=== block 1 ===
block_1/flops_by_reg.png
Scale bar: 20 um. Other sequential cells in the stronger grey, the rest of the logic in the fainter grey.
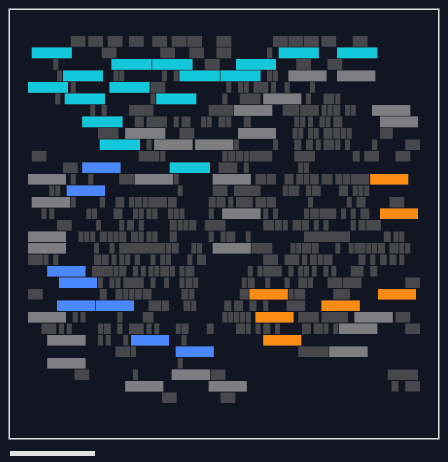

## src/rtl/led_scan_sequencer.sv

```systemverilog
// Scan/PWM timing generator for the LED cube panel drivers.
// Produces per-slot load/shift/sclk/latch strobes, PWM slot, row address and
// one-cold row selects, with inter-row blanking, a frame-synchronous buffer
// swap handshake and an on-request brightness load pass.
// Ports:
//   clk, reset_n                  clock, async active-low reset
//   enable                        run request (sampled in IDLE / frame boundary)
//   swap_req, bright_req          level requests held until acknowledged
//   serial_clk, shift             driver shift clock / shift strobe
//   load_led_vals, load_brightness driver capture strobes
//   latch_enable, output_enable_n driver latch strobe / active-low output enable
//   pwm_time, active_row_addr     current PWM slot / current row
//   row_select_n                  one-cold row drive
//   display_buf                   currently displayed buffer
//   frame_start                   first cycle of each frame
//   swap_ack, bright_ack          one-cycle acknowledges
module led_scan_sequencer #(
    parameter int unsigned NUM_ROWS     = 16,
    parameter int unsigned ROW_ADDR_W   = 4,
    parameter int unsigned PWM_BITS     = 8,
    parameter int unsigned SHIFT_BITS   = 32,
    parameter int unsigned BLANK_CYCLES = 4
) (
    input  logic                  clk,
    input  logic                  reset_n,
    input  logic                  enable,
    input  logic                  swap_req,
    input  logic                  bright_req,
    output logic                  serial_clk,
    output logic                  shift,
    output logic                  load_led_vals,
    output logic                  load_brightness,
    output logic                  latch_enable,
    output logic                  output_enable_n,
    output logic [PWM_BITS-1:0]   pwm_time,
    output logic [ROW_ADDR_W-1:0] active_row_addr,
    output logic [NUM_ROWS-1:0]   row_select_n,
    output logic                  display_buf,
    output logic                  frame_start,
    output logic                  swap_ack,
    output logic                  bright_ack
);

    localparam int unsigned STEP_LEN = 2 * SHIFT_BITS + 3;
    localparam int unsigned STEP_W   = $clog2(STEP_LEN);
    localparam int unsigned BLANK_W  = $clog2(BLANK_CYCLES + 1);

    localparam logic [1:0] S_IDLE   = 2'd0;
    localparam logic [1:0] S_SCAN   = 2'd1;
    localparam logic [1:0] S_BLANK  = 2'd2;
    localparam logic [1:0] S_BRIGHT = 2'd3;

    logic [1:0]            r_state, w_state_nxt;
    logic [STEP_W-1:0]     r_step, w_step_nxt;
    logic [PWM_BITS-1:0]   r_slot, w_slot_nxt;
    logic [ROW_ADDR_W-1:0] r_row, w_row_nxt;
    logic [BLANK_W-1:0]    r_blank, w_blank_nxt;
    logic                  r_buf, w_buf_nxt;
    logic                  w_swap_ack_nxt, w_bright_ack_nxt;

    // Output decode of the next state; registered so outputs track state exactly.
    logic                  w_pass, w_load_led, w_load_bri, w_shift, w_sclk, w_latch;
    logic                  w_oe_n, w_frame_start;
    logic [NUM_ROWS-1:0]   w_row_sel_n;
    logic [PWM_BITS-1:0]   w_pwm;

    logic                  r_sclk, r_shift, r_load_led, r_load_bri, r_latch, r_oe_n;
    logic [PWM_BITS-1:0]   r_pwm;
    logic [NUM_ROWS-1:0]   r_row_sel_n;
    logic                  r_frame_start, r_swap_ack, r_bright_ack;

    // Next-state logic
    always_comb begin
        w_state_nxt      = r_state;
        w_step_nxt       = r_step;
        w_slot_nxt       = r_slot;
        w_row_nxt        = r_row;
        w_blank_nxt      = r_blank;
        w_buf_nxt        = r_buf;
        w_swap_ack_nxt   = 1'b0;
        w_bright_ack_nxt = 1'b0;
        case (r_state)
            S_IDLE: begin
                if (enable) begin
                    w_state_nxt = S_SCAN;
                    w_step_nxt  = '0;
                    w_slot_nxt  = '0;
                    w_row_nxt   = '0;
                end
            end
            S_SCAN: begin
                if (r_step == STEP_W'(STEP_LEN - 1)) begin
                    w_step_nxt = '0;
                    if (r_slot == '1) begin
                        w_state_nxt = S_BLANK;
                        w_blank_nxt = '0;
                    end else begin
                        w_slot_nxt = r_slot + PWM_BITS'(1);
                    end
                end else begin
                    w_step_nxt = r_step + STEP_W'(1);
                end
            end
            S_BLANK: begin
                if (r_blank == BLANK_W'(BLANK_CYCLES - 1)) begin
                    w_step_nxt = '0;
                    w_slot_nxt = '0;
                    if (r_row != ROW_ADDR_W'(NUM_ROWS - 1)) begin
                        w_row_nxt   = r_row + ROW_ADDR_W'(1);
                        w_state_nxt = S_SCAN;
                    end else begin
                        // Frame boundary: swap first, then brightness, then run/stop.
                        w_row_nxt = '0;
                        if (swap_req) begin
                            w_buf_nxt      = ~r_buf;
                            w_swap_ack_nxt = 1'b1;
                        end
                        if (bright_req)  w_state_nxt = S_BRIGHT;
                        else if (enable) w_state_nxt = S_SCAN;
                        else             w_state_nxt = S_IDLE;
                    end
                end else begin
                    w_blank_nxt = r_blank + BLANK_W'(1);
                end
            end
            S_BRIGHT: begin
                if (r_step == STEP_W'(STEP_LEN - 1)) begin
                    w_step_nxt       = '0;
                    w_bright_ack_nxt = 1'b1;
                    w_state_nxt      = enable ? S_SCAN : S_IDLE;
                end else begin
                    w_step_nxt = r_step + STEP_W'(1);
                end
            end
            default: w_state_nxt = S_IDLE;
        endcase
    end

    // Strobe and row decode for the upcoming cycle
    always_comb begin
        w_pass        = (w_state_nxt == S_SCAN) || (w_state_nxt == S_BRIGHT);
        w_load_led    = (w_state_nxt == S_SCAN) && (w_step_nxt == '0);
        w_load_bri    = (w_state_nxt == S_BRIGHT) && (w_step_nxt == '0);
        w_shift       = w_pass && w_step_nxt[0] && (w_step_nxt <= STEP_W'(2 * SHIFT_BITS));
        w_sclk        = w_pass && !w_step_nxt[0] && (w_step_nxt >= STEP_W'(2))
                        && (w_step_nxt <= STEP_W'(2 * SHIFT_BITS));
        w_latch       = w_pass && (w_step_nxt == STEP_W'(2 * SHIFT_BITS + 1));
        w_oe_n        = (w_state_nxt != S_SCAN);
        w_pwm         = (w_state_nxt == S_BRIGHT) ? '0 : w_slot_nxt;
        w_frame_start = (w_state_nxt == S_SCAN) && (w_row_nxt == '0)
                        && (w_slot_nxt == '0) && (w_step_nxt == '0);
        w_row_sel_n   = '1;
        for (int i = 0; i < int'(NUM_ROWS); i++) begin
            w_row_sel_n[i] = !((w_state_nxt == S_SCAN) && (w_row_nxt == ROW_ADDR_W'(i)));
        end
    end

    // State and output registers
    always_ff @(posedge clk or negedge reset_n) begin
        if (!reset_n) begin
            r_state       <= S_IDLE;
            r_step        <= '0;
            r_slot        <= '0;
            r_row         <= '0;
            r_blank       <= '0;
            r_buf         <= 1'b0;
            r_sclk        <= 1'b0;
            r_shift       <= 1'b0;
            r_load_led    <= 1'b0;
            r_load_bri    <= 1'b0;
            r_latch       <= 1'b0;
            r_oe_n        <= 1'b1;
            r_pwm         <= '0;
            r_row_sel_n   <= '1;
            r_frame_start <= 1'b0;
            r_swap_ack    <= 1'b0;
            r_bright_ack  <= 1'b0;
        end else begin
            r_state       <= w_state_nxt;
            r_step        <= w_step_nxt;
            r_slot        <= w_slot_nxt;
            r_row         <= w_row_nxt;
            r_blank       <= w_blank_nxt;
            r_buf         <= w_buf_nxt;
            r_sclk        <= w_sclk;
            r_shift       <= w_shift;
            r_load_led    <= w_load_led;
            r_load_bri    <= w_load_bri;
            r_latch       <= w_latch;
            r_oe_n        <= w_oe_n;
            r_pwm         <= w_pwm;
            r_row_sel_n   <= w_row_sel_n;
            r_frame_start <= w_frame_start;
            r_swap_ack    <= w_swap_ack_nxt;
            r_bright_ack  <= w_bright_ack_nxt;
        end
    end

    assign serial_clk      = r_sclk;
    assign shift           = r_shift;
    assign load_led_vals   = r_load_led;
    assign load_brightness = r_load_bri;
    assign latch_enable    = r_latch;
    assign output_enable_n = r_oe_n;
    assign pwm_time        = r_pwm;
    assign active_row_addr = r_row;
    assign row_select_n    = r_row_sel_n;
    assign display_buf     = r_buf;
    assign frame_start     = r_frame_start;
    assign swap_ack        = r_swap_ack;
    assign bright_ack      = r_bright_ack;

endmodule
```

## config.mk

```make
export PLATFORM = sky130hd
export DESIGN_NAME = led_scan_sequencer
export DESIGN_NICKNAME = d
export VERILOG_FILES = /design/src/rtl/led_scan_sequencer.sv
export SDC_FILE = /design/constraint.sdc
export NUM_CORES = 1
export LEC_CHECK = 0
export ABC_AREA = 1
export CAP_MARGIN = 25
export CORE_MARGIN = 4
export CORE_UTILIZATION = 35
export CTS_CLUSTER_DIAMETER = 80
export DETAILED_ROUTE_END_ITERATION = 10
export GPL_ROUTABILITY_DRIVEN = 0
export MAX_ROUTING_LAYER = met4
export PLACE_DENSITY_LB_ADDON = 0.15
export SYNTH_ARGS = -nofsm -noshare
export SYNTH_HDL_FRONTEND = slang
export SYNTH_SLANG_ARGS = --single-unit
```

## constraint.sdc

```tcl
create_clock -name clk -period 2.46 [get_ports clk]
set_clock_uncertainty 0.2 [all_clocks]
set_input_delay 0.369 -clock clk [delete_from_list [all_inputs] [get_ports clk]]
set_output_delay 0.369 -clock clk [all_outputs]
set_load 0.03 [all_outputs]
```

=== block 2 ===
--- src/rtl/snake_pkg.sv ---
// Shared snake-game definitions: direction encoding, game states and
// playfield entity codes, used by the input controller and the game controller.
package snake_pkg;

    typedef enum logic [1:0] {
        DIR_RIGHT = 2'b00,
        DIR_DOWN  = 2'b01,
        DIR_LEFT  = 2'b10,
        DIR_UP    = 2'b11
    } dir_e;

    localparam logic [1:0] GAME_STATE_IDLE  = 2'd0;
    localparam logic [1:0] GAME_STATE_ALIVE = 2'd1;
    localparam logic [1:0] GAME_STATE_DEAD  = 2'd2;
    localparam logic [1:0] GAME_STATE_WIN   = 2'd3;

    localparam logic [1:0] ENTITY_EMPTY = 2'd0;
    localparam logic [1:0] ENTITY_SNAKE = 2'd1;
    localparam logic [1:0] ENTITY_FOOD  = 2'd2;
    localparam logic [1:0] ENTITY_WALL  = 2'd3;

    // Flipping the axis-sign bit gives the reverse heading.
    function automatic logic [1:0] opposite_dir(input logic [1:0] d);
        return d ^ 2'b10;
    endfunction

endpackage

--- src/rtl/button_debouncer.sv ---
// Single-bit debouncer: the accepted level follows the raw input only after
// the raw input has disagreed with it for DEBOUNCE_CYCLES consecutive cycles.
module button_debouncer #(
    parameter int DEBOUNCE_CYCLES = 252000
) (
    input  logic clk_25_2,
    input  logic rst,
    input  logic btn_raw,
    output logic level,
    output logic rise
);
    localparam int CW = $clog2(DEBOUNCE_CYCLES + 1);

    logic [CW-1:0] cnt_q, cnt_d;
    logic          level_q, level_d;
    logic          rise_q, rise_d;

    // Count disagreeing cycles; any agreeing sample restarts the count.
    always_comb begin
        cnt_d   = '0;
        level_d = level_q;
        rise_d  = 1'b0;
        if (btn_raw != level_q) begin
            if (cnt_q == CW'(DEBOUNCE_CYCLES - 1)) begin
                level_d = btn_raw;
                rise_d  = btn_raw;
            end else begin
                cnt_d = cnt_q + 1'b1;
            end
        end
    end

    // State registers; rise is a one-cycle strobe aligned with the new level.
    always_ff @(posedge clk_25_2) begin
        if (rst) begin
            cnt_q   <= '0;
            level_q <= 1'b0;
            rise_q  <= 1'b0;
        end else begin
            cnt_q   <= cnt_d;
            level_q <= level_d;
            rise_q  <= rise_d;
        end
    end

    assign level = level_q;
    assign rise  = rise_q;

endmodule

--- src/rtl/snake_input_controller.sv ---
// Snake input controller: debounces the four direction buttons, queues legal
// turns in a small circular buffer and applies one turn per game tick.
module snake_input_controller
    import snake_pkg::*;
#(
    parameter int DEBOUNCE_CYCLES = 252000,
    parameter int QUEUE_DEPTH     = 2
) (
    input  logic       clk_25_2,
    input  logic       rst,
    input  logic [3:0] btn,
    input  logic       tick,
    input  logic [1:0] game_state,
    output logic [1:0] mov_dir,
    output logic [2:0] queue_count,
    output logic       press_dropped
);
    localparam int PW = (QUEUE_DEPTH > 1) ? $clog2(QUEUE_DEPTH) : 1;

    logic [3:0] lvl_w, rise_w, press_w;

    for (genvar i = 0; i < 4; i++) begin : g_deb
        button_debouncer #(.DEBOUNCE_CYCLES(DEBOUNCE_CYCLES)) u_deb (
            .clk_25_2 (clk_25_2),
            .rst      (rst),
            .btn_raw  (btn[i]),
            .level    (lvl_w[i]),
            .rise     (rise_w[i])
        );
    end

    assign press_w = rise_w & lvl_w;

    logic [1:0]    mem_q [QUEUE_DEPTH];
    logic [PW-1:0] rd_q, rd_d, wr_q, wr_d, tail_idx;
    logic [2:0]    cnt_q, cnt_d, cnt_after;
    logic [1:0]    mov_q, mov_d, ref_dir, ev_dir;
    logic          drop_q, drop_d;
    logic          ev, alive, pop, push;

    function automatic logic [PW-1:0] ptr_inc(input logic [PW-1:0] p);
        return (p == PW'(QUEUE_DEPTH - 1)) ? '0 : p + 1'b1;
    endfunction

    // Lowest-index press wins; the rest are discarded without a drop strobe.
    always_comb begin
        ev     = 1'b0;
        ev_dir = 2'b00;
        for (int i = 3; i >= 0; i--) begin
            if (press_w[i]) begin
                ev     = 1'b1;
                ev_dir = 2'(i);
            end
        end
    end

    // Pop first, then judge the press against the post-pop reference.
    always_comb begin
        tail_idx  = (wr_q == '0) ? PW'(QUEUE_DEPTH - 1) : wr_q - 1'b1;
        alive     = (game_state == GAME_STATE_ALIVE);
        pop       = alive && tick && (cnt_q != 3'd0);
        cnt_after = cnt_q - {2'b00, pop};
        mov_d     = pop ? mem_q[rd_q] : mov_q;
        ref_dir   = (cnt_after != 3'd0) ? mem_q[tail_idx] : mov_d;
        push      = alive && ev && (cnt_after < 3'(QUEUE_DEPTH))
                    && (ev_dir != ref_dir) && (ev_dir != opposite_dir(ref_dir));
        drop_d    = alive && ev && !push;
        rd_d      = pop ? ptr_inc(rd_q) : rd_q;
        wr_d      = push ? ptr_inc(wr_q) : wr_q;
        cnt_d     = cnt_after + {2'b00, push};
        if (!alive) begin
            rd_d  = '0;
            wr_d  = '0;
            cnt_d = 3'd0;
        end
    end

    // Queue storage, pointers, count and applied direction.
    always_ff @(posedge clk_25_2) begin
        if (rst) begin
            rd_q   <= '0;
            wr_q   <= '0;
            cnt_q  <= 3'd0;
            mov_q  <= 2'b00;
            drop_q <= 1'b0;
            for (int i = 0; i < QUEUE_DEPTH; i++) mem_q[i] <= 2'b00;
        end else begin
            rd_q   <= rd_d;
            wr_q   <= wr_d;
            cnt_q  <= cnt_d;
            mov_q  <= mov_d;
            drop_q <= drop_d;
            if (push) mem_q[wr_q] <= ev_dir;
        end
    end

    assign mov_dir       = mov_q;
    assign queue_count   = cnt_q;
    assign press_dropped = drop_q;

endmodule
--- config.mk ---
export PLATFORM = sky130hd
export DESIGN_NAME = snake_input_controller
export DESIGN_NICKNAME = d
export VERILOG_FILES = /design/src/rtl/snake_pkg.sv /design/src/rtl/button_debouncer.sv /design/src/rtl/snake_input_controller.sv
export SDC_FILE = /design/constraint.sdc
export NUM_CORES = 1
export LEC_CHECK = 0
export CELL_PAD_IN_SITES_DETAIL_PLACEMENT = 0
export CELL_PAD_IN_SITES_GLOBAL_PLACEMENT = 1
export CORE_MARGIN = 2
export CORE_UTILIZATION = 25
export DETAILED_ROUTE_END_ITERATION = 10
export PLACE_DENSITY_LB_ADDON = 0.1
export SYNTH_ARGS = -nofsm -noshare
export SYNTH_HDL_FRONTEND = slang
export SYNTH_SLANG_ARGS = --single-unit
--- constraint.sdc ---
create_clock -name clk_25_2 -period 3.5 [get_ports clk_25_2]
set_input_delay 1.05 -clock clk_25_2 [delete_from_list [all_inputs] [get_ports clk_25_2]]
set_output_delay 1.05 -clock clk_25_2 [all_outputs]
set_load 0.01 [all_outputs]
=== block 3 ===
===== config.mk =====
export PLATFORM = sky130hd
export DESIGN_NAME = fetch_sequencer
export DESIGN_NICKNAME = d
export VERILOG_FILES = /design/src/rtl/fetch_sequencer.sv
export SDC_FILE = /design/constraint.sdc
export NUM_CORES = 1
export LEC_CHECK = 0
export CELL_PAD_IN_SITES_DETAIL_PLACEMENT = 0
export CELL_PAD_IN_SITES_GLOBAL_PLACEMENT = 1
export CORE_MARGIN = 2
export CORE_UTILIZATION = 43
export CTS_BUF_LIST = sky130_fd_sc_hd__clkbuf_8 sky130_fd_sc_hd__clkbuf_16
export DETAILED_ROUTE_END_ITERATION = 6
export DONT_BUFFER_PORTS = 1
export HOLD_SLACK_MARGIN = 0.03
export PLACE_DENSITY = 0.76
export SYNTH_ARGS = -nofsm -noshare
export SYNTH_HDL_FRONTEND = slang
export SYNTH_SLANG_ARGS = --single-unit

===== constraint.sdc =====
create_clock -name clk -period 2.1 [get_ports clk]
set_clock_uncertainty 0.2 [all_clocks]
set_input_delay 0.21 -clock clk [delete_from_list [all_inputs] [get_ports clk]]
set_output_delay 0.21 -clock clk [all_outputs]
set_load 0.005 [all_outputs]

===== src/rtl/fetch_sequencer.sv =====
// Fetch/PC sequencer for the Beta core: fetches one instruction, classifies it and
// steps the PC exactly once. Optional fetch timeout fault is built under IMEM_TIMEOUT_EN.
module fetch_sequencer #(
  parameter int TIMEOUT = 15,
  parameter int CNT_W   = 32
) (
  input  logic             clk,
  input  logic             rst,
  input  logic             start,
  input  logic             halt_req,
  output logic             imem_req,
  input  logic             imem_ack,
  input  logic [31:0]      imem_rdata,
  output logic [31:0]      instr_out,
  output logic             instr_valid,
  input  logic             operand_valid,
  output logic             pc_clk_en,
  output logic [1:0]       pc_sel,
  output logic             busy,
  output logic [CNT_W-1:0] retired,
  output logic             fault,
  output logic [2:0]       dbg_state
);

  // Handshake: imem_req is held high through every FETCH cycle; the cycle that
  // sees imem_req && imem_ack transfers imem_rdata, including the first one.
  typedef enum logic [2:0] {
    S_IDLE    = 3'd0,
    S_FETCH   = 3'd1,
    S_DECODE  = 3'd2,
    S_RESOLVE = 3'd3,
    S_FAULT   = 3'd4
  } state_t;

  localparam logic [5:0] OP_JMP = 6'h1B;
  localparam logic [5:0] OP_BEQ = 6'h1C;
  localparam logic [5:0] OP_BNE = 6'h1D;

  state_t     state;
  state_t     state_nx;
  logic       halt_pending;
  logic [5:0] opcode;
  logic [1:0] dec_sel;
  logic       timeout_hit;
  logic       stop_now;

  if (TIMEOUT < 1) begin : g_timeout_range
    $error("fetch_sequencer: TIMEOUT must be at least 1");
  end

`ifdef IMEM_TIMEOUT_EN
  localparam int WAIT_W = ($clog2(TIMEOUT + 1) < 4) ? 4 : $clog2(TIMEOUT + 1);

  logic [WAIT_W-1:0] wait_cnt;

  // Cleared whenever outside FETCH, so each fetch starts counting from zero.
  always_ff @(posedge clk or posedge rst) begin
    if (rst) begin
      wait_cnt <= '0;
    end else if (state != S_FETCH) begin
      wait_cnt <= '0;
    end else if (!imem_ack) begin
      wait_cnt <= wait_cnt + 1'b1;
    end
  end

  assign timeout_hit = (state == S_FETCH) && !imem_ack &&
                       (wait_cnt == WAIT_W'(TIMEOUT - 1));
  assign fault       = (state == S_FAULT);
`else
  assign timeout_hit = 1'b0;
  assign fault       = 1'b0;
`endif

  assign opcode = instr_out[31:26];

  always_comb begin
    dec_sel = 2'b00;
    case (opcode)
      OP_BEQ:  dec_sel = 2'b01;
      OP_JMP:  dec_sel = 2'b10;
      OP_BNE:  dec_sel = 2'b11;
      default: dec_sel = 2'b00;
    endcase
  end

  assign stop_now  = halt_pending || halt_req;
  assign busy      = (state != S_IDLE);
  assign dbg_state = state;

  always_comb begin
    state_nx    = state;
    imem_req    = 1'b0;
    instr_valid = 1'b0;
    pc_clk_en   = 1'b0;
    pc_sel      = 2'b00;
    case (state)
      S_IDLE: begin
        if (start) state_nx = S_FETCH;
      end
      S_FETCH: begin
        imem_req = 1'b1;
        if (imem_ack)         state_nx = S_DECODE;
        else if (timeout_hit) state_nx = S_FAULT;
      end
      S_DECODE: begin
        instr_valid = 1'b1;
        if (dec_sel != 2'b00) begin
          state_nx = S_RESOLVE;
        end else begin
          pc_clk_en = 1'b1;
          state_nx  = stop_now ? S_IDLE : S_FETCH;
        end
      end
      S_RESOLVE: begin
        pc_sel    = dec_sel;
        pc_clk_en = operand_valid;
        if (operand_valid) state_nx = stop_now ? S_IDLE : S_FETCH;
      end
      S_FAULT: begin
        state_nx = S_FAULT;
      end
      default: state_nx = S_IDLE;
    endcase
  end

  always_ff @(posedge clk or posedge rst) begin
    if (rst) begin
      state        <= S_IDLE;
      instr_out    <= '0;
      retired      <= '0;
      halt_pending <= 1'b0;
    end else begin
      state <= state_nx;
      if (state == S_FETCH && imem_ack) instr_out <= imem_rdata;
      if (pc_clk_en) retired <= retired + 1'b1;
      // A halt only takes effect at an instruction boundary, which also consumes it.
      if (pc_clk_en)                          halt_pending <= 1'b0;
      else if (state != S_IDLE && halt_req)   halt_pending <= 1'b1;
    end
  end

endmodule



==> screenshots <==
Wiring by layer.
Two of the layers only.
Plate I
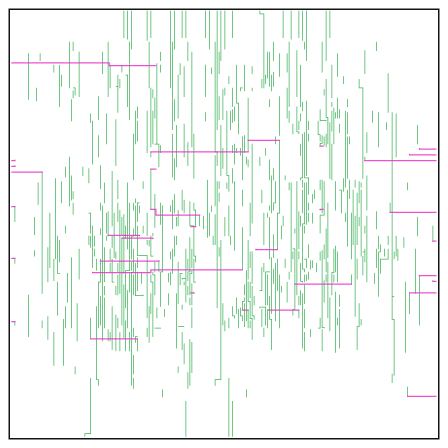
Plate II
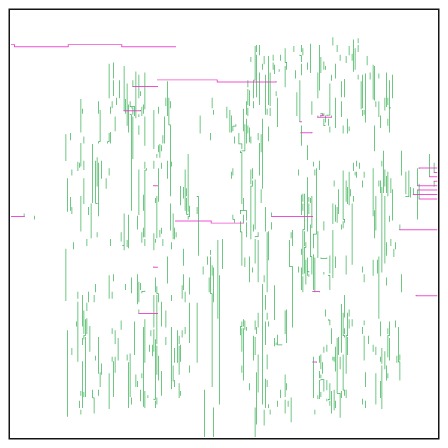
Plate III
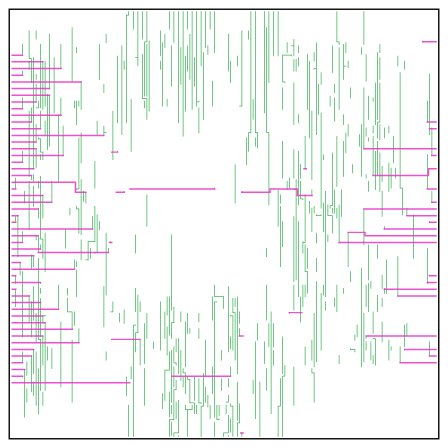
The one with the least wire is Plate III.
Plate III: block 3
Plate I: block 1
Plate II: block 2

block_3/layer_met1.png
Scale bar: 20 um. Supply wires on this layer in grey. Cells faint in the background.
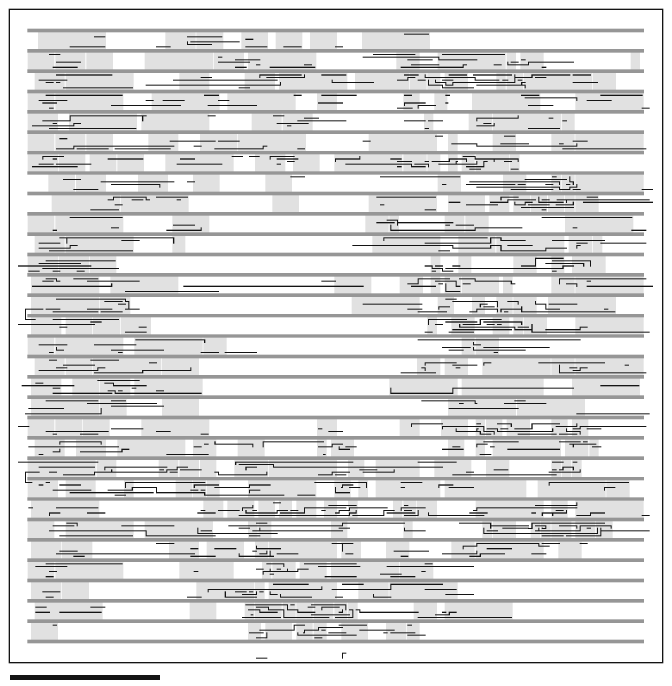
wire length on this layer: 2,680 um
main direction: horizontal
longest straight run: 23.9 um
share of all routed wire: 44%
nets with wire on the layer: 290
WL final: 6056 um
via count: 2,009
M1 GR Usage: 21.12%

block_3/io_fan.png
Scale bar: 20 um.
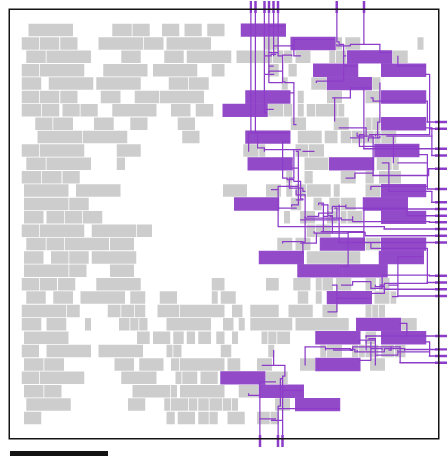
| port | colour | direction | edge | end cells | buffers | wire |
|---|---|---|---|---|---|---|
| retired | purple | output | 21 east, 8 north, 3 south | 32 | 3 | 1,070 um |

==> impl_metrics.py, block 3 <==
# Synthesis and PnR figures
metrics = {
    "clock_network": {
        "root_buffer": "clkbuf_8",
        "htree_levels": 3,
        "cts_resized": 0,
        "clock_sinks": 68,
    },
    "floorplan": {
        "die_w_um": 87.05,
        "ioPinCount": 112,
        "dieArea_sq_mm": 0.007577,
    },
    "synth": {
        "fa_ha_area_share_pct": 0.4219,
        "mux_share_pct": 12.53,
        "synth_cell_type_count": 34,
        "ys_sh_xor_pct": 9.156,
        "synth-edff-count": 0,
    },
    "worst_setup_path": {
        "setup.worst_path.end_class": "primary output",
        "reg2reg_from": "dbg_state[2]",
        "crit_chain": "and3b_1 > o211a_1 > nor2_1 > buf_4",
        "cp-start-kind": "flop",
        "worstPathRequired_ns": 1.69,
        "cp_top_family": "simple AND/OR/NAND/NOR gates",
        "cpPeakStageDelay_ns": 0.39,
    },
    "finish": {
        "final_cell_area_sq_mm": 0.003767,
        "num-clock-buffers": 10,
        "inv_count": 5,
        "logic_gate_count": 157,
        "finalNonFillerCells": 378,
    },
    "pwr": {
        "clock_net_power_mw": 1.16,
        "p_sw_mw": 1.295,
    },
    "place": {
        "placedInstanceArea_sq_mm": 0.003181,
        "place_hpwl_um": 4037,
    },
    "hold_path": {
        "hold_path_class": "in2reg",
    },
    "sta": {
        "period_needed_ns": 1.961,
        "finalClockPeriodUsage_pct": 93.40,
        "whs_ns": 0.07421,
        "fmax_mhz": 509.8,
        "fin_setup_tns_ns": 0,
    },
    "detailed_routing": {
        "dr.pass1.iters": 4,
        "antenna_left": 0,
    },
    "status": {
        "status": "finished clean",
    },
}
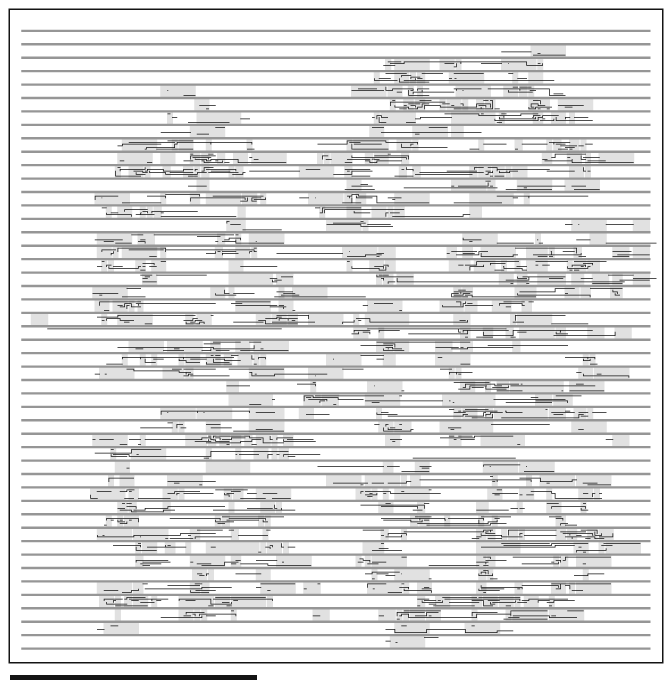
block_2/layer_met1.png
Scale bar: 50 um. Supply wires on this layer in grey. Cells faint in the background.
main direction: horizontal
wire length on this layer: 4,190 um
share of all routed wire: 53%
nets with wire on the layer: 465
longest straight run: 47.4 um

block_2/congestion.png
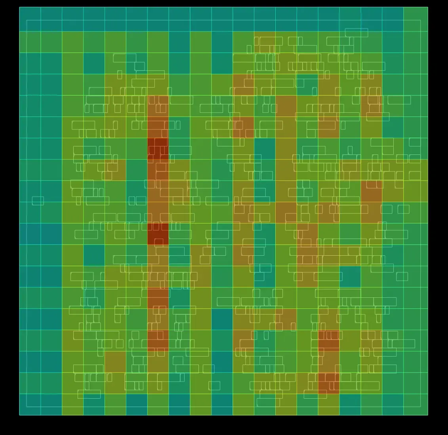
Core Util, Final: 30.10%
GRT Total Usage: 10.05%
DR WL/cell: 11.39 um
GRT met3 Usage: 2.461%

==> impl_metrics.py, block 2 <==
# Synthesis and PnR figures
metrics = {
    "floorplan": {
        "die_h_um": 132.1,
    },
    "synth": {
        "ys_chip_area_sq_mm": 0.004100,
        "top_area_share_pct": 43.45,
        "synthCells": 456,
        "fp_nets": 473,
        "synth-edff-count": 4,
        "mux_share_pct": 2.319,
        "avgSynthCellArea_sq_um": 8.992,
        "synthTopCellsByArea": "dfxtp_1 43%, nor2_1 8.6%, xor2_1 8.1%, xnor2_1 6.8%, nand3_1 3.9%",
    },
    "sta": {
        "period_needed_ns": 3.306,
        "finalClockPeriodUsage_pct": 94.45,
        "worst_slack_ns": 0.1944,
        "finalSetupViolations": 0,
    },
    "status": {
        "status": "finished clean",
    },
    "hold_path": {
        "hold_end": "g_deb[1].u_deb.cnt_q[0]",
        "hold_path_class": "reg2reg",
    },
    "pwr": {
        "internal_power_mw": 1.645,
        "powerSeq_mw": 1.08,
        "power.group.top": "registers",
        "netSwitchingFraction_pct": 22.10,
        "leakagePower_nw": 1.582,
        "p_seq_share_pct": 51.0,
        "power.density_mw_per_mm2": 440.2,
    },
    "detailed_routing": {
        "wl_um": 7940,
        "wl_met2_um": 3334,
        "vias_per_cell": 4.253,
        "drcViolationCount": 0,
    },
    "worst_setup_path": {
        "reg2reg_to": "mem_q[1][1]",
        "crit_chain": "clkdlybuf4s50_1 > nand3b_1 > nor2_1 > ha_1 > ha_1 > xnor2_2 > a31oi_1 > a31oi_2 > mux2i_2 > buf_4 > nor4b_1",
        "worstPathRequired_ns": 3.64,
        "crit_buf_inv": 2,
        "crit_cells": 11,
        "cp_max_fo": 6,
        "crit_top_cell": "ha_1",
    },
    "clock_network": {
        "cts.clk_slew.worst_paths_ns": 0.07,
    },
    "place": {
        "gp_congestion": 0.7129,
        "placedCellCount": 681,
        "place_hpwl_um": 5637,
    },
    "finish": {
        "mostFrequentLayoutCell": "nor2_1",
        "inv_count": 15,
        "regArea_sq_mm": 0.001902,
        "nets": 493,
        "final_cell_area_sq_mm": 0.004798,
    },
}
block_1/congestion.png
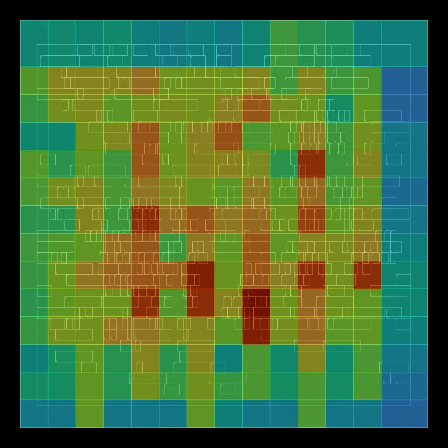
met2 Use GR: 24.09%
GRT Total Usage: 16.78%

Notes on block_1/flops_by_reg.png above:
| name in the netlist | colour | placed flops |
|---|---|---|
| r_step | orange | 7 |
| r_slot | blue | 8 |
| row_select_n | cyan | 16 |
sequential power: 1.22 mW
Seq area share: 38.24%
Reg area: 0.001473 sq mm
Core Util, Final: 46.17%

==> impl_metrics.py, block 1 <==
# Synthesis and PnR figures
metrics = {
    "status": {
        "status": "finished clean",
    },
    "worst_setup_path": {
        "cp_top_family": "AND-OR/OR-AND gates",
        "setup.worst_path.end_class": "flop",
        "crit_start": "r_blank[0]",
        "crit_chain": "ha_1 > ha_2 > nor2_2 > inv_1 > o211ai_1 > nor2_2 > a31oi_1 > nor2_1",
        "cp_max_fo": 7,
        "reg2reg_to": "shift",
    },
    "sta": {
        "rsz0062_at_grt": "false",
        "finalClockPeriodUsage_pct": 92.94,
        "slew_viol_final": 0,
    },
    "pwr": {
        "total_power_mw": 3.561,
        "leakagePower_nw": 1.901,
        "internal_power_mw": 2.144,
        "p_seq_share_pct": 34.2,
    },
    "finish": {
        "num-clock-buffers": 10,
        "largest_reg_flops": 16,
        "final_cell_area_sq_mm": 0.003851,
        "syn_to_final_growth_pct": 26.56,
        "comb-cell-share_pct": 35.12,
        "logic_gate_count": 258,
        "final_cell_mix": "118 x nand2_1, 42 x inv_1, 41 x dfrtp_1, 41 x clkdlybuf4s50_1, 32 x nand3_1",
        "largestClassByArea": "registers",
    },
    "grt": {
        "grt_pass1_wl_um": 12950,
        "grtUsageMet3_pct": 4.339,
    },
    "detailed_routing": {
        "avgRoutedWirePerCell_um": 13.99,
        "wl_met2_um": 3443,
        "vias_per_cell": 4.719,
        "dr.pass1.iters": 4,
        "antenna_left": 0,
    },
    "clock_network": {
        "clock_path_buffers": 2,
        "cts_tree": "yes",
    },
    "synth": {
        "compound_area_share_pct": 4.276,
        "yosysMostFrequentCell": "nand2_1",
        "fp_nets": 382,
        "common_cells": "118 x nand2_1, 42 x inv_1, 41 x dfrtp_1",
        "top_area_share_pct": 33.72,
        "ys_sh_simple_pct": 36.35,
        "synth-edff-count": 0,
    },
    "place": {
        "dpl_worst_slack_ns": 0.1199,
        "placedInstanceArea_sq_mm": 0.003618,
        "placedCellCount": 520,
    },
    "floorplan": {
        "ioPinCount": 43,
    },
    "hold_path": {
        "hold_depth": 1,
    },
}

=== block 4 ===
block_4/io_fan.png
Scale bar: 50 um.
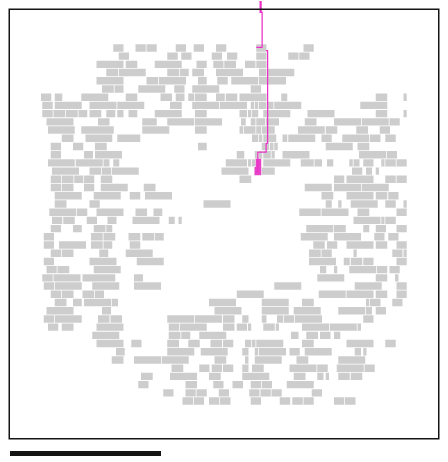

<file path="src/rtl/flash_fetch_pkg.sv">
// Shared definitions for the flash sample fetcher.
//   - fetch_state_t : 2-bit FSM encoding IDLE / REQ / WAIT_DATA / SELECT
//   - FLASH_DATA_W  : Avalon flash data width (one 32-bit word)
//   - SAMPLE_W      : audio sample width (one half of a flash word)
//   - BYTEEN_ALL    : byte enable for whole-word reads
//   - pick_half()   : selects the 16-bit half of a flash word
package flash_fetch_pkg;

  localparam int FLASH_DATA_W = 32;
  localparam int SAMPLE_W     = 16;
  localparam logic [3:0] BYTEEN_ALL = 4'b1111;

  typedef enum logic [1:0] {
    IDLE      = 2'd0,
    REQ       = 2'd1,
    WAIT_DATA = 2'd2,
    SELECT    = 2'd3
  } fetch_state_t;

  function automatic logic [SAMPLE_W-1:0] pick_half(
    input logic [FLASH_DATA_W-1:0] word,
    input logic                    hi
  );
    return hi ? word[31:16] : word[15:0];
  endfunction

endpackage

</file>
<file path="src/rtl/sample_tick_detect.sv">
// Turns the asynchronous divided sampling clock into a one-cycle request
// pulse in the CLK_50M domain.
// Ports:
//   CLK_50M    in  system clock
//   RESET_N    in  asynchronous active-low reset
//   sample_clk in  divided sampling clock (level, asynchronous)
//   tick       out one-cycle pulse, high in the third cycle after the
//                  sample_clk rising edge is first sampled
module sample_tick_detect (
  input  logic CLK_50M,
  input  logic RESET_N,
  input  logic sample_clk,
  output logic tick
);

  // sync1/sync2 form the synchroniser; sync3 is the previous value of the
  // synchronised level for edge detection. tick is registered so that the
  // request reaches the FSM as a clean, glitch-free flop output.
  logic sync1, sync2, sync3;

  always_ff @(posedge CLK_50M or negedge RESET_N) begin
    if (!RESET_N) begin
      sync1 <= 1'b0;
      sync2 <= 1'b0;
      sync3 <= 1'b0;
      tick  <= 1'b0;
    end else begin
      sync1 <= sample_clk;
      sync2 <= sync1;
      sync3 <= sync2;
      tick  <= sync2 & ~sync3;
    end
  end

endmodule

</file>
<file path="src/rtl/flash_sample_fetcher.sv">
// Fetches one 16-bit audio sample per sampling-clock edge from a 32-bit
// Avalon-MM flash port, with a one-word cache so the second half of a word
// needs no flash read.
// Optional feature macro: FETCH_TIMEOUT_EN (per-fetch watchdog, sticky
// timeout_err). Without it the fetcher waits indefinitely for read data.
// Ports:
//   CLK_50M, RESET_N           clock, asynchronous active-low reset
//   sample_clk                 divided sampling clock; rising edge = request
//   pause                      1 = emit silence and skip the flash read
//   address, high_low_half     word address and half select from the counter
//   flash_mem_*                Avalon-MM read master
//   sample_out, sample_valid   registered sample and one-cycle update strobe
//   busy                       FSM not in IDLE
//   overrun                    one-cycle pulse: request dropped while busy
//   timeout_err                sticky watchdog flag
//   fsm_state                  current FSM state (debug)
//
// Avalon read handshake: flash_mem_read is held high with a stable
// flash_mem_address until a cycle in which flash_mem_waitrequest is low;
// that cycle accepts the request and read drops on the next edge. The word
// returns later in the single cycle where flash_mem_readdatavalid is high.
module flash_sample_fetcher
  import flash_fetch_pkg::*;
#(
  parameter int ADDR_W         = 23,
  parameter int TIMEOUT_CYCLES = 1024
) (
  input  logic                    CLK_50M,
  input  logic                    RESET_N,
  input  logic                    sample_clk,
  input  logic                    pause,
  input  logic [31:0]             address,
  input  logic                    high_low_half,
  output logic                    flash_mem_read,
  output logic [ADDR_W-1:0]       flash_mem_address,
  output logic [3:0]              flash_mem_byteenable,
  input  logic                    flash_mem_waitrequest,
  input  logic                    flash_mem_readdatavalid,
  input  logic [FLASH_DATA_W-1:0] flash_mem_readdata,
  output logic [SAMPLE_W-1:0]     sample_out,
  output logic                    sample_valid,
  output logic                    busy,
  output logic                    overrun,
  output logic                    timeout_err,
  output logic [1:0]              fsm_state
);

  fetch_state_t            state;
  logic                    tick;
  logic                    lat_half;
  logic                    lat_pause;
  logic                    cache_valid;
  logic [ADDR_W-1:0]       cache_addr;
  logic [FLASH_DATA_W-1:0] cache_word;
  logic                    wd_fire;

  // Upper address bits beyond the flash window are intentionally ignored.
  logic unused_addr_hi;
  assign unused_addr_hi = ^address[31:ADDR_W];

  assign flash_mem_byteenable = BYTEEN_ALL;
  assign busy                 = (state != IDLE);
  assign fsm_state            = state;

  sample_tick_detect u_tick (
    .CLK_50M    (CLK_50M),
    .RESET_N    (RESET_N),
    .sample_clk (sample_clk),
    .tick       (tick)
  );

`ifdef FETCH_TIMEOUT_EN
  localparam int WD_W = $clog2(TIMEOUT_CYCLES + 1);
  localparam logic [WD_W-1:0] WD_LAST = WD_W'(TIMEOUT_CYCLES - 1);

  logic [WD_W-1:0] wd_cnt;

  // Fires on the edge that ends the TIMEOUT_CYCLES-th cycle in REQ/WAIT_DATA.
  assign wd_fire = ((state == REQ) || (state == WAIT_DATA)) && (wd_cnt == WD_LAST);

  always_ff @(posedge CLK_50M or negedge RESET_N) begin
    if (!RESET_N) begin
      wd_cnt      <= '0;
      timeout_err <= 1'b0;
    end else begin
      if ((state == REQ) || (state == WAIT_DATA)) wd_cnt <= wd_cnt + WD_W'(1);
      else                                        wd_cnt <= '0;
      if (wd_fire) timeout_err <= 1'b1;
    end
  end
`else
  logic unused_timeout_cfg;
  assign unused_timeout_cfg = (TIMEOUT_CYCLES == 0);
  assign wd_fire            = 1'b0;
  assign timeout_err        = 1'b0;
`endif

  always_ff @(posedge CLK_50M or negedge RESET_N) begin
    if (!RESET_N) begin
      state             <= IDLE;
      flash_mem_read    <= 1'b0;
      flash_mem_address <= '0;
      lat_half          <= 1'b0;
      lat_pause         <= 1'b0;
      cache_valid       <= 1'b0;
      cache_addr        <= '0;
      cache_word        <= '0;
      sample_out        <= '0;
      sample_valid      <= 1'b0;
      overrun           <= 1'b0;
    end else begin
      sample_valid <= 1'b0;
      // Requests are never queued: a tick outside IDLE is only reported.
      overrun      <= tick && (state != IDLE);

      if (wd_fire) begin
        // Abandon the fetch; the cached word may be stale, so drop it.
        state          <= IDLE;
        flash_mem_read <= 1'b0;
        sample_out     <= '0;
        sample_valid   <= 1'b1;
        cache_valid    <= 1'b0;
      end else begin
        case (state)
          IDLE: begin
            if (tick) begin
              flash_mem_address <= address[ADDR_W-1:0];
              lat_half          <= high_low_half;
              lat_pause         <= pause;
              if (pause || (cache_valid && (cache_addr == address[ADDR_W-1:0]))) begin
                state <= SELECT;
              end else begin
                state          <= REQ;
                flash_mem_read <= 1'b1;
              end
            end
          end
          REQ: begin
            if (!flash_mem_waitrequest) begin
              flash_mem_read <= 1'b0;
              state          <= WAIT_DATA;
            end
          end
          WAIT_DATA: begin
            if (flash_mem_readdatavalid) begin
              cache_word  <= flash_mem_readdata;
              cache_addr  <= flash_mem_address;
              cache_valid <= 1'b1;
              state       <= SELECT;
            end
          end
          SELECT: begin
            // A pause seen at the request or now yields silence; a fetch
            // already under way still refills the cache.
            sample_out   <= (pause || lat_pause) ? '0 : pick_half(cache_word, lat_half);
            sample_valid <= 1'b1;
            state        <= IDLE;
          end
          default: state <= IDLE;
        endcase
      end
    end
  end

endmodule
</file>
<file path="config.mk">
export PLATFORM = sky130hd
export DESIGN_NAME = flash_sample_fetcher
export DESIGN_NICKNAME = d
export VERILOG_FILES = /design/src/rtl/flash_fetch_pkg.sv /design/src/rtl/sample_tick_detect.sv /design/src/rtl/flash_sample_fetcher.sv
export SDC_FILE = /design/constraint.sdc
export NUM_CORES = 1
export LEC_CHECK = 0
export CAP_MARGIN = 20
export CORE_MARGIN = 10
export CORE_UTILIZATION = 30
export CTS_CLUSTER_SIZE = 14
export DETAILED_ROUTE_END_ITERATION = 8
export GPL_ROUTABILITY_DRIVEN = 0
export PLACE_DENSITY = 0.64
export SYNTH_ARGS = -nofsm -noshare
export SYNTH_HDL_FRONTEND = slang
export SYNTH_SLANG_ARGS = --single-unit
</file>
<file path="constraint.sdc">
create_clock -name CLK_50M -period 2.3 [get_ports CLK_50M]
set_input_delay 0.345 -clock CLK_50M [delete_from_list [all_inputs] [get_ports CLK_50M]]
set_output_delay 0.345 -clock CLK_50M [all_outputs]
set_load 0.01 [all_outputs]
</file>
=== block 5 ===
File: config.mk
export PLATFORM = sky130hd
export DESIGN_NAME = uart_tx_fifo
export DESIGN_NICKNAME = d
export VERILOG_FILES = /design/src/rtl/uart_pkg.sv /design/src/rtl/sync_fifo.sv /design/src/rtl/uart_tx_fifo.sv
export SDC_FILE = /design/constraint.sdc
export NUM_CORES = 1
export LEC_CHECK = 0
export CAP_MARGIN = 25
export CORE_UTILIZATION = 45
export CTS_BUF_LIST = sky130_fd_sc_hd__clkbuf_4 sky130_fd_sc_hd__clkbuf_8 sky130_fd_sc_hd__clkbuf_16
export CTS_CLUSTER_SIZE = 30
export DETAILED_ROUTE_END_ITERATION = 7
export PLACE_DENSITY_LB_ADDON = 0.2
export SYNTH_ARGS = -nofsm -noshare
export SYNTH_HDL_FRONTEND = slang
export SYNTH_SLANG_ARGS = --single-unit
File: constraint.sdc
create_clock -name i_Clock -period 3 [get_ports i_Clock]
set_input_delay 0.6 -clock i_Clock [delete_from_list [all_inputs] [get_ports i_Clock]]
set_output_delay 0.6 -clock i_Clock [all_outputs]
set_load 0.01 [all_outputs]
File: src/rtl/uart_pkg.sv
// ============================================================================
// Module      : uart_pkg
// Description : Shared constants for the UART transmit and receive buffers.
// Revision    : 1.0 - initial release
// ============================================================================
`default_nettype none

package uart_pkg;

    localparam int c_BYTE_W = 8;

    localparam logic [1:0] c_IDLE      = 2'd0;
    localparam logic [1:0] c_WAIT_DONE = 2'd1;
    localparam logic [1:0] c_GAP       = 2'd2;

endpackage

`default_nettype wire

File: src/rtl/sync_fifo.sv
// ============================================================================
// Module      : sync_fifo
// Description : Single-clock circular FIFO with registered count/full/empty
//               and a sticky overflow flag for writes dropped while full.
// Revision    : 1.0 - initial release
// ============================================================================
`default_nettype none

module sync_fifo #(
    parameter int DEPTH = 16,
    parameter int WIDTH = 8,
    localparam int PTR_W = $clog2(DEPTH),
    localparam int CNT_W = $clog2(DEPTH + 1)
) (
    input  logic             clk,
    input  logic             rst,
    input  logic             i_wr_en,
    input  logic [WIDTH-1:0] i_wr_data,
    input  logic             i_rd_en,
    output logic [WIDTH-1:0] o_rd_data,
    output logic             o_full,
    output logic             o_empty,
    output logic [CNT_W-1:0] o_count,
    output logic             o_overflow
);

    localparam logic [CNT_W-1:0] c_ONE       = CNT_W'(1);
    localparam logic [CNT_W-1:0] c_DEPTH_CNT = CNT_W'(DEPTH);

    logic [WIDTH-1:0] r_mem [DEPTH];
    logic [PTR_W-1:0] r_wr_ptr;
    logic [PTR_W-1:0] r_rd_ptr;
    logic [CNT_W-1:0] r_count;
    logic             r_full;
    logic             r_empty;
    logic             r_overflow;

    logic             w_wr_acc;
    logic             w_rd_acc;
    logic [CNT_W-1:0] w_count_nxt;

    // Full is judged on the registered flag, so a pop in the same cycle
    // never rescues a write that arrives while full.
    assign w_wr_acc = i_wr_en & ~r_full;
    assign w_rd_acc = i_rd_en & ~r_empty;

    always_comb begin
        w_count_nxt = r_count;
        if (w_wr_acc && !w_rd_acc) begin
            w_count_nxt = r_count + c_ONE;
        end else if (!w_wr_acc && w_rd_acc) begin
            w_count_nxt = r_count - c_ONE;
        end
    end

    always_ff @(posedge clk) begin
        if (rst) begin
            r_wr_ptr   <= '0;
            r_rd_ptr   <= '0;
            r_count    <= '0;
            r_full     <= 1'b0;
            r_empty    <= 1'b1;
            r_overflow <= 1'b0;
        end else begin
            if (w_wr_acc) begin
                r_wr_ptr <= r_wr_ptr + 1'b1;
            end
            if (w_rd_acc) begin
                r_rd_ptr <= r_rd_ptr + 1'b1;
            end
            if (i_wr_en && r_full) begin
                r_overflow <= 1'b1;
            end
            r_count <= w_count_nxt;
            r_full  <= (w_count_nxt == c_DEPTH_CNT);
            r_empty <= (w_count_nxt == '0);
        end
    end

    always_ff @(posedge clk) begin
        if (w_wr_acc) begin
            r_mem[r_wr_ptr] <= i_wr_data;
        end
    end

    assign o_rd_data  = r_mem[r_rd_ptr];
    assign o_full     = r_full;
    assign o_empty    = r_empty;
    assign o_count    = r_count;
    assign o_overflow = r_overflow;

endmodule

`default_nettype wire

File: src/rtl/uart_tx_fifo.sv
// ============================================================================
// Module      : uart_tx_fifo
// Description : Host-side byte FIFO that launches bytes into uart_tx one at a
//               time, waiting for Tx_Done plus an idle gap between launches.
// Revision    : 1.0 - initial release
// ============================================================================
`default_nettype none

module uart_tx_fifo
    import uart_pkg::*;
#(
    parameter int DEPTH    = 16,
    parameter int GAP_CLKS = 1
) (
    input  logic                       i_Clock,
    input  logic                       i_Rst_n,
    input  logic                       i_Wr_DV,
    input  logic [7:0]                 i_Wr_Byte,
    output logic                       o_Full,
    output logic                       o_Empty,
    output logic [$clog2(DEPTH+1)-1:0] o_Count,
    output logic                       o_Overflow,
    output logic                       o_Tx_DV,
    output logic [7:0]                 o_Tx_Byte,
    input  logic                       i_Tx_Active,
    input  logic                       i_Tx_Done
);

    localparam logic [7:0] c_GAP_LOAD = 8'(GAP_CLKS - 1);

    logic                w_rst;
    logic [c_BYTE_W-1:0] w_head;
    logic                w_empty;
    logic                w_pop;
    logic                w_gap_load;
    logic [1:0]          r_state;
    logic [1:0]          w_state_nxt;
    logic [7:0]          r_gap_cnt;
    logic                r_tx_dv;
    logic [c_BYTE_W-1:0] r_tx_byte;

    assign w_rst = ~i_Rst_n;

    sync_fifo #(
        .DEPTH (DEPTH),
        .WIDTH (c_BYTE_W)
    ) u_fifo (
        .clk        (i_Clock),
        .rst        (w_rst),
        .i_wr_en    (i_Wr_DV),
        .i_wr_data  (i_Wr_Byte),
        .i_rd_en    (w_pop),
        .o_rd_data  (w_head),
        .o_full     (o_Full),
        .o_empty    (w_empty),
        .o_count    (o_Count),
        .o_overflow (o_Overflow)
    );

    always_ff @(posedge i_Clock) begin
        if (!i_Rst_n) begin
            r_state <= c_IDLE;
        end else begin
            r_state <= w_state_nxt;
        end
    end

    always_comb begin
        w_state_nxt = r_state;
        case (r_state)
            c_IDLE:      if (w_pop)              w_state_nxt = c_WAIT_DONE;
            c_WAIT_DONE: if (i_Tx_Done)          w_state_nxt = c_GAP;
            c_GAP:       if (r_gap_cnt == 8'd0)  w_state_nxt = c_IDLE;
            default:                             w_state_nxt = c_IDLE;
        endcase
    end

    // Done pulses outside WAIT_DONE (including after a mid-frame reset) fall through unused.
    always_comb begin
        w_pop      = (r_state == c_IDLE) && !w_empty && !i_Tx_Active;
        w_gap_load = (r_state == c_WAIT_DONE) && i_Tx_Done;
    end

    always_ff @(posedge i_Clock) begin
        if (!i_Rst_n) begin
            r_tx_dv   <= 1'b0;
            r_tx_byte <= '0;
            r_gap_cnt <= '0;
        end else begin
            r_tx_dv <= w_pop;
            if (w_pop) begin
                r_tx_byte <= w_head;
            end
            if (w_gap_load) begin
                r_gap_cnt <= c_GAP_LOAD;
            end else if ((r_state == c_GAP) && (r_gap_cnt != 8'd0)) begin
                r_gap_cnt <= r_gap_cnt - 8'd1;
            end
        end
    end

    assign o_Empty   = w_empty;
    assign o_Tx_DV   = r_tx_dv;
    assign o_Tx_Byte = r_tx_byte;

endmodule

`default_nettype wire

=== block 6 ===
**src/rtl/fw_pe_multi.sv**
```systemverilog
// fw_pe_multi: Floyd-Warshall min-plus PE with LANES-wide beats, row/pivot local stores and a 3-stage pipeline.
// Optional feature macro FW_PE_SAT_EN: saturating add where all-ones is infinity; otherwise the add wraps.
module fw_pe_multi #(
    parameter int WIDTH   = 16,
    parameter int LANES   = 4,
    parameter int DEPTH   = 16,
    parameter int ID      = 0,
    parameter int ID_W    = 4,
    parameter int SEL_W   = $clog2(LANES),
    parameter int ADDR_W  = $clog2(DEPTH),
    parameter int INSTR_W = 4 + ID_W + SEL_W + ADDR_W
) (
    input  logic                     clk,
    input  logic                     reset,
    input  logic [LANES*WIDTH-1:0]   in,
    input  logic [INSTR_W-1:0]       instr_in,
    output logic [LANES*WIDTH-1:0]   out,
    output logic                     out_valid,
    output logic [INSTR_W-1:0]       instr_out
);
    typedef enum logic [2:0] {
        OP_IDLE    = 3'd0,
        OP_LOAD0   = 3'd1,
        OP_LOAD1   = 3'd2,
        OP_COMPUTE = 3'd3,
        OP_FORWARD = 3'd4,
        OP_CLEAR   = 3'd5
    } op_t;

    logic [2:0]        op_raw;
    logic [ID_W-1:0]   pe_id;
    logic [SEL_W-1:0]  sel;
    logic [ADDR_W-1:0] addr1;
    logic              inhibit;
    logic              hit;
    op_t               op;

    assign {inhibit, addr1, sel, pe_id, op_raw} = instr_in;
    assign hit = pe_id == ID_W'(ID);

    // Decode: addressed ops aimed at another PE pass through as FORWARD, codes 6-7 are IDLE
    always_comb begin
        op = OP_IDLE;
        case (op_raw)
            3'd1: op = hit ? OP_LOAD0 : OP_FORWARD;
            3'd2: op = hit ? OP_LOAD1 : OP_FORWARD;
            3'd3: op = hit ? OP_COMPUTE : OP_FORWARD;
            3'd4: op = OP_FORWARD;
            3'd5: op = hit ? OP_CLEAR : OP_FORWARD;
            default: op = OP_IDLE;
        endcase
    end

    logic [LANES*WIDTH-1:0] ls0 [DEPTH];
    logic [LANES*WIDTH-1:0] ls1 [DEPTH];
    logic [ADDR_W-1:0]      wp0, wp1, rp0;
    logic [LANES*WIDTH-1:0] rd0, rd1;

    // Local-store writes; contents are deliberately not reset
    always_ff @(posedge clk) begin
        if (op == OP_LOAD0) ls0[wp0] <= in;
        if (op == OP_LOAD1) ls1[wp1] <= in;
    end

    // Stage 1 synchronous reads; a colliding write is seen only next cycle (read-first)
    always_ff @(posedge clk) begin
        rd0 <= ls0[rp0];
        rd1 <= ls1[addr1];
    end

    // Store pointers wrap naturally at DEPTH; CLEAR rewinds them without touching contents
    always_ff @(posedge clk) begin
        if (reset || op == OP_CLEAR) begin
            wp0 <= '0;
            wp1 <= '0;
            rp0 <= '0;
        end else begin
            if (op == OP_LOAD0) wp0 <= wp0 + 1'b1;
            if (op == OP_LOAD1) wp1 <= wp1 + 1'b1;
            if (op == OP_COMPUTE) rp0 <= rp0 + 1'b1;
        end
    end

    op_t                    s1_op, s2_op;
    logic                   s1_inh, s2_inh;
    logic [SEL_W-1:0]       s1_sel;
    logic [LANES*WIDTH-1:0] s1_in, s2_in, d0;
    logic [WIDTH-1:0]       d1;
    logic [INSTR_W-1:0]     s1_instr, s2_instr;

    // Pipeline stages 1-2: control is flushed by reset, data simply follows
    always_ff @(posedge clk) begin
        if (reset) begin
            s1_op    <= OP_IDLE;
            s2_op    <= OP_IDLE;
            s1_instr <= '0;
            s2_instr <= '0;
        end else begin
            s1_op    <= op;
            s2_op    <= s1_op;
            s1_instr <= instr_in;
            s2_instr <= s1_instr;
        end
        s1_inh <= inhibit;
        s1_sel <= sel;
        s1_in  <= in;
        s2_inh <= s1_inh;
        s2_in  <= s1_in;
        d0     <= rd0;
        d1     <= rd1[s1_sel*WIDTH +: WIDTH];
    end

    function automatic logic [WIDTH-1:0] add(input logic [WIDTH-1:0] a, input logic [WIDTH-1:0] b);
`ifdef FW_PE_SAT_EN
        logic [WIDTH:0] s;
        s = {1'b0, a} + {1'b0, b};
        return (s[WIDTH] || &a || &b) ? {WIDTH{1'b1}} : s[WIDTH-1:0];
`else
        return a + b;
`endif
    endfunction

    // Ties keep the incoming word, which is value-identical anyway
    function automatic logic [WIDTH-1:0] min_plus(input logic [WIDTH-1:0] x, input logic [WIDTH-1:0] a,
                                                  input logic [WIDTH-1:0] b);
        logic [WIDTH-1:0] s;
        s = add(a, b);
        return (x <= s) ? x : s;
    endfunction

    logic [LANES*WIDTH-1:0] res;

    // Stage 3 datapath: per-lane min(in, d0 + broadcast d1)
    always_comb begin
        res = '0;
        for (int i = 0; i < LANES; i++)
            res[i*WIDTH +: WIDTH] = min_plus(s2_in[i*WIDTH +: WIDTH], d0[i*WIDTH +: WIDTH], d1);
    end

    // Output register: result, pass-through beat, or zero when nothing is presented
    always_ff @(posedge clk) begin
        if (reset) begin
            out       <= '0;
            out_valid <= 1'b0;
            instr_out <= '0;
        end else begin
            instr_out <= s2_instr;
            out_valid <= s2_op == OP_COMPUTE || s2_op == OP_FORWARD;
            out       <= (s2_op == OP_COMPUTE && !s2_inh) ? res :
                         (s2_op == OP_COMPUTE || s2_op == OP_FORWARD) ? s2_in : '0;
        end
    end
endmodule

```
**config.mk**
```make
export PLATFORM = sky130hd
export DESIGN_NAME = fw_pe_multi
export DESIGN_NICKNAME = d
export VERILOG_FILES = /design/src/rtl/fw_pe_multi.sv
export SDC_FILE = /design/constraint.sdc
export NUM_CORES = 2
export LEC_CHECK = 0
export ABC_AREA = 1
export ABC_CLOCK_PERIOD_IN_PS = 13850
export CAP_MARGIN = 10
export CORE_MARGIN = 2
export CORE_UTILIZATION = 45
export CTS_BUF_LIST = sky130_fd_sc_hd__clkbuf_2 sky130_fd_sc_hd__clkbuf_4 sky130_fd_sc_hd__clkbuf_8
export DETAILED_ROUTE_END_ITERATION = 10
export PLACE_DENSITY = 0.57
export SETUP_SLACK_MARGIN = 0.3
export SLEW_MARGIN = 0
export SYNTH_ARGS = -nofsm -noshare
export SYNTH_HDL_FRONTEND = slang
export SYNTH_SLANG_ARGS = --single-unit
```
**constraint.sdc**
```tcl
create_clock -name clk -period 13.85 [get_ports clk]
set_input_delay 3.4625 -clock clk [delete_from_list [all_inputs] [get_ports clk]]
set_output_delay 3.4625 -clock clk [all_outputs]
set_load 0.01 [all_outputs]
```
block_4/congestion.png
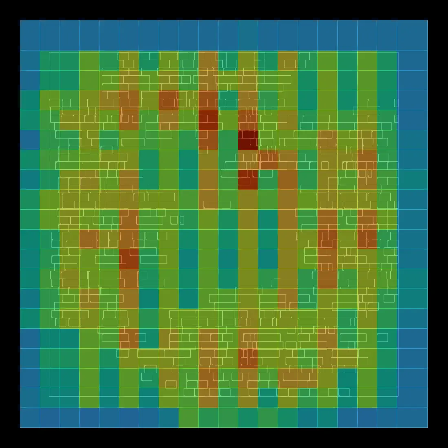
met2 Use GR: 17.62%
Core Util, Final: 41.62%
most crowded layer after global routing: met2

block_4/wires.png
Two of the layers only.
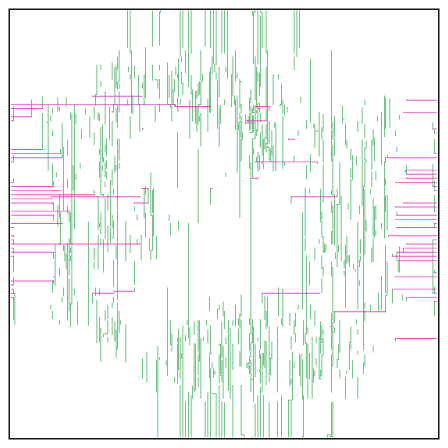
| layer | colour | wire length |
|---|---|---|
| metal 3 | magenta | 782 um |
| metal 2 | green | 4,980 um |

## Picture notes: block_4/io_fan.png
| port | colour | direction | edge | end cells | buffers | wire |
|---|---|---|---|---|---|---|
| flash_mem_readdatavalid | magenta | input | north | 2 | 1 | 58.7 um |

==> impl_metrics.py, block 4 <==
# Synthesis and PnR figures
metrics = {
    "finish": {
        "area_share_clock_buf_inv_pct": 5.254,
        "num-clock-buffers": 10,
        "ff_count": 106,
    },
    "worst_setup_path": {
        "crit_cells": 4,
        "crit_buf_inv": 3,
        "reg2reg_to": "flash_mem_address[13]",
    },
    "place": {
        "dpl_worst_slack_ns": 0.1872,
    },
    "pwr": {
        "netSwitchingFraction_pct": 30.32,
        "pwr-share-comb_pct": 38.9,
    },
    "grt": {
        "grt_usage_pct": 10.69,
        "met1_usage_pct": 12.10,
    },
    "floorplan": {
        "ioPinCount": 121,
        "core_area_sq_mm": 0.01453,
    },
    "hold_path": {
        "hold_path_class": "in2async",
    },
    "clock_network": {
        "cts_hold_buf": 0,
        "cts_inserted_buffers": 9,
        "htree_levels": 3,
        "cts_tree": "yes",
    },
    "sta": {
        "finalSetupViolations": 0,
    },
    "flow_run": {
        "warnings": 39,
    },
    "synth": {
        "ys_sh_simple_pct": 2.785,
        "avgSynthCellArea_sq_um": 14.03,
    },
    "status": {
        "status": "finished clean",
    },
    "detailed_routing": {
        "vias": 2779,
    },
}
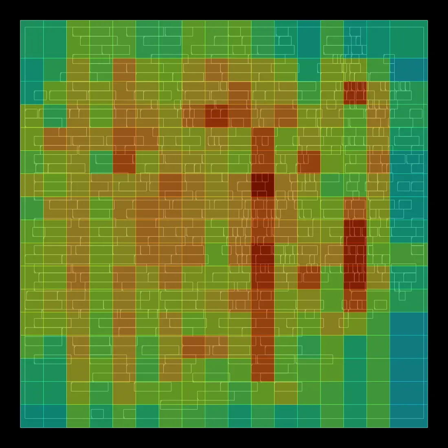
block_5/congestion.png
GRT Total Usage: 19.21%
most crowded layer after global routing: met2
met2 Use GR: 29.90%
GRT met3 Usage: 5.758%
DR WL/cell: 19.87 um

==> impl_metrics.py, block 5 <==
# Synthesis and PnR figures
metrics = {
    "worst_setup_path": {
        "r2r_setup_slack_ns": 0.95,
        "crit_buf_inv": 1,
    },
    "sta": {
        "clock_skew_ns": 0.008529,
        "worst_pin_slew_ns": 0.7939,
    },
    "synth": {
        "synthCells": 400,
        "ys_chip_area_sq_mm": 0.006447,
        "fa_ha_area_share_pct": 1.552,
    },
    "finish": {
        "inv_count": 12,
        "num-clock-buffers": 17,
        "regArea_sq_mm": 0.004546,
        "sh_seq_area_pct": 58.94,
        "mostFrequentLayoutCell": "edfxtp_1",
        "nonClkBufAreaFrac_pct": 6.067,
        "signal_buffers": 51,
    },
    "clock_network": {
        "cts_hold_buf": 0,
        "cts_tree": "yes",
        "cts_setup_buffers": 0,
    },
    "pwr": {
        "netSwitchingFraction_pct": 23.39,
        "peakVddDrop_mv": 0.8017,
        "pwr-share-comb_pct": 11.4,
        "powerSeq_mw": 2.56,
        "power.density_mw_per_mm2": 716.0,
    },
    "detailed_routing": {
        "highest_layer": "met4",
        "vias": 3553,
        "antenna_left": 0,
        "drtIter0Drc": 241,
        "drcViolationCount": 0,
    },
    "grt": {
        "antenna_found_initial": 0,
    },
    "floorplan": {
        "tap_cells": 180,
        "initCoreUtil_pct": 46.27,
        "die_h_um": 121.7,
        "die_w_um": 121.7,
        "ioPinCount": 30,
    },
    "status": {
        "status": "finished clean",
    },
    "hold_path": {
        "hold_depth": 2,
        "hp-start": "u_fifo.o_overflow",
    },
}
block_6/congestion.png
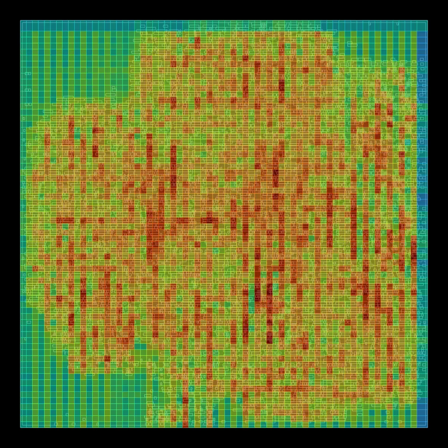
DR WL/cell: 25.77 um
Core Util, Final: 50.95%
met2 Use GR: 38.71%
GRT met3 Usage: 4.780%

==> impl_metrics.py, block 6 <==
# Synthesis and PnR figures
metrics = {
    "status": {
        "status": "finished clean",
    },
    "sta": {
        "final_hold_viol_count": 0,
        "period_needed_ns": 6.507,
        "worst_pin_slew_ns": 1.178,
    },
    "detailed_routing": {
        "highest_layer": "met5",
        "dr_wl_met3_um": 21870,
        "wl_met2_um": 126700,
    },
    "clock_network": {
        "clk-insertion-delay-late_ns": 1.11,
    },
    "finish": {
        "syn_to_final_growth_pct": 12.78,
        "logic_area_sq_mm": 0.02229,
        "final_cell_area_sq_mm": 0.1091,
        "n_fill_cell": 18438,
    },
    "pwr": {
        "power.density_mw_per_mm2": 143.9,
        "p_comb_uw": 801,
        "p_sw_mw": 3.585,
    },
    "grt": {
        "grt_pass1_wl_um": 398200,
        "grt_pass1_vias": 58074,
        "antenna_found_initial": 30,
    },
    "hold_path": {
        "hold_depth": 0,
    },
    "worst_setup_path": {
        "setup.worst_path.end_class": "flop",
        "reg2reg_to": "out[9]",
        "cpPeakStageDelay_ns": 0.85,
        "crit_top_cell": "inv_2",
        "r2r_setup_slack_ns": 9.15,
        "cp_top_family": "simple AND/OR/NAND/NOR gates",
    },
    "synth": {
        "synth_area_sq_mm": 0.09676,
        "mux_share_pct": 2.648,
    },
    "place": {
        "placedCellCount": 9968,
    },
    "floorplan": {
        "die_w_um": 467.7,
    },
}

=== block 7 ===
`config.mk`:
```
export PLATFORM = sky130hd
export DESIGN_NAME = tt_um_reuel_pandher_circuit_sequencer
export DESIGN_NICKNAME = d
export VERILOG_FILES = /design/src/rtl/tt_um_reuel_pandher_circuit_sequencer.sv
export SDC_FILE = /design/constraint.sdc
export NUM_CORES = 1
export LEC_CHECK = 0
export ABC_AREA = 1
export CAP_MARGIN = 40
export CORE_MARGIN = 1
export CORE_UTILIZATION = 54
export DETAILED_ROUTE_END_ITERATION = 12
export GPL_TIMING_DRIVEN = 0
export PLACE_DENSITY = 0.92
export SYNTH_ARGS = -nofsm -noshare
export SYNTH_HDL_FRONTEND = slang
export SYNTH_SLANG_ARGS = --single-unit
```
`constraint.sdc`:
```
create_clock -name clk -period 5 [get_ports clk]
set_clock_uncertainty 0.15 [all_clocks]
set_input_delay 1.5 -clock clk [delete_from_list [all_inputs] [get_ports clk]]
set_output_delay 1.5 -clock clk [all_outputs]
set_load 0.02 [all_outputs]
```
`src/rtl/tt_um_reuel_pandher_circuit_sequencer.sv`:
```
// Self-test sequencer around the three-input datapath x = (A & B) | ~C, y = ~C.
// Sweeps all eight input vectors with a selectable dwell, captures x/y maps and checks them.
module tt_um_reuel_pandher_circuit_sequencer #(
   parameter logic [7:0] EXP_X = 8'h8F,
   parameter logic [7:0] EXP_Y = 8'h0F
) (
   input  logic       clk,
   input  logic       rst_n,
   input  logic       ena,
   input  logic [7:0] ui_in,
   output logic [7:0] uo_out,
   input  logic [7:0] uio_in,
   output logic [7:0] uio_out,
   output logic [7:0] uio_oe
);

   typedef enum logic [1:0] {
      IDLE    = 2'd0,
      APPLY   = 2'd1,
      CAPTURE = 2'd2,
      DONE    = 2'd3
   } state_t;

   state_t     state_q;
   state_t     state_d;
   logic [2:0] idx_q;
   logic [2:0] cnt_q;
   logic [2:0] sync_q;
   logic [1:0] mode_q;
   logic [1:0] s_q;
   logic [7:0] xmap_q;
   logic [7:0] ymap_q;
   logic       done_q;
   logic       pass_q;

   logic       start_pulse;
   logic       run_mode;
   logic       busy;
   logic [2:0] vec;
   logic       x;
   logic       y;
   logic       unused_ok;

   // Dwell counter preload is D-1 where D = 2^s.
   function automatic logic [2:0] dwell_load(input logic [1:0] s);
      case (s)
         2'd0:    return 3'd0;
         2'd1:    return 3'd1;
         2'd2:    return 3'd3;
         default: return 3'd7;
      endcase
   endfunction

   assign start_pulse = sync_q[1] & ~sync_q[2];
   assign run_mode    = (ui_in[2:1] == 2'b01) || (ui_in[2:1] == 2'b10);
   assign busy        = (state_q == APPLY) || (state_q == CAPTURE);
   assign vec         = busy ? idx_q : ui_in[5:3];

   // The datapath under test; A = vec[0], B = vec[1], C = vec[2].
   assign x = (vec[0] & vec[1]) | ~vec[2];
   assign y = ~vec[2];

   assign uo_out    = {pass_q, done_q, busy, vec, y, x};
   assign uio_out   = xmap_q;
   assign uio_oe    = 8'hFF;
   assign unused_ok = &{1'b0, uio_in};

   always_comb begin
      state_d = state_q;
      case (state_q)
         IDLE, DONE: begin
            if (start_pulse && run_mode) state_d = APPLY;
         end
         APPLY: begin
            if (start_pulse)       state_d = IDLE;
            else if (cnt_q == 3'd0) state_d = CAPTURE;
         end
         CAPTURE: begin
            if (start_pulse)            state_d = IDLE;
            else if (idx_q != 3'd7)     state_d = APPLY;
            else if (mode_q == 2'b01)   state_d = DONE;
            else                        state_d = APPLY;
         end
         default: state_d = IDLE;
      endcase
   end

   // The index wraps 7 -> 0 on its own, which is what continuous mode needs.
   always_ff @(posedge clk or negedge rst_n) begin
      if (!rst_n) begin
         state_q <= IDLE;
         idx_q   <= 3'd0;
         cnt_q   <= 3'd0;
         sync_q  <= 3'd0;
         mode_q  <= 2'd0;
         s_q     <= 2'd0;
         xmap_q  <= 8'h00;
         ymap_q  <= 8'h00;
         done_q  <= 1'b0;
         pass_q  <= 1'b0;
      end else if (ena) begin
         sync_q  <= {sync_q[1:0], ui_in[0]};
         state_q <= state_d;
         if (start_pulse) begin
            mode_q <= ui_in[2:1];
            s_q    <= ui_in[7:6];
         end
         case (state_q)
            IDLE, DONE: begin
               if (start_pulse && run_mode) begin
                  xmap_q <= 8'h00;
                  ymap_q <= 8'h00;
                  done_q <= 1'b0;
                  pass_q <= 1'b0;
                  idx_q  <= 3'd0;
                  cnt_q  <= dwell_load(ui_in[7:6]);
               end
            end
            APPLY: begin
               if (start_pulse) begin
                  xmap_q <= 8'h00;
                  ymap_q <= 8'h00;
                  done_q <= 1'b0;
                  pass_q <= 1'b0;
                  idx_q  <= 3'd0;
                  cnt_q  <= 3'd0;
               end else begin
                  done_q <= 1'b0;
                  if (cnt_q != 3'd0) cnt_q <= cnt_q - 3'd1;
               end
            end
            CAPTURE: begin
               if (start_pulse) begin
                  xmap_q <= 8'h00;
                  ymap_q <= 8'h00;
                  done_q <= 1'b0;
                  pass_q <= 1'b0;
                  idx_q  <= 3'd0;
                  cnt_q  <= 3'd0;
               end else begin
                  xmap_q[idx_q] <= x;
                  ymap_q[idx_q] <= y;
                  idx_q         <= idx_q + 3'd1;
                  cnt_q         <= dwell_load(s_q);
                  if (idx_q == 3'd7) begin
                     pass_q <= ({x, xmap_q[6:0]} == EXP_X) && ({y, ymap_q[6:0]} == EXP_Y);
                     done_q <= 1'b1;
                  end
               end
            end
            default: ;
         endcase
      end
   end

endmodule

```
=== block 8 ===
$ cat src/rtl/dm_port_arbiter_if.sv
// Two-port data-memory request bundle plus the shared DM-side wiring.
// The slave modport is the arbiter; the master modport faces requesters and DM.
interface dm_port_arbiter_if;
    logic        a_req;
    logic        a_we;
    logic [2:0]  a_op;
    logic [31:0] a_addr;
    logic [31:0] a_wdata;
    logic        a_ready;
    logic        a_rvalid;
    logic [31:0] a_rdata;
    logic        a_err;

    logic        b_req;
    logic        b_we;
    logic [2:0]  b_op;
    logic [31:0] b_addr;
    logic [31:0] b_wdata;
    logic        b_ready;
    logic        b_rvalid;
    logic [31:0] b_rdata;
    logic        b_err;

    logic [31:0] dm_addr;
    logic [31:0] dm_wd;
    logic        dm_memwrite;
    logic [31:0] dm_in_src;
    logic [31:0] dm_out_src;
    logic [31:0] dm_data;

    modport slave (
        input  a_req, a_we, a_op, a_addr, a_wdata,
        output a_ready, a_rvalid, a_rdata, a_err,
        input  b_req, b_we, b_op, b_addr, b_wdata,
        output b_ready, b_rvalid, b_rdata, b_err,
        output dm_addr, dm_wd, dm_memwrite, dm_in_src, dm_out_src,
        input  dm_data
    );

    modport master (
        output a_req, a_we, a_op, a_addr, a_wdata,
        input  a_ready, a_rvalid, a_rdata, a_err,
        output b_req, b_we, b_op, b_addr, b_wdata,
        input  b_ready, b_rvalid, b_rdata, b_err,
        input  dm_addr, dm_wd, dm_memwrite, dm_in_src, dm_out_src,
        output dm_data
    );
endinterface

$ cat src/rtl/dm_port_arbiter.sv
// Two-port data-memory arbiter: A priority, B starvation-bounded, 2-stage pipe.
// Optional alignment/op checking is enabled by defining DM_ALIGN_CHECK_EN.
module dm_port_arbiter #(
    parameter int unsigned MAX_HOLD = 4
) (
    input  logic              clk,
    input  logic              reset,
    dm_port_arbiter_if.slave  bus
);
    localparam logic [3:0] HOLD_MAX = 4'(MAX_HOLD);

    logic [3:0]  hold_q, hold_d;

    logic        s1_valid_q, s1_valid_d;
    logic        s1_owner_q, s1_owner_d;
    logic        s1_we_q, s1_we_d;
    logic        s1_mw_q, s1_mw_d;
    logic        s1_err_q, s1_err_d;
    logic [2:0]  s1_op_q, s1_op_d;
    logic [31:0] s1_addr_q, s1_addr_d;
    logic [31:0] s1_wd_q, s1_wd_d;

    logic        s2_valid_q, s2_valid_d;
    logic        s2_owner_q, s2_owner_d;
    logic        s2_err_q, s2_err_d;
    logic [31:0] s2_rdata_q, s2_rdata_d;

    logic        gnt_a, gnt_b, accept;
    logic        sel_we, sel_err;
    logic [2:0]  sel_op;
    logic [31:0] sel_addr, sel_wd;

    always_comb begin
        gnt_a  = bus.a_req && reset
                 && !(bus.b_req && (hold_q == HOLD_MAX));
        gnt_b  = bus.b_req && reset && !gnt_a;
        accept = gnt_a || gnt_b;

        sel_we   = gnt_b ? bus.b_we    : bus.a_we;
        sel_op   = gnt_b ? bus.b_op    : bus.a_op;
        sel_addr = gnt_b ? bus.b_addr  : bus.a_addr;
        sel_wd   = gnt_b ? bus.b_wdata : bus.a_wdata;

`ifdef DM_ALIGN_CHECK_EN
        sel_err = (sel_op > 3'd4)
                  || ((sel_op == 3'd0) && (sel_addr[1:0] != 2'b00))
                  || (((sel_op == 3'd1) || (sel_op == 3'd2)) && sel_addr[0]);
`else
        sel_err = 1'b0;
`endif

        // B's wait counter only runs while B is actually waiting
        hold_d = hold_q;
        if (!bus.b_req || gnt_b) begin
            hold_d = 4'd0;
        end else if (gnt_a && (hold_q != HOLD_MAX)) begin
            hold_d = hold_q + 4'd1;
        end

        s1_valid_d = accept;
        s1_owner_d = gnt_b;
        s1_we_d    = accept && sel_we;
        s1_err_d   = accept && sel_err;
        s1_mw_d    = accept && sel_we && !sel_err;
        s1_op_d    = accept ? sel_op   : 3'd0;
        s1_addr_d  = accept ? sel_addr : 32'd0;
        s1_wd_d    = accept ? sel_wd   : 32'd0;

        s2_valid_d = s1_valid_q;
        s2_owner_d = s1_owner_q;
        s2_err_d   = s1_err_q;
        s2_rdata_d = (s1_valid_q && !s1_we_q && !s1_err_q)
                     ? bus.dm_data : 32'd0;
    end

    always_ff @(posedge clk or negedge reset) begin
        if (!reset) begin
            hold_q     <= 4'd0;
            s1_valid_q <= 1'b0;
            s1_owner_q <= 1'b0;
            s1_we_q    <= 1'b0;
            s1_mw_q    <= 1'b0;
            s1_err_q   <= 1'b0;
            s1_op_q    <= 3'd0;
            s1_addr_q  <= 32'd0;
            s1_wd_q    <= 32'd0;
            s2_valid_q <= 1'b0;
            s2_owner_q <= 1'b0;
            s2_err_q   <= 1'b0;
            s2_rdata_q <= 32'd0;
        end else begin
            hold_q     <= hold_d;
            s1_valid_q <= s1_valid_d;
            s1_owner_q <= s1_owner_d;
            s1_we_q    <= s1_we_d;
            s1_mw_q    <= s1_mw_d;
            s1_err_q   <= s1_err_d;
            s1_op_q    <= s1_op_d;
            s1_addr_q  <= s1_addr_d;
            s1_wd_q    <= s1_wd_d;
            s2_valid_q <= s2_valid_d;
            s2_owner_q <= s2_owner_d;
            s2_err_q   <= s2_err_d;
            s2_rdata_q <= s2_rdata_d;
        end
    end

    always_comb begin
        bus.a_ready = gnt_a;
        bus.b_ready = gnt_b;

        bus.a_rvalid = s2_valid_q && !s2_owner_q;
        bus.b_rvalid = s2_valid_q && s2_owner_q;
        bus.a_rdata  = bus.a_rvalid ? s2_rdata_q : 32'd0;
        bus.b_rdata  = bus.b_rvalid ? s2_rdata_q : 32'd0;
        bus.a_err    = bus.a_rvalid && s2_err_q;
        bus.b_err    = bus.b_rvalid && s2_err_q;

        bus.dm_addr     = s1_addr_q;
        bus.dm_wd       = s1_wd_q;
        bus.dm_memwrite = s1_mw_q;
        bus.dm_out_src  = {29'd0, s1_op_q};
        // halves select lane code 1, bytes code 2, everything else word
        case (s1_op_q)
            3'd1, 3'd2: bus.dm_in_src = 32'd1;
            3'd3, 3'd4: bus.dm_in_src = 32'd2;
            default:    bus.dm_in_src = 32'd0;
        endcase
    end
endmodule

$ cat src/flat_wrapper.sv
// flat-port wrapper written by rule: the top's interface ports become plain ports
module dm_port_arbiter_flat 
#(
    parameter int unsigned MAX_HOLD = 4
)
  (clk, reset, bus_a_req, bus_a_we, bus_a_op, bus_a_addr, bus_a_wdata, bus_a_ready, bus_a_rvalid, bus_a_rdata, bus_a_err, bus_b_req, bus_b_we, bus_b_op, bus_b_addr, bus_b_wdata, bus_b_ready, bus_b_rvalid, bus_b_rdata, bus_b_err, bus_dm_addr, bus_dm_wd, bus_dm_memwrite, bus_dm_in_src, bus_dm_out_src, bus_dm_data);
  dm_port_arbiter_if bus_i ();
  input  logic clk;
  input  logic reset;
  input wire logic [$bits(bus_i.a_req)-1:0] bus_a_req;
  input wire logic [$bits(bus_i.a_we)-1:0] bus_a_we;
  input wire logic [$bits(bus_i.a_op)-1:0] bus_a_op;
  input wire logic [$bits(bus_i.a_addr)-1:0] bus_a_addr;
  input wire logic [$bits(bus_i.a_wdata)-1:0] bus_a_wdata;
  output wire logic [$bits(bus_i.a_ready)-1:0] bus_a_ready;
  output wire logic [$bits(bus_i.a_rvalid)-1:0] bus_a_rvalid;
  output wire logic [$bits(bus_i.a_rdata)-1:0] bus_a_rdata;
  output wire logic [$bits(bus_i.a_err)-1:0] bus_a_err;
  input wire logic [$bits(bus_i.b_req)-1:0] bus_b_req;
  input wire logic [$bits(bus_i.b_we)-1:0] bus_b_we;
  input wire logic [$bits(bus_i.b_op)-1:0] bus_b_op;
  input wire logic [$bits(bus_i.b_addr)-1:0] bus_b_addr;
  input wire logic [$bits(bus_i.b_wdata)-1:0] bus_b_wdata;
  output wire logic [$bits(bus_i.b_ready)-1:0] bus_b_ready;
  output wire logic [$bits(bus_i.b_rvalid)-1:0] bus_b_rvalid;
  output wire logic [$bits(bus_i.b_rdata)-1:0] bus_b_rdata;
  output wire logic [$bits(bus_i.b_err)-1:0] bus_b_err;
  output wire logic [$bits(bus_i.dm_addr)-1:0] bus_dm_addr;
  output wire logic [$bits(bus_i.dm_wd)-1:0] bus_dm_wd;
  output wire logic [$bits(bus_i.dm_memwrite)-1:0] bus_dm_memwrite;
  output wire logic [$bits(bus_i.dm_in_src)-1:0] bus_dm_in_src;
  output wire logic [$bits(bus_i.dm_out_src)-1:0] bus_dm_out_src;
  input wire logic [$bits(bus_i.dm_data)-1:0] bus_dm_data;
  assign bus_i.a_req = bus_a_req;
  assign bus_i.a_we = bus_a_we;
  assign bus_i.a_op = bus_a_op;
  assign bus_i.a_addr = bus_a_addr;
  assign bus_i.a_wdata = bus_a_wdata;
  assign bus_a_ready = bus_i.a_ready;
  assign bus_a_rvalid = bus_i.a_rvalid;
  assign bus_a_rdata = bus_i.a_rdata;
  assign bus_a_err = bus_i.a_err;
  assign bus_i.b_req = bus_b_req;
  assign bus_i.b_we = bus_b_we;
  assign bus_i.b_op = bus_b_op;
  assign bus_i.b_addr = bus_b_addr;
  assign bus_i.b_wdata = bus_b_wdata;
  assign bus_b_ready = bus_i.b_ready;
  assign bus_b_rvalid = bus_i.b_rvalid;
  assign bus_b_rdata = bus_i.b_rdata;
  assign bus_b_err = bus_i.b_err;
  assign bus_dm_addr = bus_i.dm_addr;
  assign bus_dm_wd = bus_i.dm_wd;
  assign bus_dm_memwrite = bus_i.dm_memwrite;
  assign bus_dm_in_src = bus_i.dm_in_src;
  assign bus_dm_out_src = bus_i.dm_out_src;
  assign bus_i.dm_data = bus_dm_data;
  dm_port_arbiter #(.MAX_HOLD(MAX_HOLD)) u_core (.clk(clk), .reset(reset), .bus(bus_i));
endmodule
$ cat config.mk
export PLATFORM = sky130hd
export DESIGN_NAME = dm_port_arbiter_flat
export DESIGN_NICKNAME = d
export VERILOG_FILES = /design/src/rtl/dm_port_arbiter_if.sv /design/src/rtl/dm_port_arbiter.sv /design/src/flat_wrapper.sv
export SDC_FILE = /design/constraint.sdc
export NUM_CORES = 1
export LEC_CHECK = 0
export CORE_AREA = 2 2 145 147
export DETAILED_ROUTE_END_ITERATION = 8
export DIE_AREA = 0 0 147 149
export PLACE_DENSITY = 0.75
export SETUP_SLACK_MARGIN = 0.5
export SKIP_CTS_REPAIR_TIMING = 1
export SYNTH_ARGS = -nofsm -noshare
export SYNTH_HDL_FRONTEND = slang
export SYNTH_SLANG_ARGS = --single-unit
$ cat constraint.sdc
create_clock -name clk -period 2.42 [get_ports clk]
set_clock_uncertainty 0.15 [all_clocks]
set_input_delay 0.605 -clock clk [delete_from_list [all_inputs] [get_ports clk]]
set_output_delay 0.605 -clock clk [all_outputs]
set_load 0.005 [all_outputs]
=== block 9 ===
File: config.mk
export PLATFORM = sky130hd
export DESIGN_NAME = joystick_protocols_mp
export DESIGN_NICKNAME = d
export VERILOG_FILES = /design/src/rtl/joystick_protocols_mp.sv
export SDC_FILE = /design/constraint.sdc
export NUM_CORES = 1
export LEC_CHECK = 0
export ABC_AREA = 1
export CORE_ASPECT_RATIO = 0.5
export CORE_MARGIN = 2
export CORE_UTILIZATION = 59
export CTS_CLUSTER_SIZE = 8
export DETAILED_ROUTE_END_ITERATION = 10
export PLACE_DENSITY_LB_ADDON = 0.12
export SKIP_LAST_GASP = 1
export SLEW_MARGIN = 20
export SYNTH_ARGS = -nofsm -noshare
export SYNTH_HDL_FRONTEND = slang
export SYNTH_SLANG_ARGS = --single-unit
File: constraint.sdc
create_clock -name clk_i -period 6.1 [get_ports clk_i]
set_input_delay 1.525 -clock clk_i [delete_from_list [all_inputs] [get_ports clk_i]]
set_output_delay 1.525 -clock clk_i [all_outputs]
set_load 0.02 [all_outputs]
File: src/rtl/joystick_protocols_mp.sv
// Keyboard joystick plus NUM_SLOTS splitter-multiplexed DB9 joysticks mapped onto
// Kempston/Fuller/Sinclair/Cursor/OPQA. Define JOY_DEBOUNCE_EN for two-sample slot debounce.
`timescale 1ns/1ps
module joystick_protocols_mp #(
  parameter int         NUM_SLOTS     = 2,
  parameter int         SLOT_CYCLES   = 140000,
  parameter int         SETTLE_CYCLES = 64,
  parameter logic [7:0] JOYCONF_BASE  = 8'h06
) (
  input  logic        clk_i,
  input  logic        rst_i,
  input  logic [15:0] a_i,
  input  logic        iorq_n_i,
  input  logic        rd_n_i,
  input  logic [7:0]  din_i,
  output logic [7:0]  dout_o,
  output logic        oe_o,
  input  logic [7:0]  zxuno_addr_i,
  input  logic        zxuno_regrd_i,
  input  logic        zxuno_regwr_i,
  input  logic [4:0]  kbdjoy_in_i,
  input  logic [5:0]  db9_in_i,
  input  logic        splitter_en_i,
  output logic [1:0]  joy_sel_o,
  input  logic [4:0]  kbdcol_in_i,
  output logic [4:0]  kbdcol_out_o,
  input  logic        vertical_retrace_int_n_i
);

  localparam int NCH = NUM_SLOTS + 1;
  localparam int CW  = $clog2(SLOT_CYCLES + 1);
  localparam logic [CW-1:0] SETTLE_LAST = CW'(SETTLE_CYCLES - 1);
  localparam logic [CW-1:0] SLOT_LAST   = CW'(SLOT_CYCLES - 1);
  localparam logic [1:0]    K_LAST      = 2'(NUM_SLOTS - 1);

  localparam logic [7:0] KEMPSTON_ADDR1 = 8'h1F;
  localparam logic [7:0] KEMPSTON_ADDR2 = 8'hDF;
  localparam logic [7:0] FULLER_ADDR    = 8'h7F;

  localparam logic [2:0] P_KEMPSTON = 3'd1;
  localparam logic [2:0] P_SINCLAIR1 = 3'd2;
  localparam logic [2:0] P_SINCLAIR2 = 3'd3;
  localparam logic [2:0] P_CURSOR   = 3'd4;
  localparam logic [2:0] P_FULLER   = 3'd5;
  localparam logic [2:0] P_OPQA     = 3'd6;

  typedef enum logic [1:0] {S_SELECT, S_SETTLE, S_SAMPLE, S_HOLD} state_t;

  state_t        state_q;
  logic [1:0]    k_q, k_d, joy_sel_q;
  logic [CW-1:0] cnt_q;
  logic [5:0]    db9_s1_q, db9_s2_q;
  logic [5:0]    slot_q [NUM_SLOTS];
  logic [7:0]    conf_q [NCH];
  logic          vr_q;
  logic [4:0]    frame_q;
  logic [5:0]    joy_c [NCH];
  logic          unused_ok;

  assign unused_ok = &{1'b0, a_i[14]};
  assign k_d       = (k_q == K_LAST) ? 2'd0 : k_q + 2'd1;
  assign joy_sel_o = joy_sel_q;

`ifdef JOY_DEBOUNCE_EN
  logic [5:0] prev_q [NUM_SLOTS];

  // a bit follows the new sample only when it matches the previous one
  function automatic logic [5:0] debounce(input logic [5:0] cur, input logic [5:0] prev,
                                          input logic [5:0] smp);
    return (smp & ~(smp ^ prev)) | (cur & (smp ^ prev));
  endfunction
`endif

  always_ff @(posedge clk_i) begin
    if (rst_i) begin
      for (int n = 0; n < NCH; n++) conf_q[n] <= 8'(n + 1);
    end else begin
      for (int n = 0; n < NCH; n++)
        if (zxuno_regwr_i && zxuno_addr_i == JOYCONF_BASE + 8'(n)) conf_q[n] <= din_i;
    end
  end

  always_ff @(posedge clk_i) begin
    if (rst_i) begin
      vr_q    <= 1'b1;
      frame_q <= '0;
    end else begin
      vr_q <= vertical_retrace_int_n_i;
      if (vertical_retrace_int_n_i && !vr_q) frame_q <= frame_q + 5'd1;
    end
  end

  always_ff @(posedge clk_i) begin
    if (rst_i) begin
      db9_s1_q <= 6'h3F;
      db9_s2_q <= 6'h3F;
    end else begin
      db9_s1_q <= db9_in_i;
      db9_s2_q <= db9_s1_q;
    end
  end

  always_ff @(posedge clk_i) begin
    if (rst_i) begin
      state_q   <= S_SELECT;
      k_q       <= 2'd0;
      cnt_q     <= '0;
      joy_sel_q <= 2'd0;
      for (int i = 0; i < NUM_SLOTS; i++) begin
        slot_q[i] <= 6'h3F;
`ifdef JOY_DEBOUNCE_EN
        prev_q[i] <= 6'h3F;
`endif
      end
    end else if (!splitter_en_i) begin
      // no splitter: the port is read directly into slot 0 every cycle
      state_q   <= S_SELECT;
      k_q       <= 2'd0;
      cnt_q     <= '0;
      joy_sel_q <= 2'd0;
      for (int i = 0; i < NUM_SLOTS; i++) begin
        if (i == 0) begin
`ifdef JOY_DEBOUNCE_EN
          prev_q[i] <= db9_s2_q;
          slot_q[i] <= debounce(slot_q[i], prev_q[i], db9_s2_q);
`else
          slot_q[i] <= db9_s2_q;
`endif
        end else begin
          slot_q[i] <= 6'h3F;
        end
      end
    end else begin
      case (state_q)
        S_SELECT: begin
          joy_sel_q <= k_q;
          cnt_q     <= '0;
          state_q   <= S_SETTLE;
        end
        S_SETTLE: begin
          cnt_q <= cnt_q + 1'b1;
          if (cnt_q == SETTLE_LAST) state_q <= S_SAMPLE;
        end
        S_SAMPLE: begin
          for (int i = 0; i < NUM_SLOTS; i++) begin
            if (k_q == 2'(i)) begin
`ifdef JOY_DEBOUNCE_EN
              prev_q[i] <= db9_s2_q;
              slot_q[i] <= debounce(slot_q[i], prev_q[i], db9_s2_q);
`else
              slot_q[i] <= db9_s2_q;
`endif
            end
          end
          cnt_q   <= cnt_q + 1'b1;
          state_q <= S_HOLD;
        end
        default: begin
          if (cnt_q == SLOT_LAST) begin
            k_q       <= k_d;
            joy_sel_q <= k_d;
            state_q   <= S_SELECT;
          end else begin
            cnt_q <= cnt_q + 1'b1;
          end
        end
      endcase
    end
  end

  // per-channel active-high {F2,F1,U,D,L,R} with autofire applied to F1
  always_comb begin
    joy_c[0] = {1'b0, kbdjoy_in_i};
    for (int s = 0; s < NUM_SLOTS; s++) joy_c[s + 1] = ~slot_q[s];
    for (int n = 0; n < NCH; n++)
      if (conf_q[n][3])
        joy_c[n][4] = joy_c[n][4] & frame_q[{1'b0, conf_q[n][5:4]} + 3'd1];
  end

  logic       kemp_any, conf_hit, io_rd;
  logic [7:0] kemp_or, fuller_and, conf_val;
  logic [4:0] kbd_mask;
  logic [5:0] j;

  always_comb begin
    kemp_any   = 1'b0;
    kemp_or    = 8'h00;
    fuller_and = 8'hFF;
    kbd_mask   = 5'b00000;
    conf_hit   = 1'b0;
    conf_val   = 8'hFF;
    j          = 6'b000000;
    for (int n = 0; n < NCH; n++) begin
      j = joy_c[n];
      if (zxuno_regrd_i && zxuno_addr_i == JOYCONF_BASE + 8'(n)) begin
        conf_hit = 1'b1;
        conf_val = conf_q[n];
      end
      case (conf_q[n][2:0])
        P_KEMPSTON: begin
          kemp_any = 1'b1;
          kemp_or  = kemp_or | {2'b00, j};
        end
        P_FULLER: fuller_and = fuller_and & ~{j[4], j[5], 2'b00, j[0], j[1], j[2], j[3]};
        P_SINCLAIR1: begin
          if (!a_i[12]) kbd_mask = kbd_mask | {j[1], j[0], j[2], j[3], j[4]};
          if (!a_i[8])  kbd_mask = kbd_mask | {2'b00, j[5], 2'b00};
        end
        P_SINCLAIR2: begin
          if (!a_i[11]) kbd_mask = kbd_mask | {j[4], j[3], j[2], j[0], j[1]};
          if (!a_i[8])  kbd_mask = kbd_mask | {3'b000, j[5], 1'b0};
        end
        P_CURSOR: begin
          if (!a_i[12]) kbd_mask = kbd_mask | {j[2], j[3], j[0], j[5], j[4]};
          if (!a_i[11]) kbd_mask = kbd_mask | {j[1], 4'b0000};
        end
        P_OPQA: begin
          if (!a_i[13]) kbd_mask = kbd_mask | {3'b000, j[1], j[0]};
          if (!a_i[10]) kbd_mask = kbd_mask | {4'b0000, j[3]};
          if (!a_i[9])  kbd_mask = kbd_mask | {4'b0000, j[2]};
          if (!a_i[15]) kbd_mask = kbd_mask | {2'b00, j[5], 1'b0, j[4]};
        end
        default: ;
      endcase
    end
  end

  assign io_rd = !iorq_n_i && !rd_n_i;

  always_comb begin
    oe_o         = 1'b0;
    dout_o       = 8'hFF;
    kbdcol_out_o = kbdcol_in_i;
    if (conf_hit) begin
      oe_o   = 1'b1;
      dout_o = conf_val;
    end else if (io_rd && (a_i[7:0] == KEMPSTON_ADDR1 || a_i[7:0] == KEMPSTON_ADDR2)) begin
      oe_o   = 1'b1;
      dout_o = kemp_any ? kemp_or : 8'hFF;
    end else if (io_rd && a_i[7:0] == FULLER_ADDR) begin
      oe_o   = 1'b1;
      dout_o = fuller_and;
    end else if (io_rd && !a_i[0]) begin
      kbdcol_out_o = kbdcol_in_i & ~kbd_mask;
    end
  end

endmodule

=== block 10 ===
===== config.mk =====
export PLATFORM = sky130hd
export DESIGN_NAME = mem_port_arbiter
export DESIGN_NICKNAME = d
export VERILOG_FILES = /design/src/rtl/mem_port_arbiter.sv
export SDC_FILE = /design/constraint.sdc
export NUM_CORES = 1
export LEC_CHECK = 0
export CAP_MARGIN = 20
export CELL_PAD_IN_SITES_DETAIL_PLACEMENT = 1
export CELL_PAD_IN_SITES_GLOBAL_PLACEMENT = 1
export CORE_ASPECT_RATIO = 0.6
export CORE_MARGIN = 1
export CORE_UTILIZATION = 26
export DETAILED_ROUTE_END_ITERATION = 16
export PLACE_DENSITY_LB_ADDON = 0.12
export SLEW_MARGIN = 20
export SYNTH_ARGS = -nofsm -noshare
export SYNTH_HDL_FRONTEND = slang
export SYNTH_SLANG_ARGS = --single-unit
export TNS_END_PERCENT = 10

===== constraint.sdc =====
create_clock -name clk -period 1.55 [get_ports clk]
set_clock_uncertainty 0.15 [all_clocks]
set_input_delay 0.31 -clock clk [delete_from_list [all_inputs] [get_ports clk]]
set_output_delay 0.31 -clock clk [all_outputs]
set_load 0.03 [all_outputs]

===== src/rtl/mem_port_arbiter.sv =====
// mem_port_arbiter
// Two-requester round-robin arbiter for one shared memory port. Requester 0
// is the CPU port and requester 1 is the DMA/loader or I/O master. Each
// accepted request becomes exactly one memory transaction. A registered FSM
// sequences the transaction: IDLE -> ISSUE -> (WAIT ->) IDLE.
//
// Handshake: a requester holds req (with we/addr/wdata stable) until it sees
// gnt. The request is taken in a cycle where req & gnt are both high. gnt is
// combinational and is only ever high in IDLE, one requester at a time. A
// request cannot be withdrawn once it has been taken. Read data comes back on
// the shared rdata bus, qualified by a one-cycle rvalid strobe for the owner.
//
// Ports
//   clk, reset           clock; asynchronous active-high reset
//   req0/1, we0/1        request and write-enable (1=write, 0=read)
//   addr0/1, wdata0/1    request address and write data
//   gnt0/1               combinational accept
//   rvalid0/1, rdata     read-return strobe and registered read data
//   mem_addr, mem_cmd    registered memory address and command
//                        (00 NONE, 01 READ, 10 WRITE)
//   mem_wdata            registered memory write data
//   mem_rdata            memory read data, valid RD_LAT cycles after READ
//   busy                 high whenever the FSM is not in IDLE
module mem_port_arbiter #(
    parameter int AW     = 9,
    parameter int DW     = 16,
    parameter int RD_LAT = 1
) (
    input  logic          clk,
    input  logic          reset,
    input  logic          req0,
    input  logic          req1,
    input  logic          we0,
    input  logic          we1,
    input  logic [AW-1:0] addr0,
    input  logic [AW-1:0] addr1,
    input  logic [DW-1:0] wdata0,
    input  logic [DW-1:0] wdata1,
    output logic          gnt0,
    output logic          gnt1,
    output logic          rvalid0,
    output logic          rvalid1,
    output logic [DW-1:0] rdata,
    output logic [AW-1:0] mem_addr,
    output logic [1:0]    mem_cmd,
    output logic [DW-1:0] mem_wdata,
    input  logic [DW-1:0] mem_rdata,
    output logic          busy
);

    localparam int CW = $clog2(RD_LAT + 1);

    localparam logic [1:0] CMD_NONE  = 2'b00;
    localparam logic [1:0] CMD_READ  = 2'b01;
    localparam logic [1:0] CMD_WRITE = 2'b10;

    typedef enum logic [1:0] {
        IDLE  = 2'd0,
        ISSUE = 2'd1,
        WAIT  = 2'd2
    } state_t;

    state_t          state;
    state_t          state_nxt;
    logic            last;      // owner of the most recent grant
    logic            own_q;     // owner of the transaction in flight
    logic            we_q;      // transaction in flight is a write
    logic [CW-1:0]   cnt;       // remaining WAIT cycles before read data is valid
    logic            pick0;
    logic            pick1;
    logic            accept;
    logic            rd_done;
    logic            sel_we;
    logic [AW-1:0]   sel_addr;
    logic [DW-1:0]   sel_wdata;

    // State register
    always_ff @(posedge clk or posedge reset) begin
        if (reset) begin
            state <= IDLE;
        end else begin
            state <= state_nxt;
        end
    end

    // Next-state logic
    always_comb begin
        state_nxt = state;
        case (state)
            IDLE:    if (accept) state_nxt = ISSUE;
            ISSUE:   state_nxt = we_q ? IDLE : WAIT;
            WAIT:    if (rd_done) state_nxt = IDLE;
            default: state_nxt = IDLE;
        endcase
    end

    // Output logic: grant selection and status. On contention the requester
    // that did not win last time is served. Reset masks the grants so nothing
    // is accepted while reset is held, even though the state already reads IDLE.
    always_comb begin
        pick0     = req0 & (~req1 | last);
        pick1     = req1 & (~req0 | ~last);
        gnt0      = (state == IDLE) & ~reset & pick0;
        gnt1      = (state == IDLE) & ~reset & pick1;
        accept    = gnt0 | gnt1;
        sel_we    = gnt1 ? we1    : we0;
        sel_addr  = gnt1 ? addr1  : addr0;
        sel_wdata = gnt1 ? wdata1 : wdata0;
        rd_done   = (state == WAIT) && (cnt == '0);
        busy      = (state != IDLE);
    end

    // Transaction bookkeeping: owner, direction, fairness pointer, wait count
    always_ff @(posedge clk or posedge reset) begin
        if (reset) begin
            last  <= 1'b1;
            own_q <= 1'b0;
            we_q  <= 1'b0;
            cnt   <= '0;
        end else begin
            if (accept) begin
                last  <= gnt1;
                own_q <= gnt1;
                we_q  <= sel_we;
            end
            if (state == ISSUE && !we_q) begin
                cnt <= CW'(RD_LAT - 1);
            end else if (state == WAIT && cnt != '0) begin
                cnt <= cnt - 1'b1;
            end
        end
    end

    // Memory-side registers. The command is loaded on the accept edge so it
    // is on the bus for exactly the ISSUE cycle; address and write data keep
    // their values afterwards.
    always_ff @(posedge clk or posedge reset) begin
        if (reset) begin
            mem_cmd   <= CMD_NONE;
            mem_addr  <= '0;
            mem_wdata <= '0;
        end else begin
            mem_cmd <= CMD_NONE;
            if (accept) begin
                mem_cmd   <= sel_we ? CMD_WRITE : CMD_READ;
                mem_addr  <= sel_addr;
                mem_wdata <= sel_wdata;
            end
        end
    end

    // Read return: capture memory data in the last WAIT cycle and strobe the
    // owner's rvalid for one cycle.
    always_ff @(posedge clk or posedge reset) begin
        if (reset) begin
            rdata   <= '0;
            rvalid0 <= 1'b0;
            rvalid1 <= 1'b0;
        end else begin
            rvalid0 <= 1'b0;
            rvalid1 <= 1'b0;
            if (rd_done) begin
                rdata   <= mem_rdata;
                rvalid0 <= ~own_q;
                rvalid1 <= own_q;
            end
        end
    end

endmodule


block_10/congestion.png
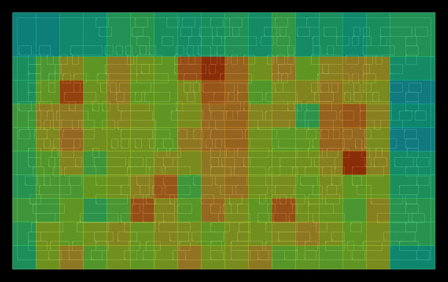
most crowded layer after global routing: met2
GRT met3 Usage: 5.833%

block_10/wires.png
Two of the layers only.
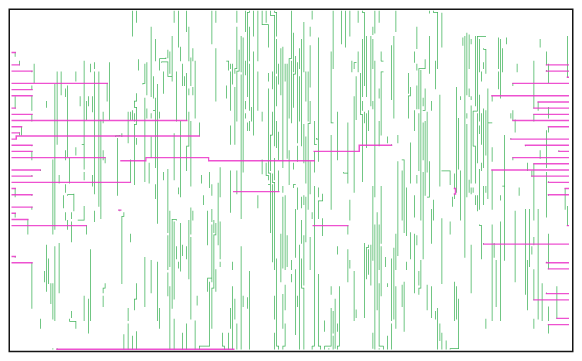
| layer | colour | wire length |
|---|---|---|
| metal 2 | green | 4,020 um |
| metal 3 | magenta | 550 um |
WL final: 8651 um
via count: 2,265
DR WL/cell: 18.33 um
GRT Total Usage: 17.77%

==> impl_metrics.py, block 10 <==
# Synthesis and PnR figures
metrics = {
    "worst_setup_path": {
        "cpPeakStageDelay_ns": 0.43,
        "r2r_setup_slack_ns": -0.27,
        "reg2reg_to": "mem_wdata[10]",
        "cp_top_family": "simple AND/OR/NAND/NOR gates",
        "setup.worst_path.end_class": "primary output",
        "rr_worst_depth": 8,
    },
    "synth": {
        "synthCells": 215,
        "async_flop_share_pct": 100.0,
        "ys_sh_simple_pct": 10.30,
        "ys.flops": 51,
        "flop_cell": "dfrtp_1",
    },
    "status": {
        "status": "finished, violations left",
        "violations": "setup timing",
    },
    "finish": {
        "nonClkBufAreaFrac_pct": 38.96,
        "final_util_pct": 50.15,
        "sh_seq_area_pct": 29.78,
        "num-clock-buffers": 6,
        "final_cell_area_sq_mm": 0.004290,
    },
    "pwr": {
        "power.density_mw_per_mm2": 1498,
        "p_sw_mw": 2.368,
        "total_power_mw": 6.428,
        "p_seq_share_pct": 31.7,
    },
    "detailed_routing": {
        "dr_wl_met3_um": 549,
        "wl_met1_um": 4025,
        "antenna_left": 0,
    },
    "flow_run": {
        "warnings": 29,
    },
    "sta": {
        "worst_pin_slew_ns": 0.3332,
        "worst_slack_ns": -0.3049,
        "finalSetupViolations": 50,
    },
    "clock_network": {
        "cts_hold_buf": 0,
        "cts_setup_buffers": 6,
    },
    "place": {
        "gp_congestion": 0.7485,
        "placedCellCount": 450,
    },
    "grt": {
        "grt_pass1_vias": 2267,
    },
}
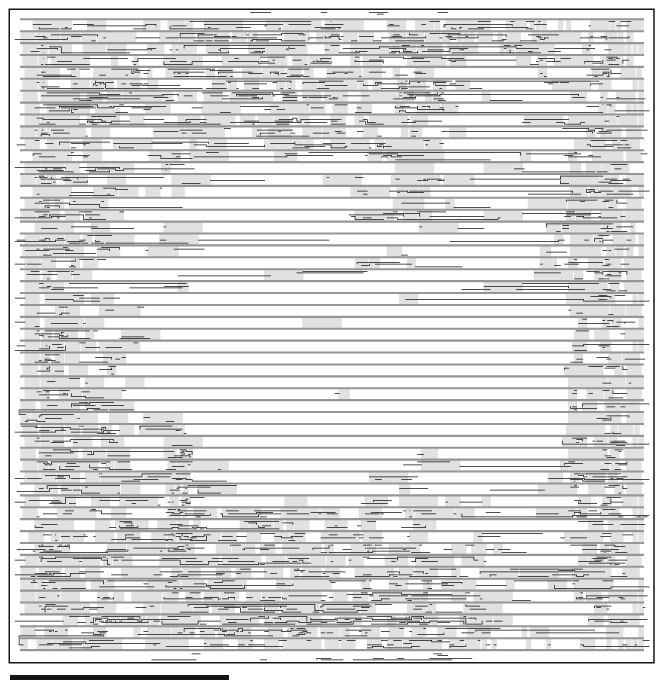
block_8/layer_met1.png
Scale bar: 50 um. Supply wires on this layer in grey. Cells faint in the background.
nets with wire on the layer: 774
main direction: horizontal
wire length on this layer: 6,600 um
longest straight run: 48.3 um
share of all routed wire: 36%

block_8/congestion.png
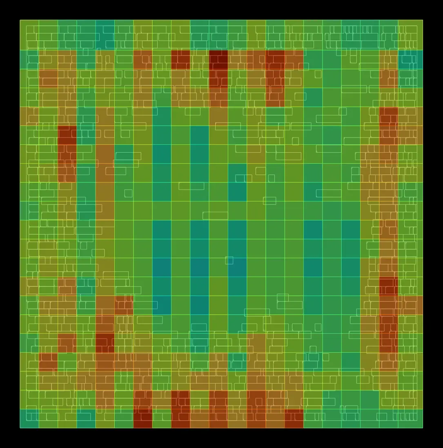
M1 GR Usage: 14.71%
DR WL/cell: 16.77 um
GRT met3 Usage: 4.709%

==> impl_metrics.py, block 8 <==
# Synthesis and PnR figures
metrics = {
    "worst_setup_path": {
        "crit_chain": "nor2b_4 > buf_6 > clkbuf_16 > buf_8 > buf_6 > and2_4 > buf_6",
    },
    "status": {
        "violations": "setup timing",
        "status": "finished, violations left",
    },
    "synth": {
        "ys.flops": 108,
        "ys_top_logic_family": "simple AND/OR/NAND/NOR gates",
    },
    "finish": {
        "finalNonFillerCells": 1093,
        "sh_seq_area_pct": 26.95,
        "inv_count": 5,
    },
    "sta": {
        "worst_slack_ns": -0.01210,
        "period_needed_ns": 2.432,
        "final_hold_viol_count": 0,
        "finalSetupViolations": 2,
    },
    "detailed_routing": {
        "highest_layer": "met4",
    },
    "place": {
        "io_buffers": 309,
    },
    "floorplan": {
        "tap_cells": 275,
    },
}
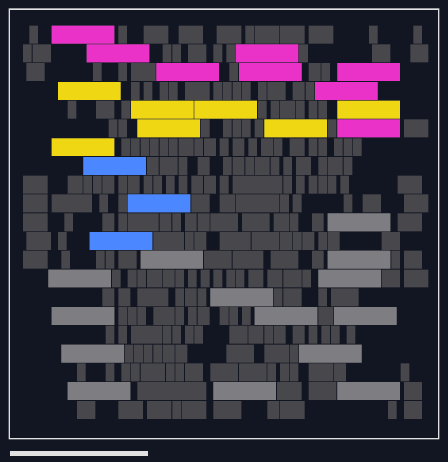
block_7/flops_by_reg.png
Scale bar: 20 um. Other sequential cells in the stronger grey, the rest of the logic in the fainter grey.
| name in the netlist | colour | placed flops |
|---|---|---|
| uio_out | magenta | 8 |
| idx_q | blue | 3 |
| ymap_q | yellow | 7 |

==> impl_metrics.py, block 7 <==
# Synthesis and PnR figures
metrics = {
    "worst_setup_path": {
        "cp-start-kind": "input pin",
        "cp_top_family": "buffers and inverters",
        "crit_buf_inv": 5,
        "reg2reg_to": "uio_out[2]",
    },
    "synth": {
        "fa_ha_area_share_pct": 3.856,
        "top_area_share_pct": 41.13,
        "yosysMostFrequentCell": "nand2_1",
    },
    "sta": {
        "fin_setup_tns_ns": 0,
        "finalClockPeriodUsage_pct": 92.32,
    },
    "grt": {
        "grtUsageMet3_pct": 4.555,
        "met1_usage_pct": 30.52,
    },
    "status": {
        "status": "finished clean",
    },
    "detailed_routing": {
        "dr_wl_met3_um": 194,
        "highest_layer": "met4",
    },
    "pwr": {
        "power.group.top": "combinational cells",
        "leakagePower_nw": 1.258,
        "p_sw_uw": 474.6,
    },
    "finish": {
        "largest_reg_flops": 8,
    },
    "floorplan": {
        "tap_cells": 46,
        "dieArea_sq_mm": 0.003850,
    },
    "place": {
        "placedCellCount": 330,
    },
    "clock_network": {
        "cts_tree": "yes",
    },
}
block_9/congestion.png
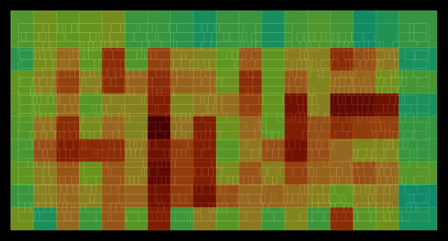
Core Util, Final: 77.32%
most crowded layer after global routing: met2
M1 GR Usage: 39.47%
GRT met3 Usage: 7.605%

block_9/layer_met1.png
Scale bar: 50 um. Supply wires on this layer in grey. Cells faint in the background.
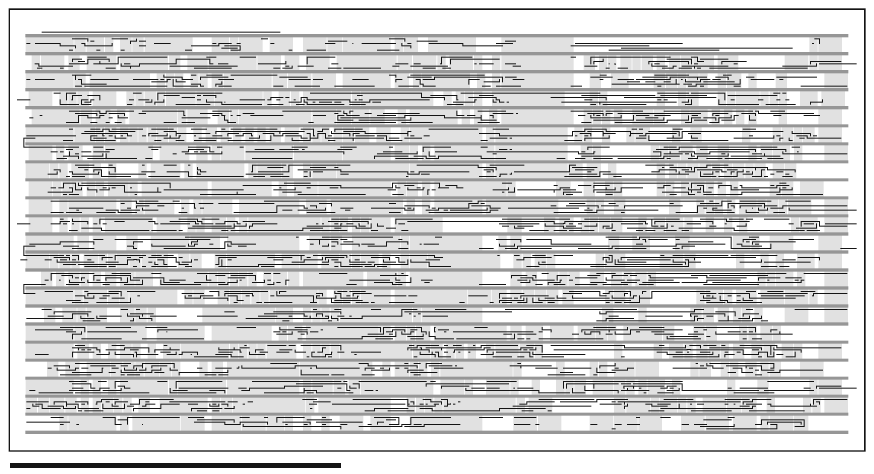
wire length on this layer: 5,710 um
nets with wire on the layer: 716
via count: 4,785
WL final: 13,440 um

==> impl_metrics.py, block 9 <==
# Synthesis and PnR figures
metrics = {
    "status": {
        "status": "finished clean",
    },
    "synth": {
        "yosys_warnings": 0,
        "synthTopCellsByArea": "edfxtp_1 24%, dfxtp_1 18%, nand2_1 10%, inv_1 8.9%, nor2_1 5.5%",
        "ys_cells": 629,
        "mux_share_pct": 0,
        "synth_area_sq_mm": 0.004598,
        "synthCells": 629,
        "yosysSeqAreaShare_pct": 41.80,
        "yosysMostFrequentCell": "nand2_1",
    },
    "finish": {
        "syn_to_final_growth_pct": 24.98,
        "final_cell_mix": "125 x nand2_1, 109 x inv_1, 70 x clkdlybuf4s50_1",
        "n_fill_cell": 519,
        "finalNonFillerCells": 809,
        "largest_reg_flops": 24,
        "logic_gate_count": 435,
    },
    "pwr": {
        "total_power_mw": 1.272,
    },
    "worst_setup_path": {
        "arrival_ns": 3.98,
        "reg2reg_to": "cnt_q[12]",
    },
    "floorplan": {
        "initCoreUtil_pct": 61.87,
        "core_area_sq_mm": 0.007432,
    },
    "sta": {
        "max_slew_margin_pct": 23.86,
        "whs_ns": 0.4099,
        "slew_viol_final": 0,
    },
    "detailed_routing": {
        "drcViolationCount": 0,
    },
    "flow_run": {
        "warnings": 30,
    },
    "place": {
        "io_buffers": 70,
    },
    "grt": {
        "overflow": 0,
    },
}


## Gallery

Port wiring.
(a)
Scale bar: 20 um.
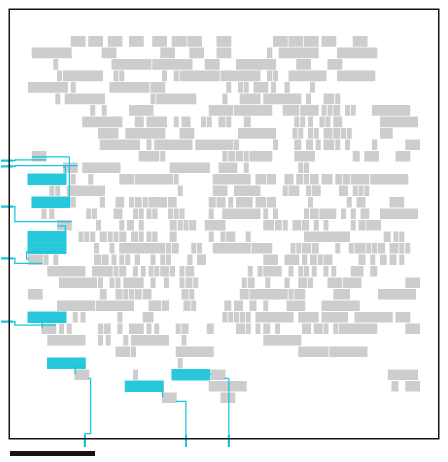
(b)
Scale bar: 20 um.
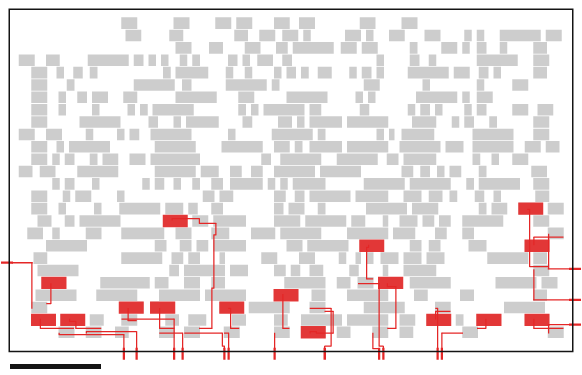
(c)
Scale bar: 50 um.
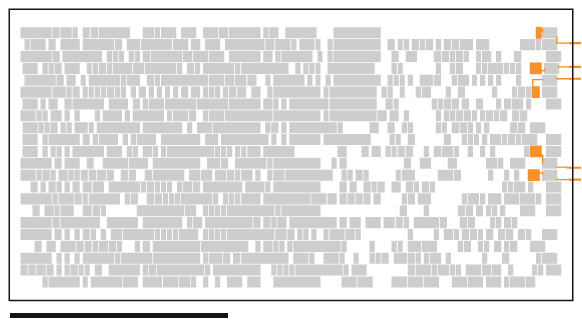
(d)
Scale bar: 20 um.
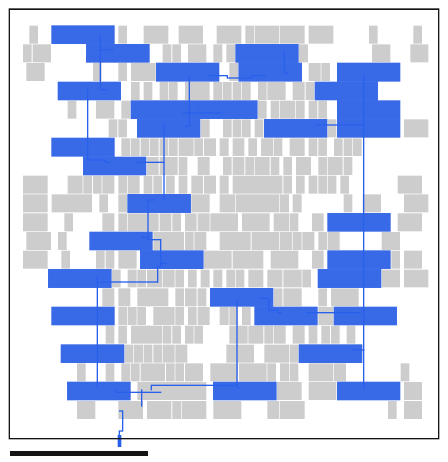
(e)
Scale bar: 20 um.
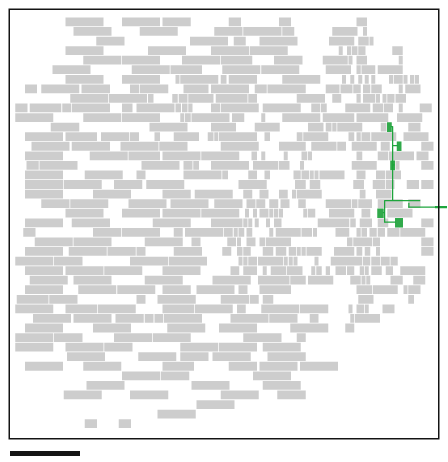
(f)
Scale bar: 100 um.
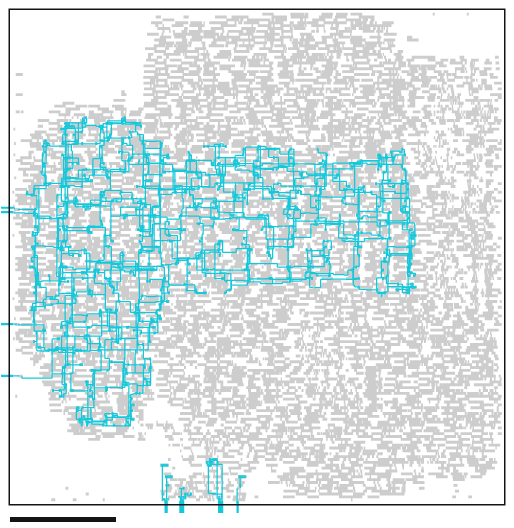
block 1 -> (a)
block 10 -> (b)
block 6 -> (f)
block 7 -> (d)
block 9 -> (c)
block 5 -> (e)
The one with the smallest die is (d).
The one with the largest die is (f).

Key to (b):
| port | colour | direction | edge | end cells | buffers | wire |
|---|---|---|---|---|---|---|
| mem_rdata | red | input | 12 south, 3 east, 1 west | 16 | 16 | 352 um |


==> gallery <==
Wiring by layer.
Two of the layers only.
image #1
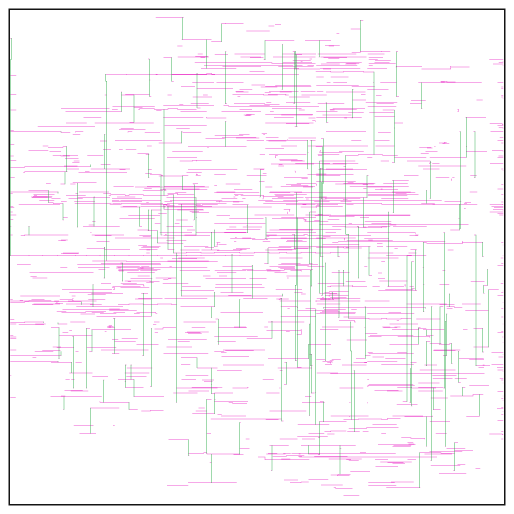
image #2
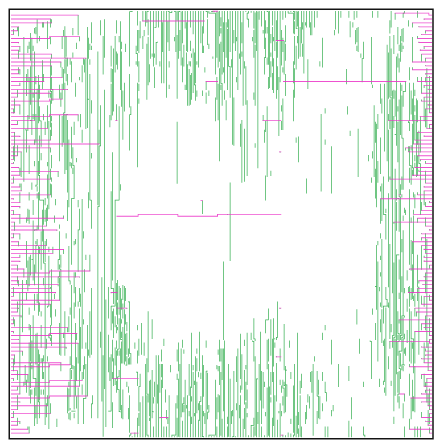
image #3
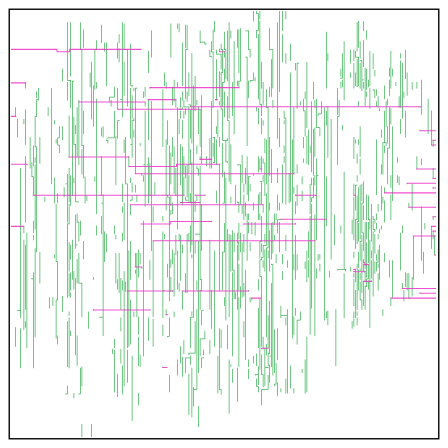
image #4
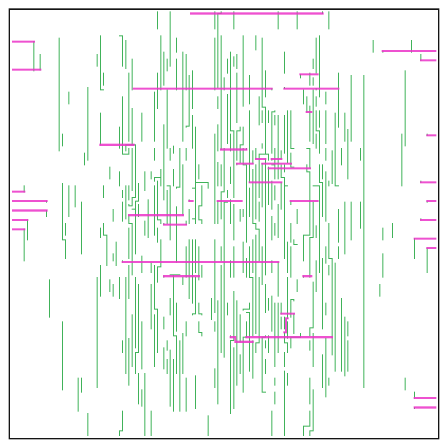
image #5
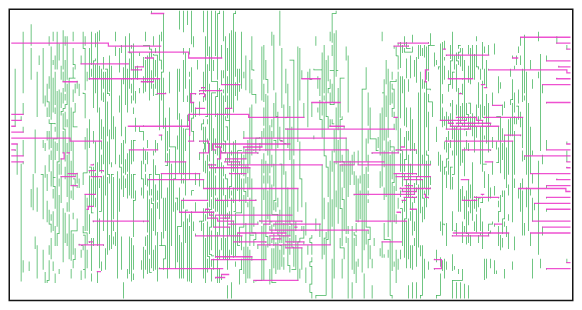
| picture | from |
|---|---|
| image #4 | block 7 |
| image #3 | block 5 |
| image #5 | block 9 |
| image #2 | block 8 |
| image #1 | block 6 |

Power is estimated from default activity; no workload was simulated.
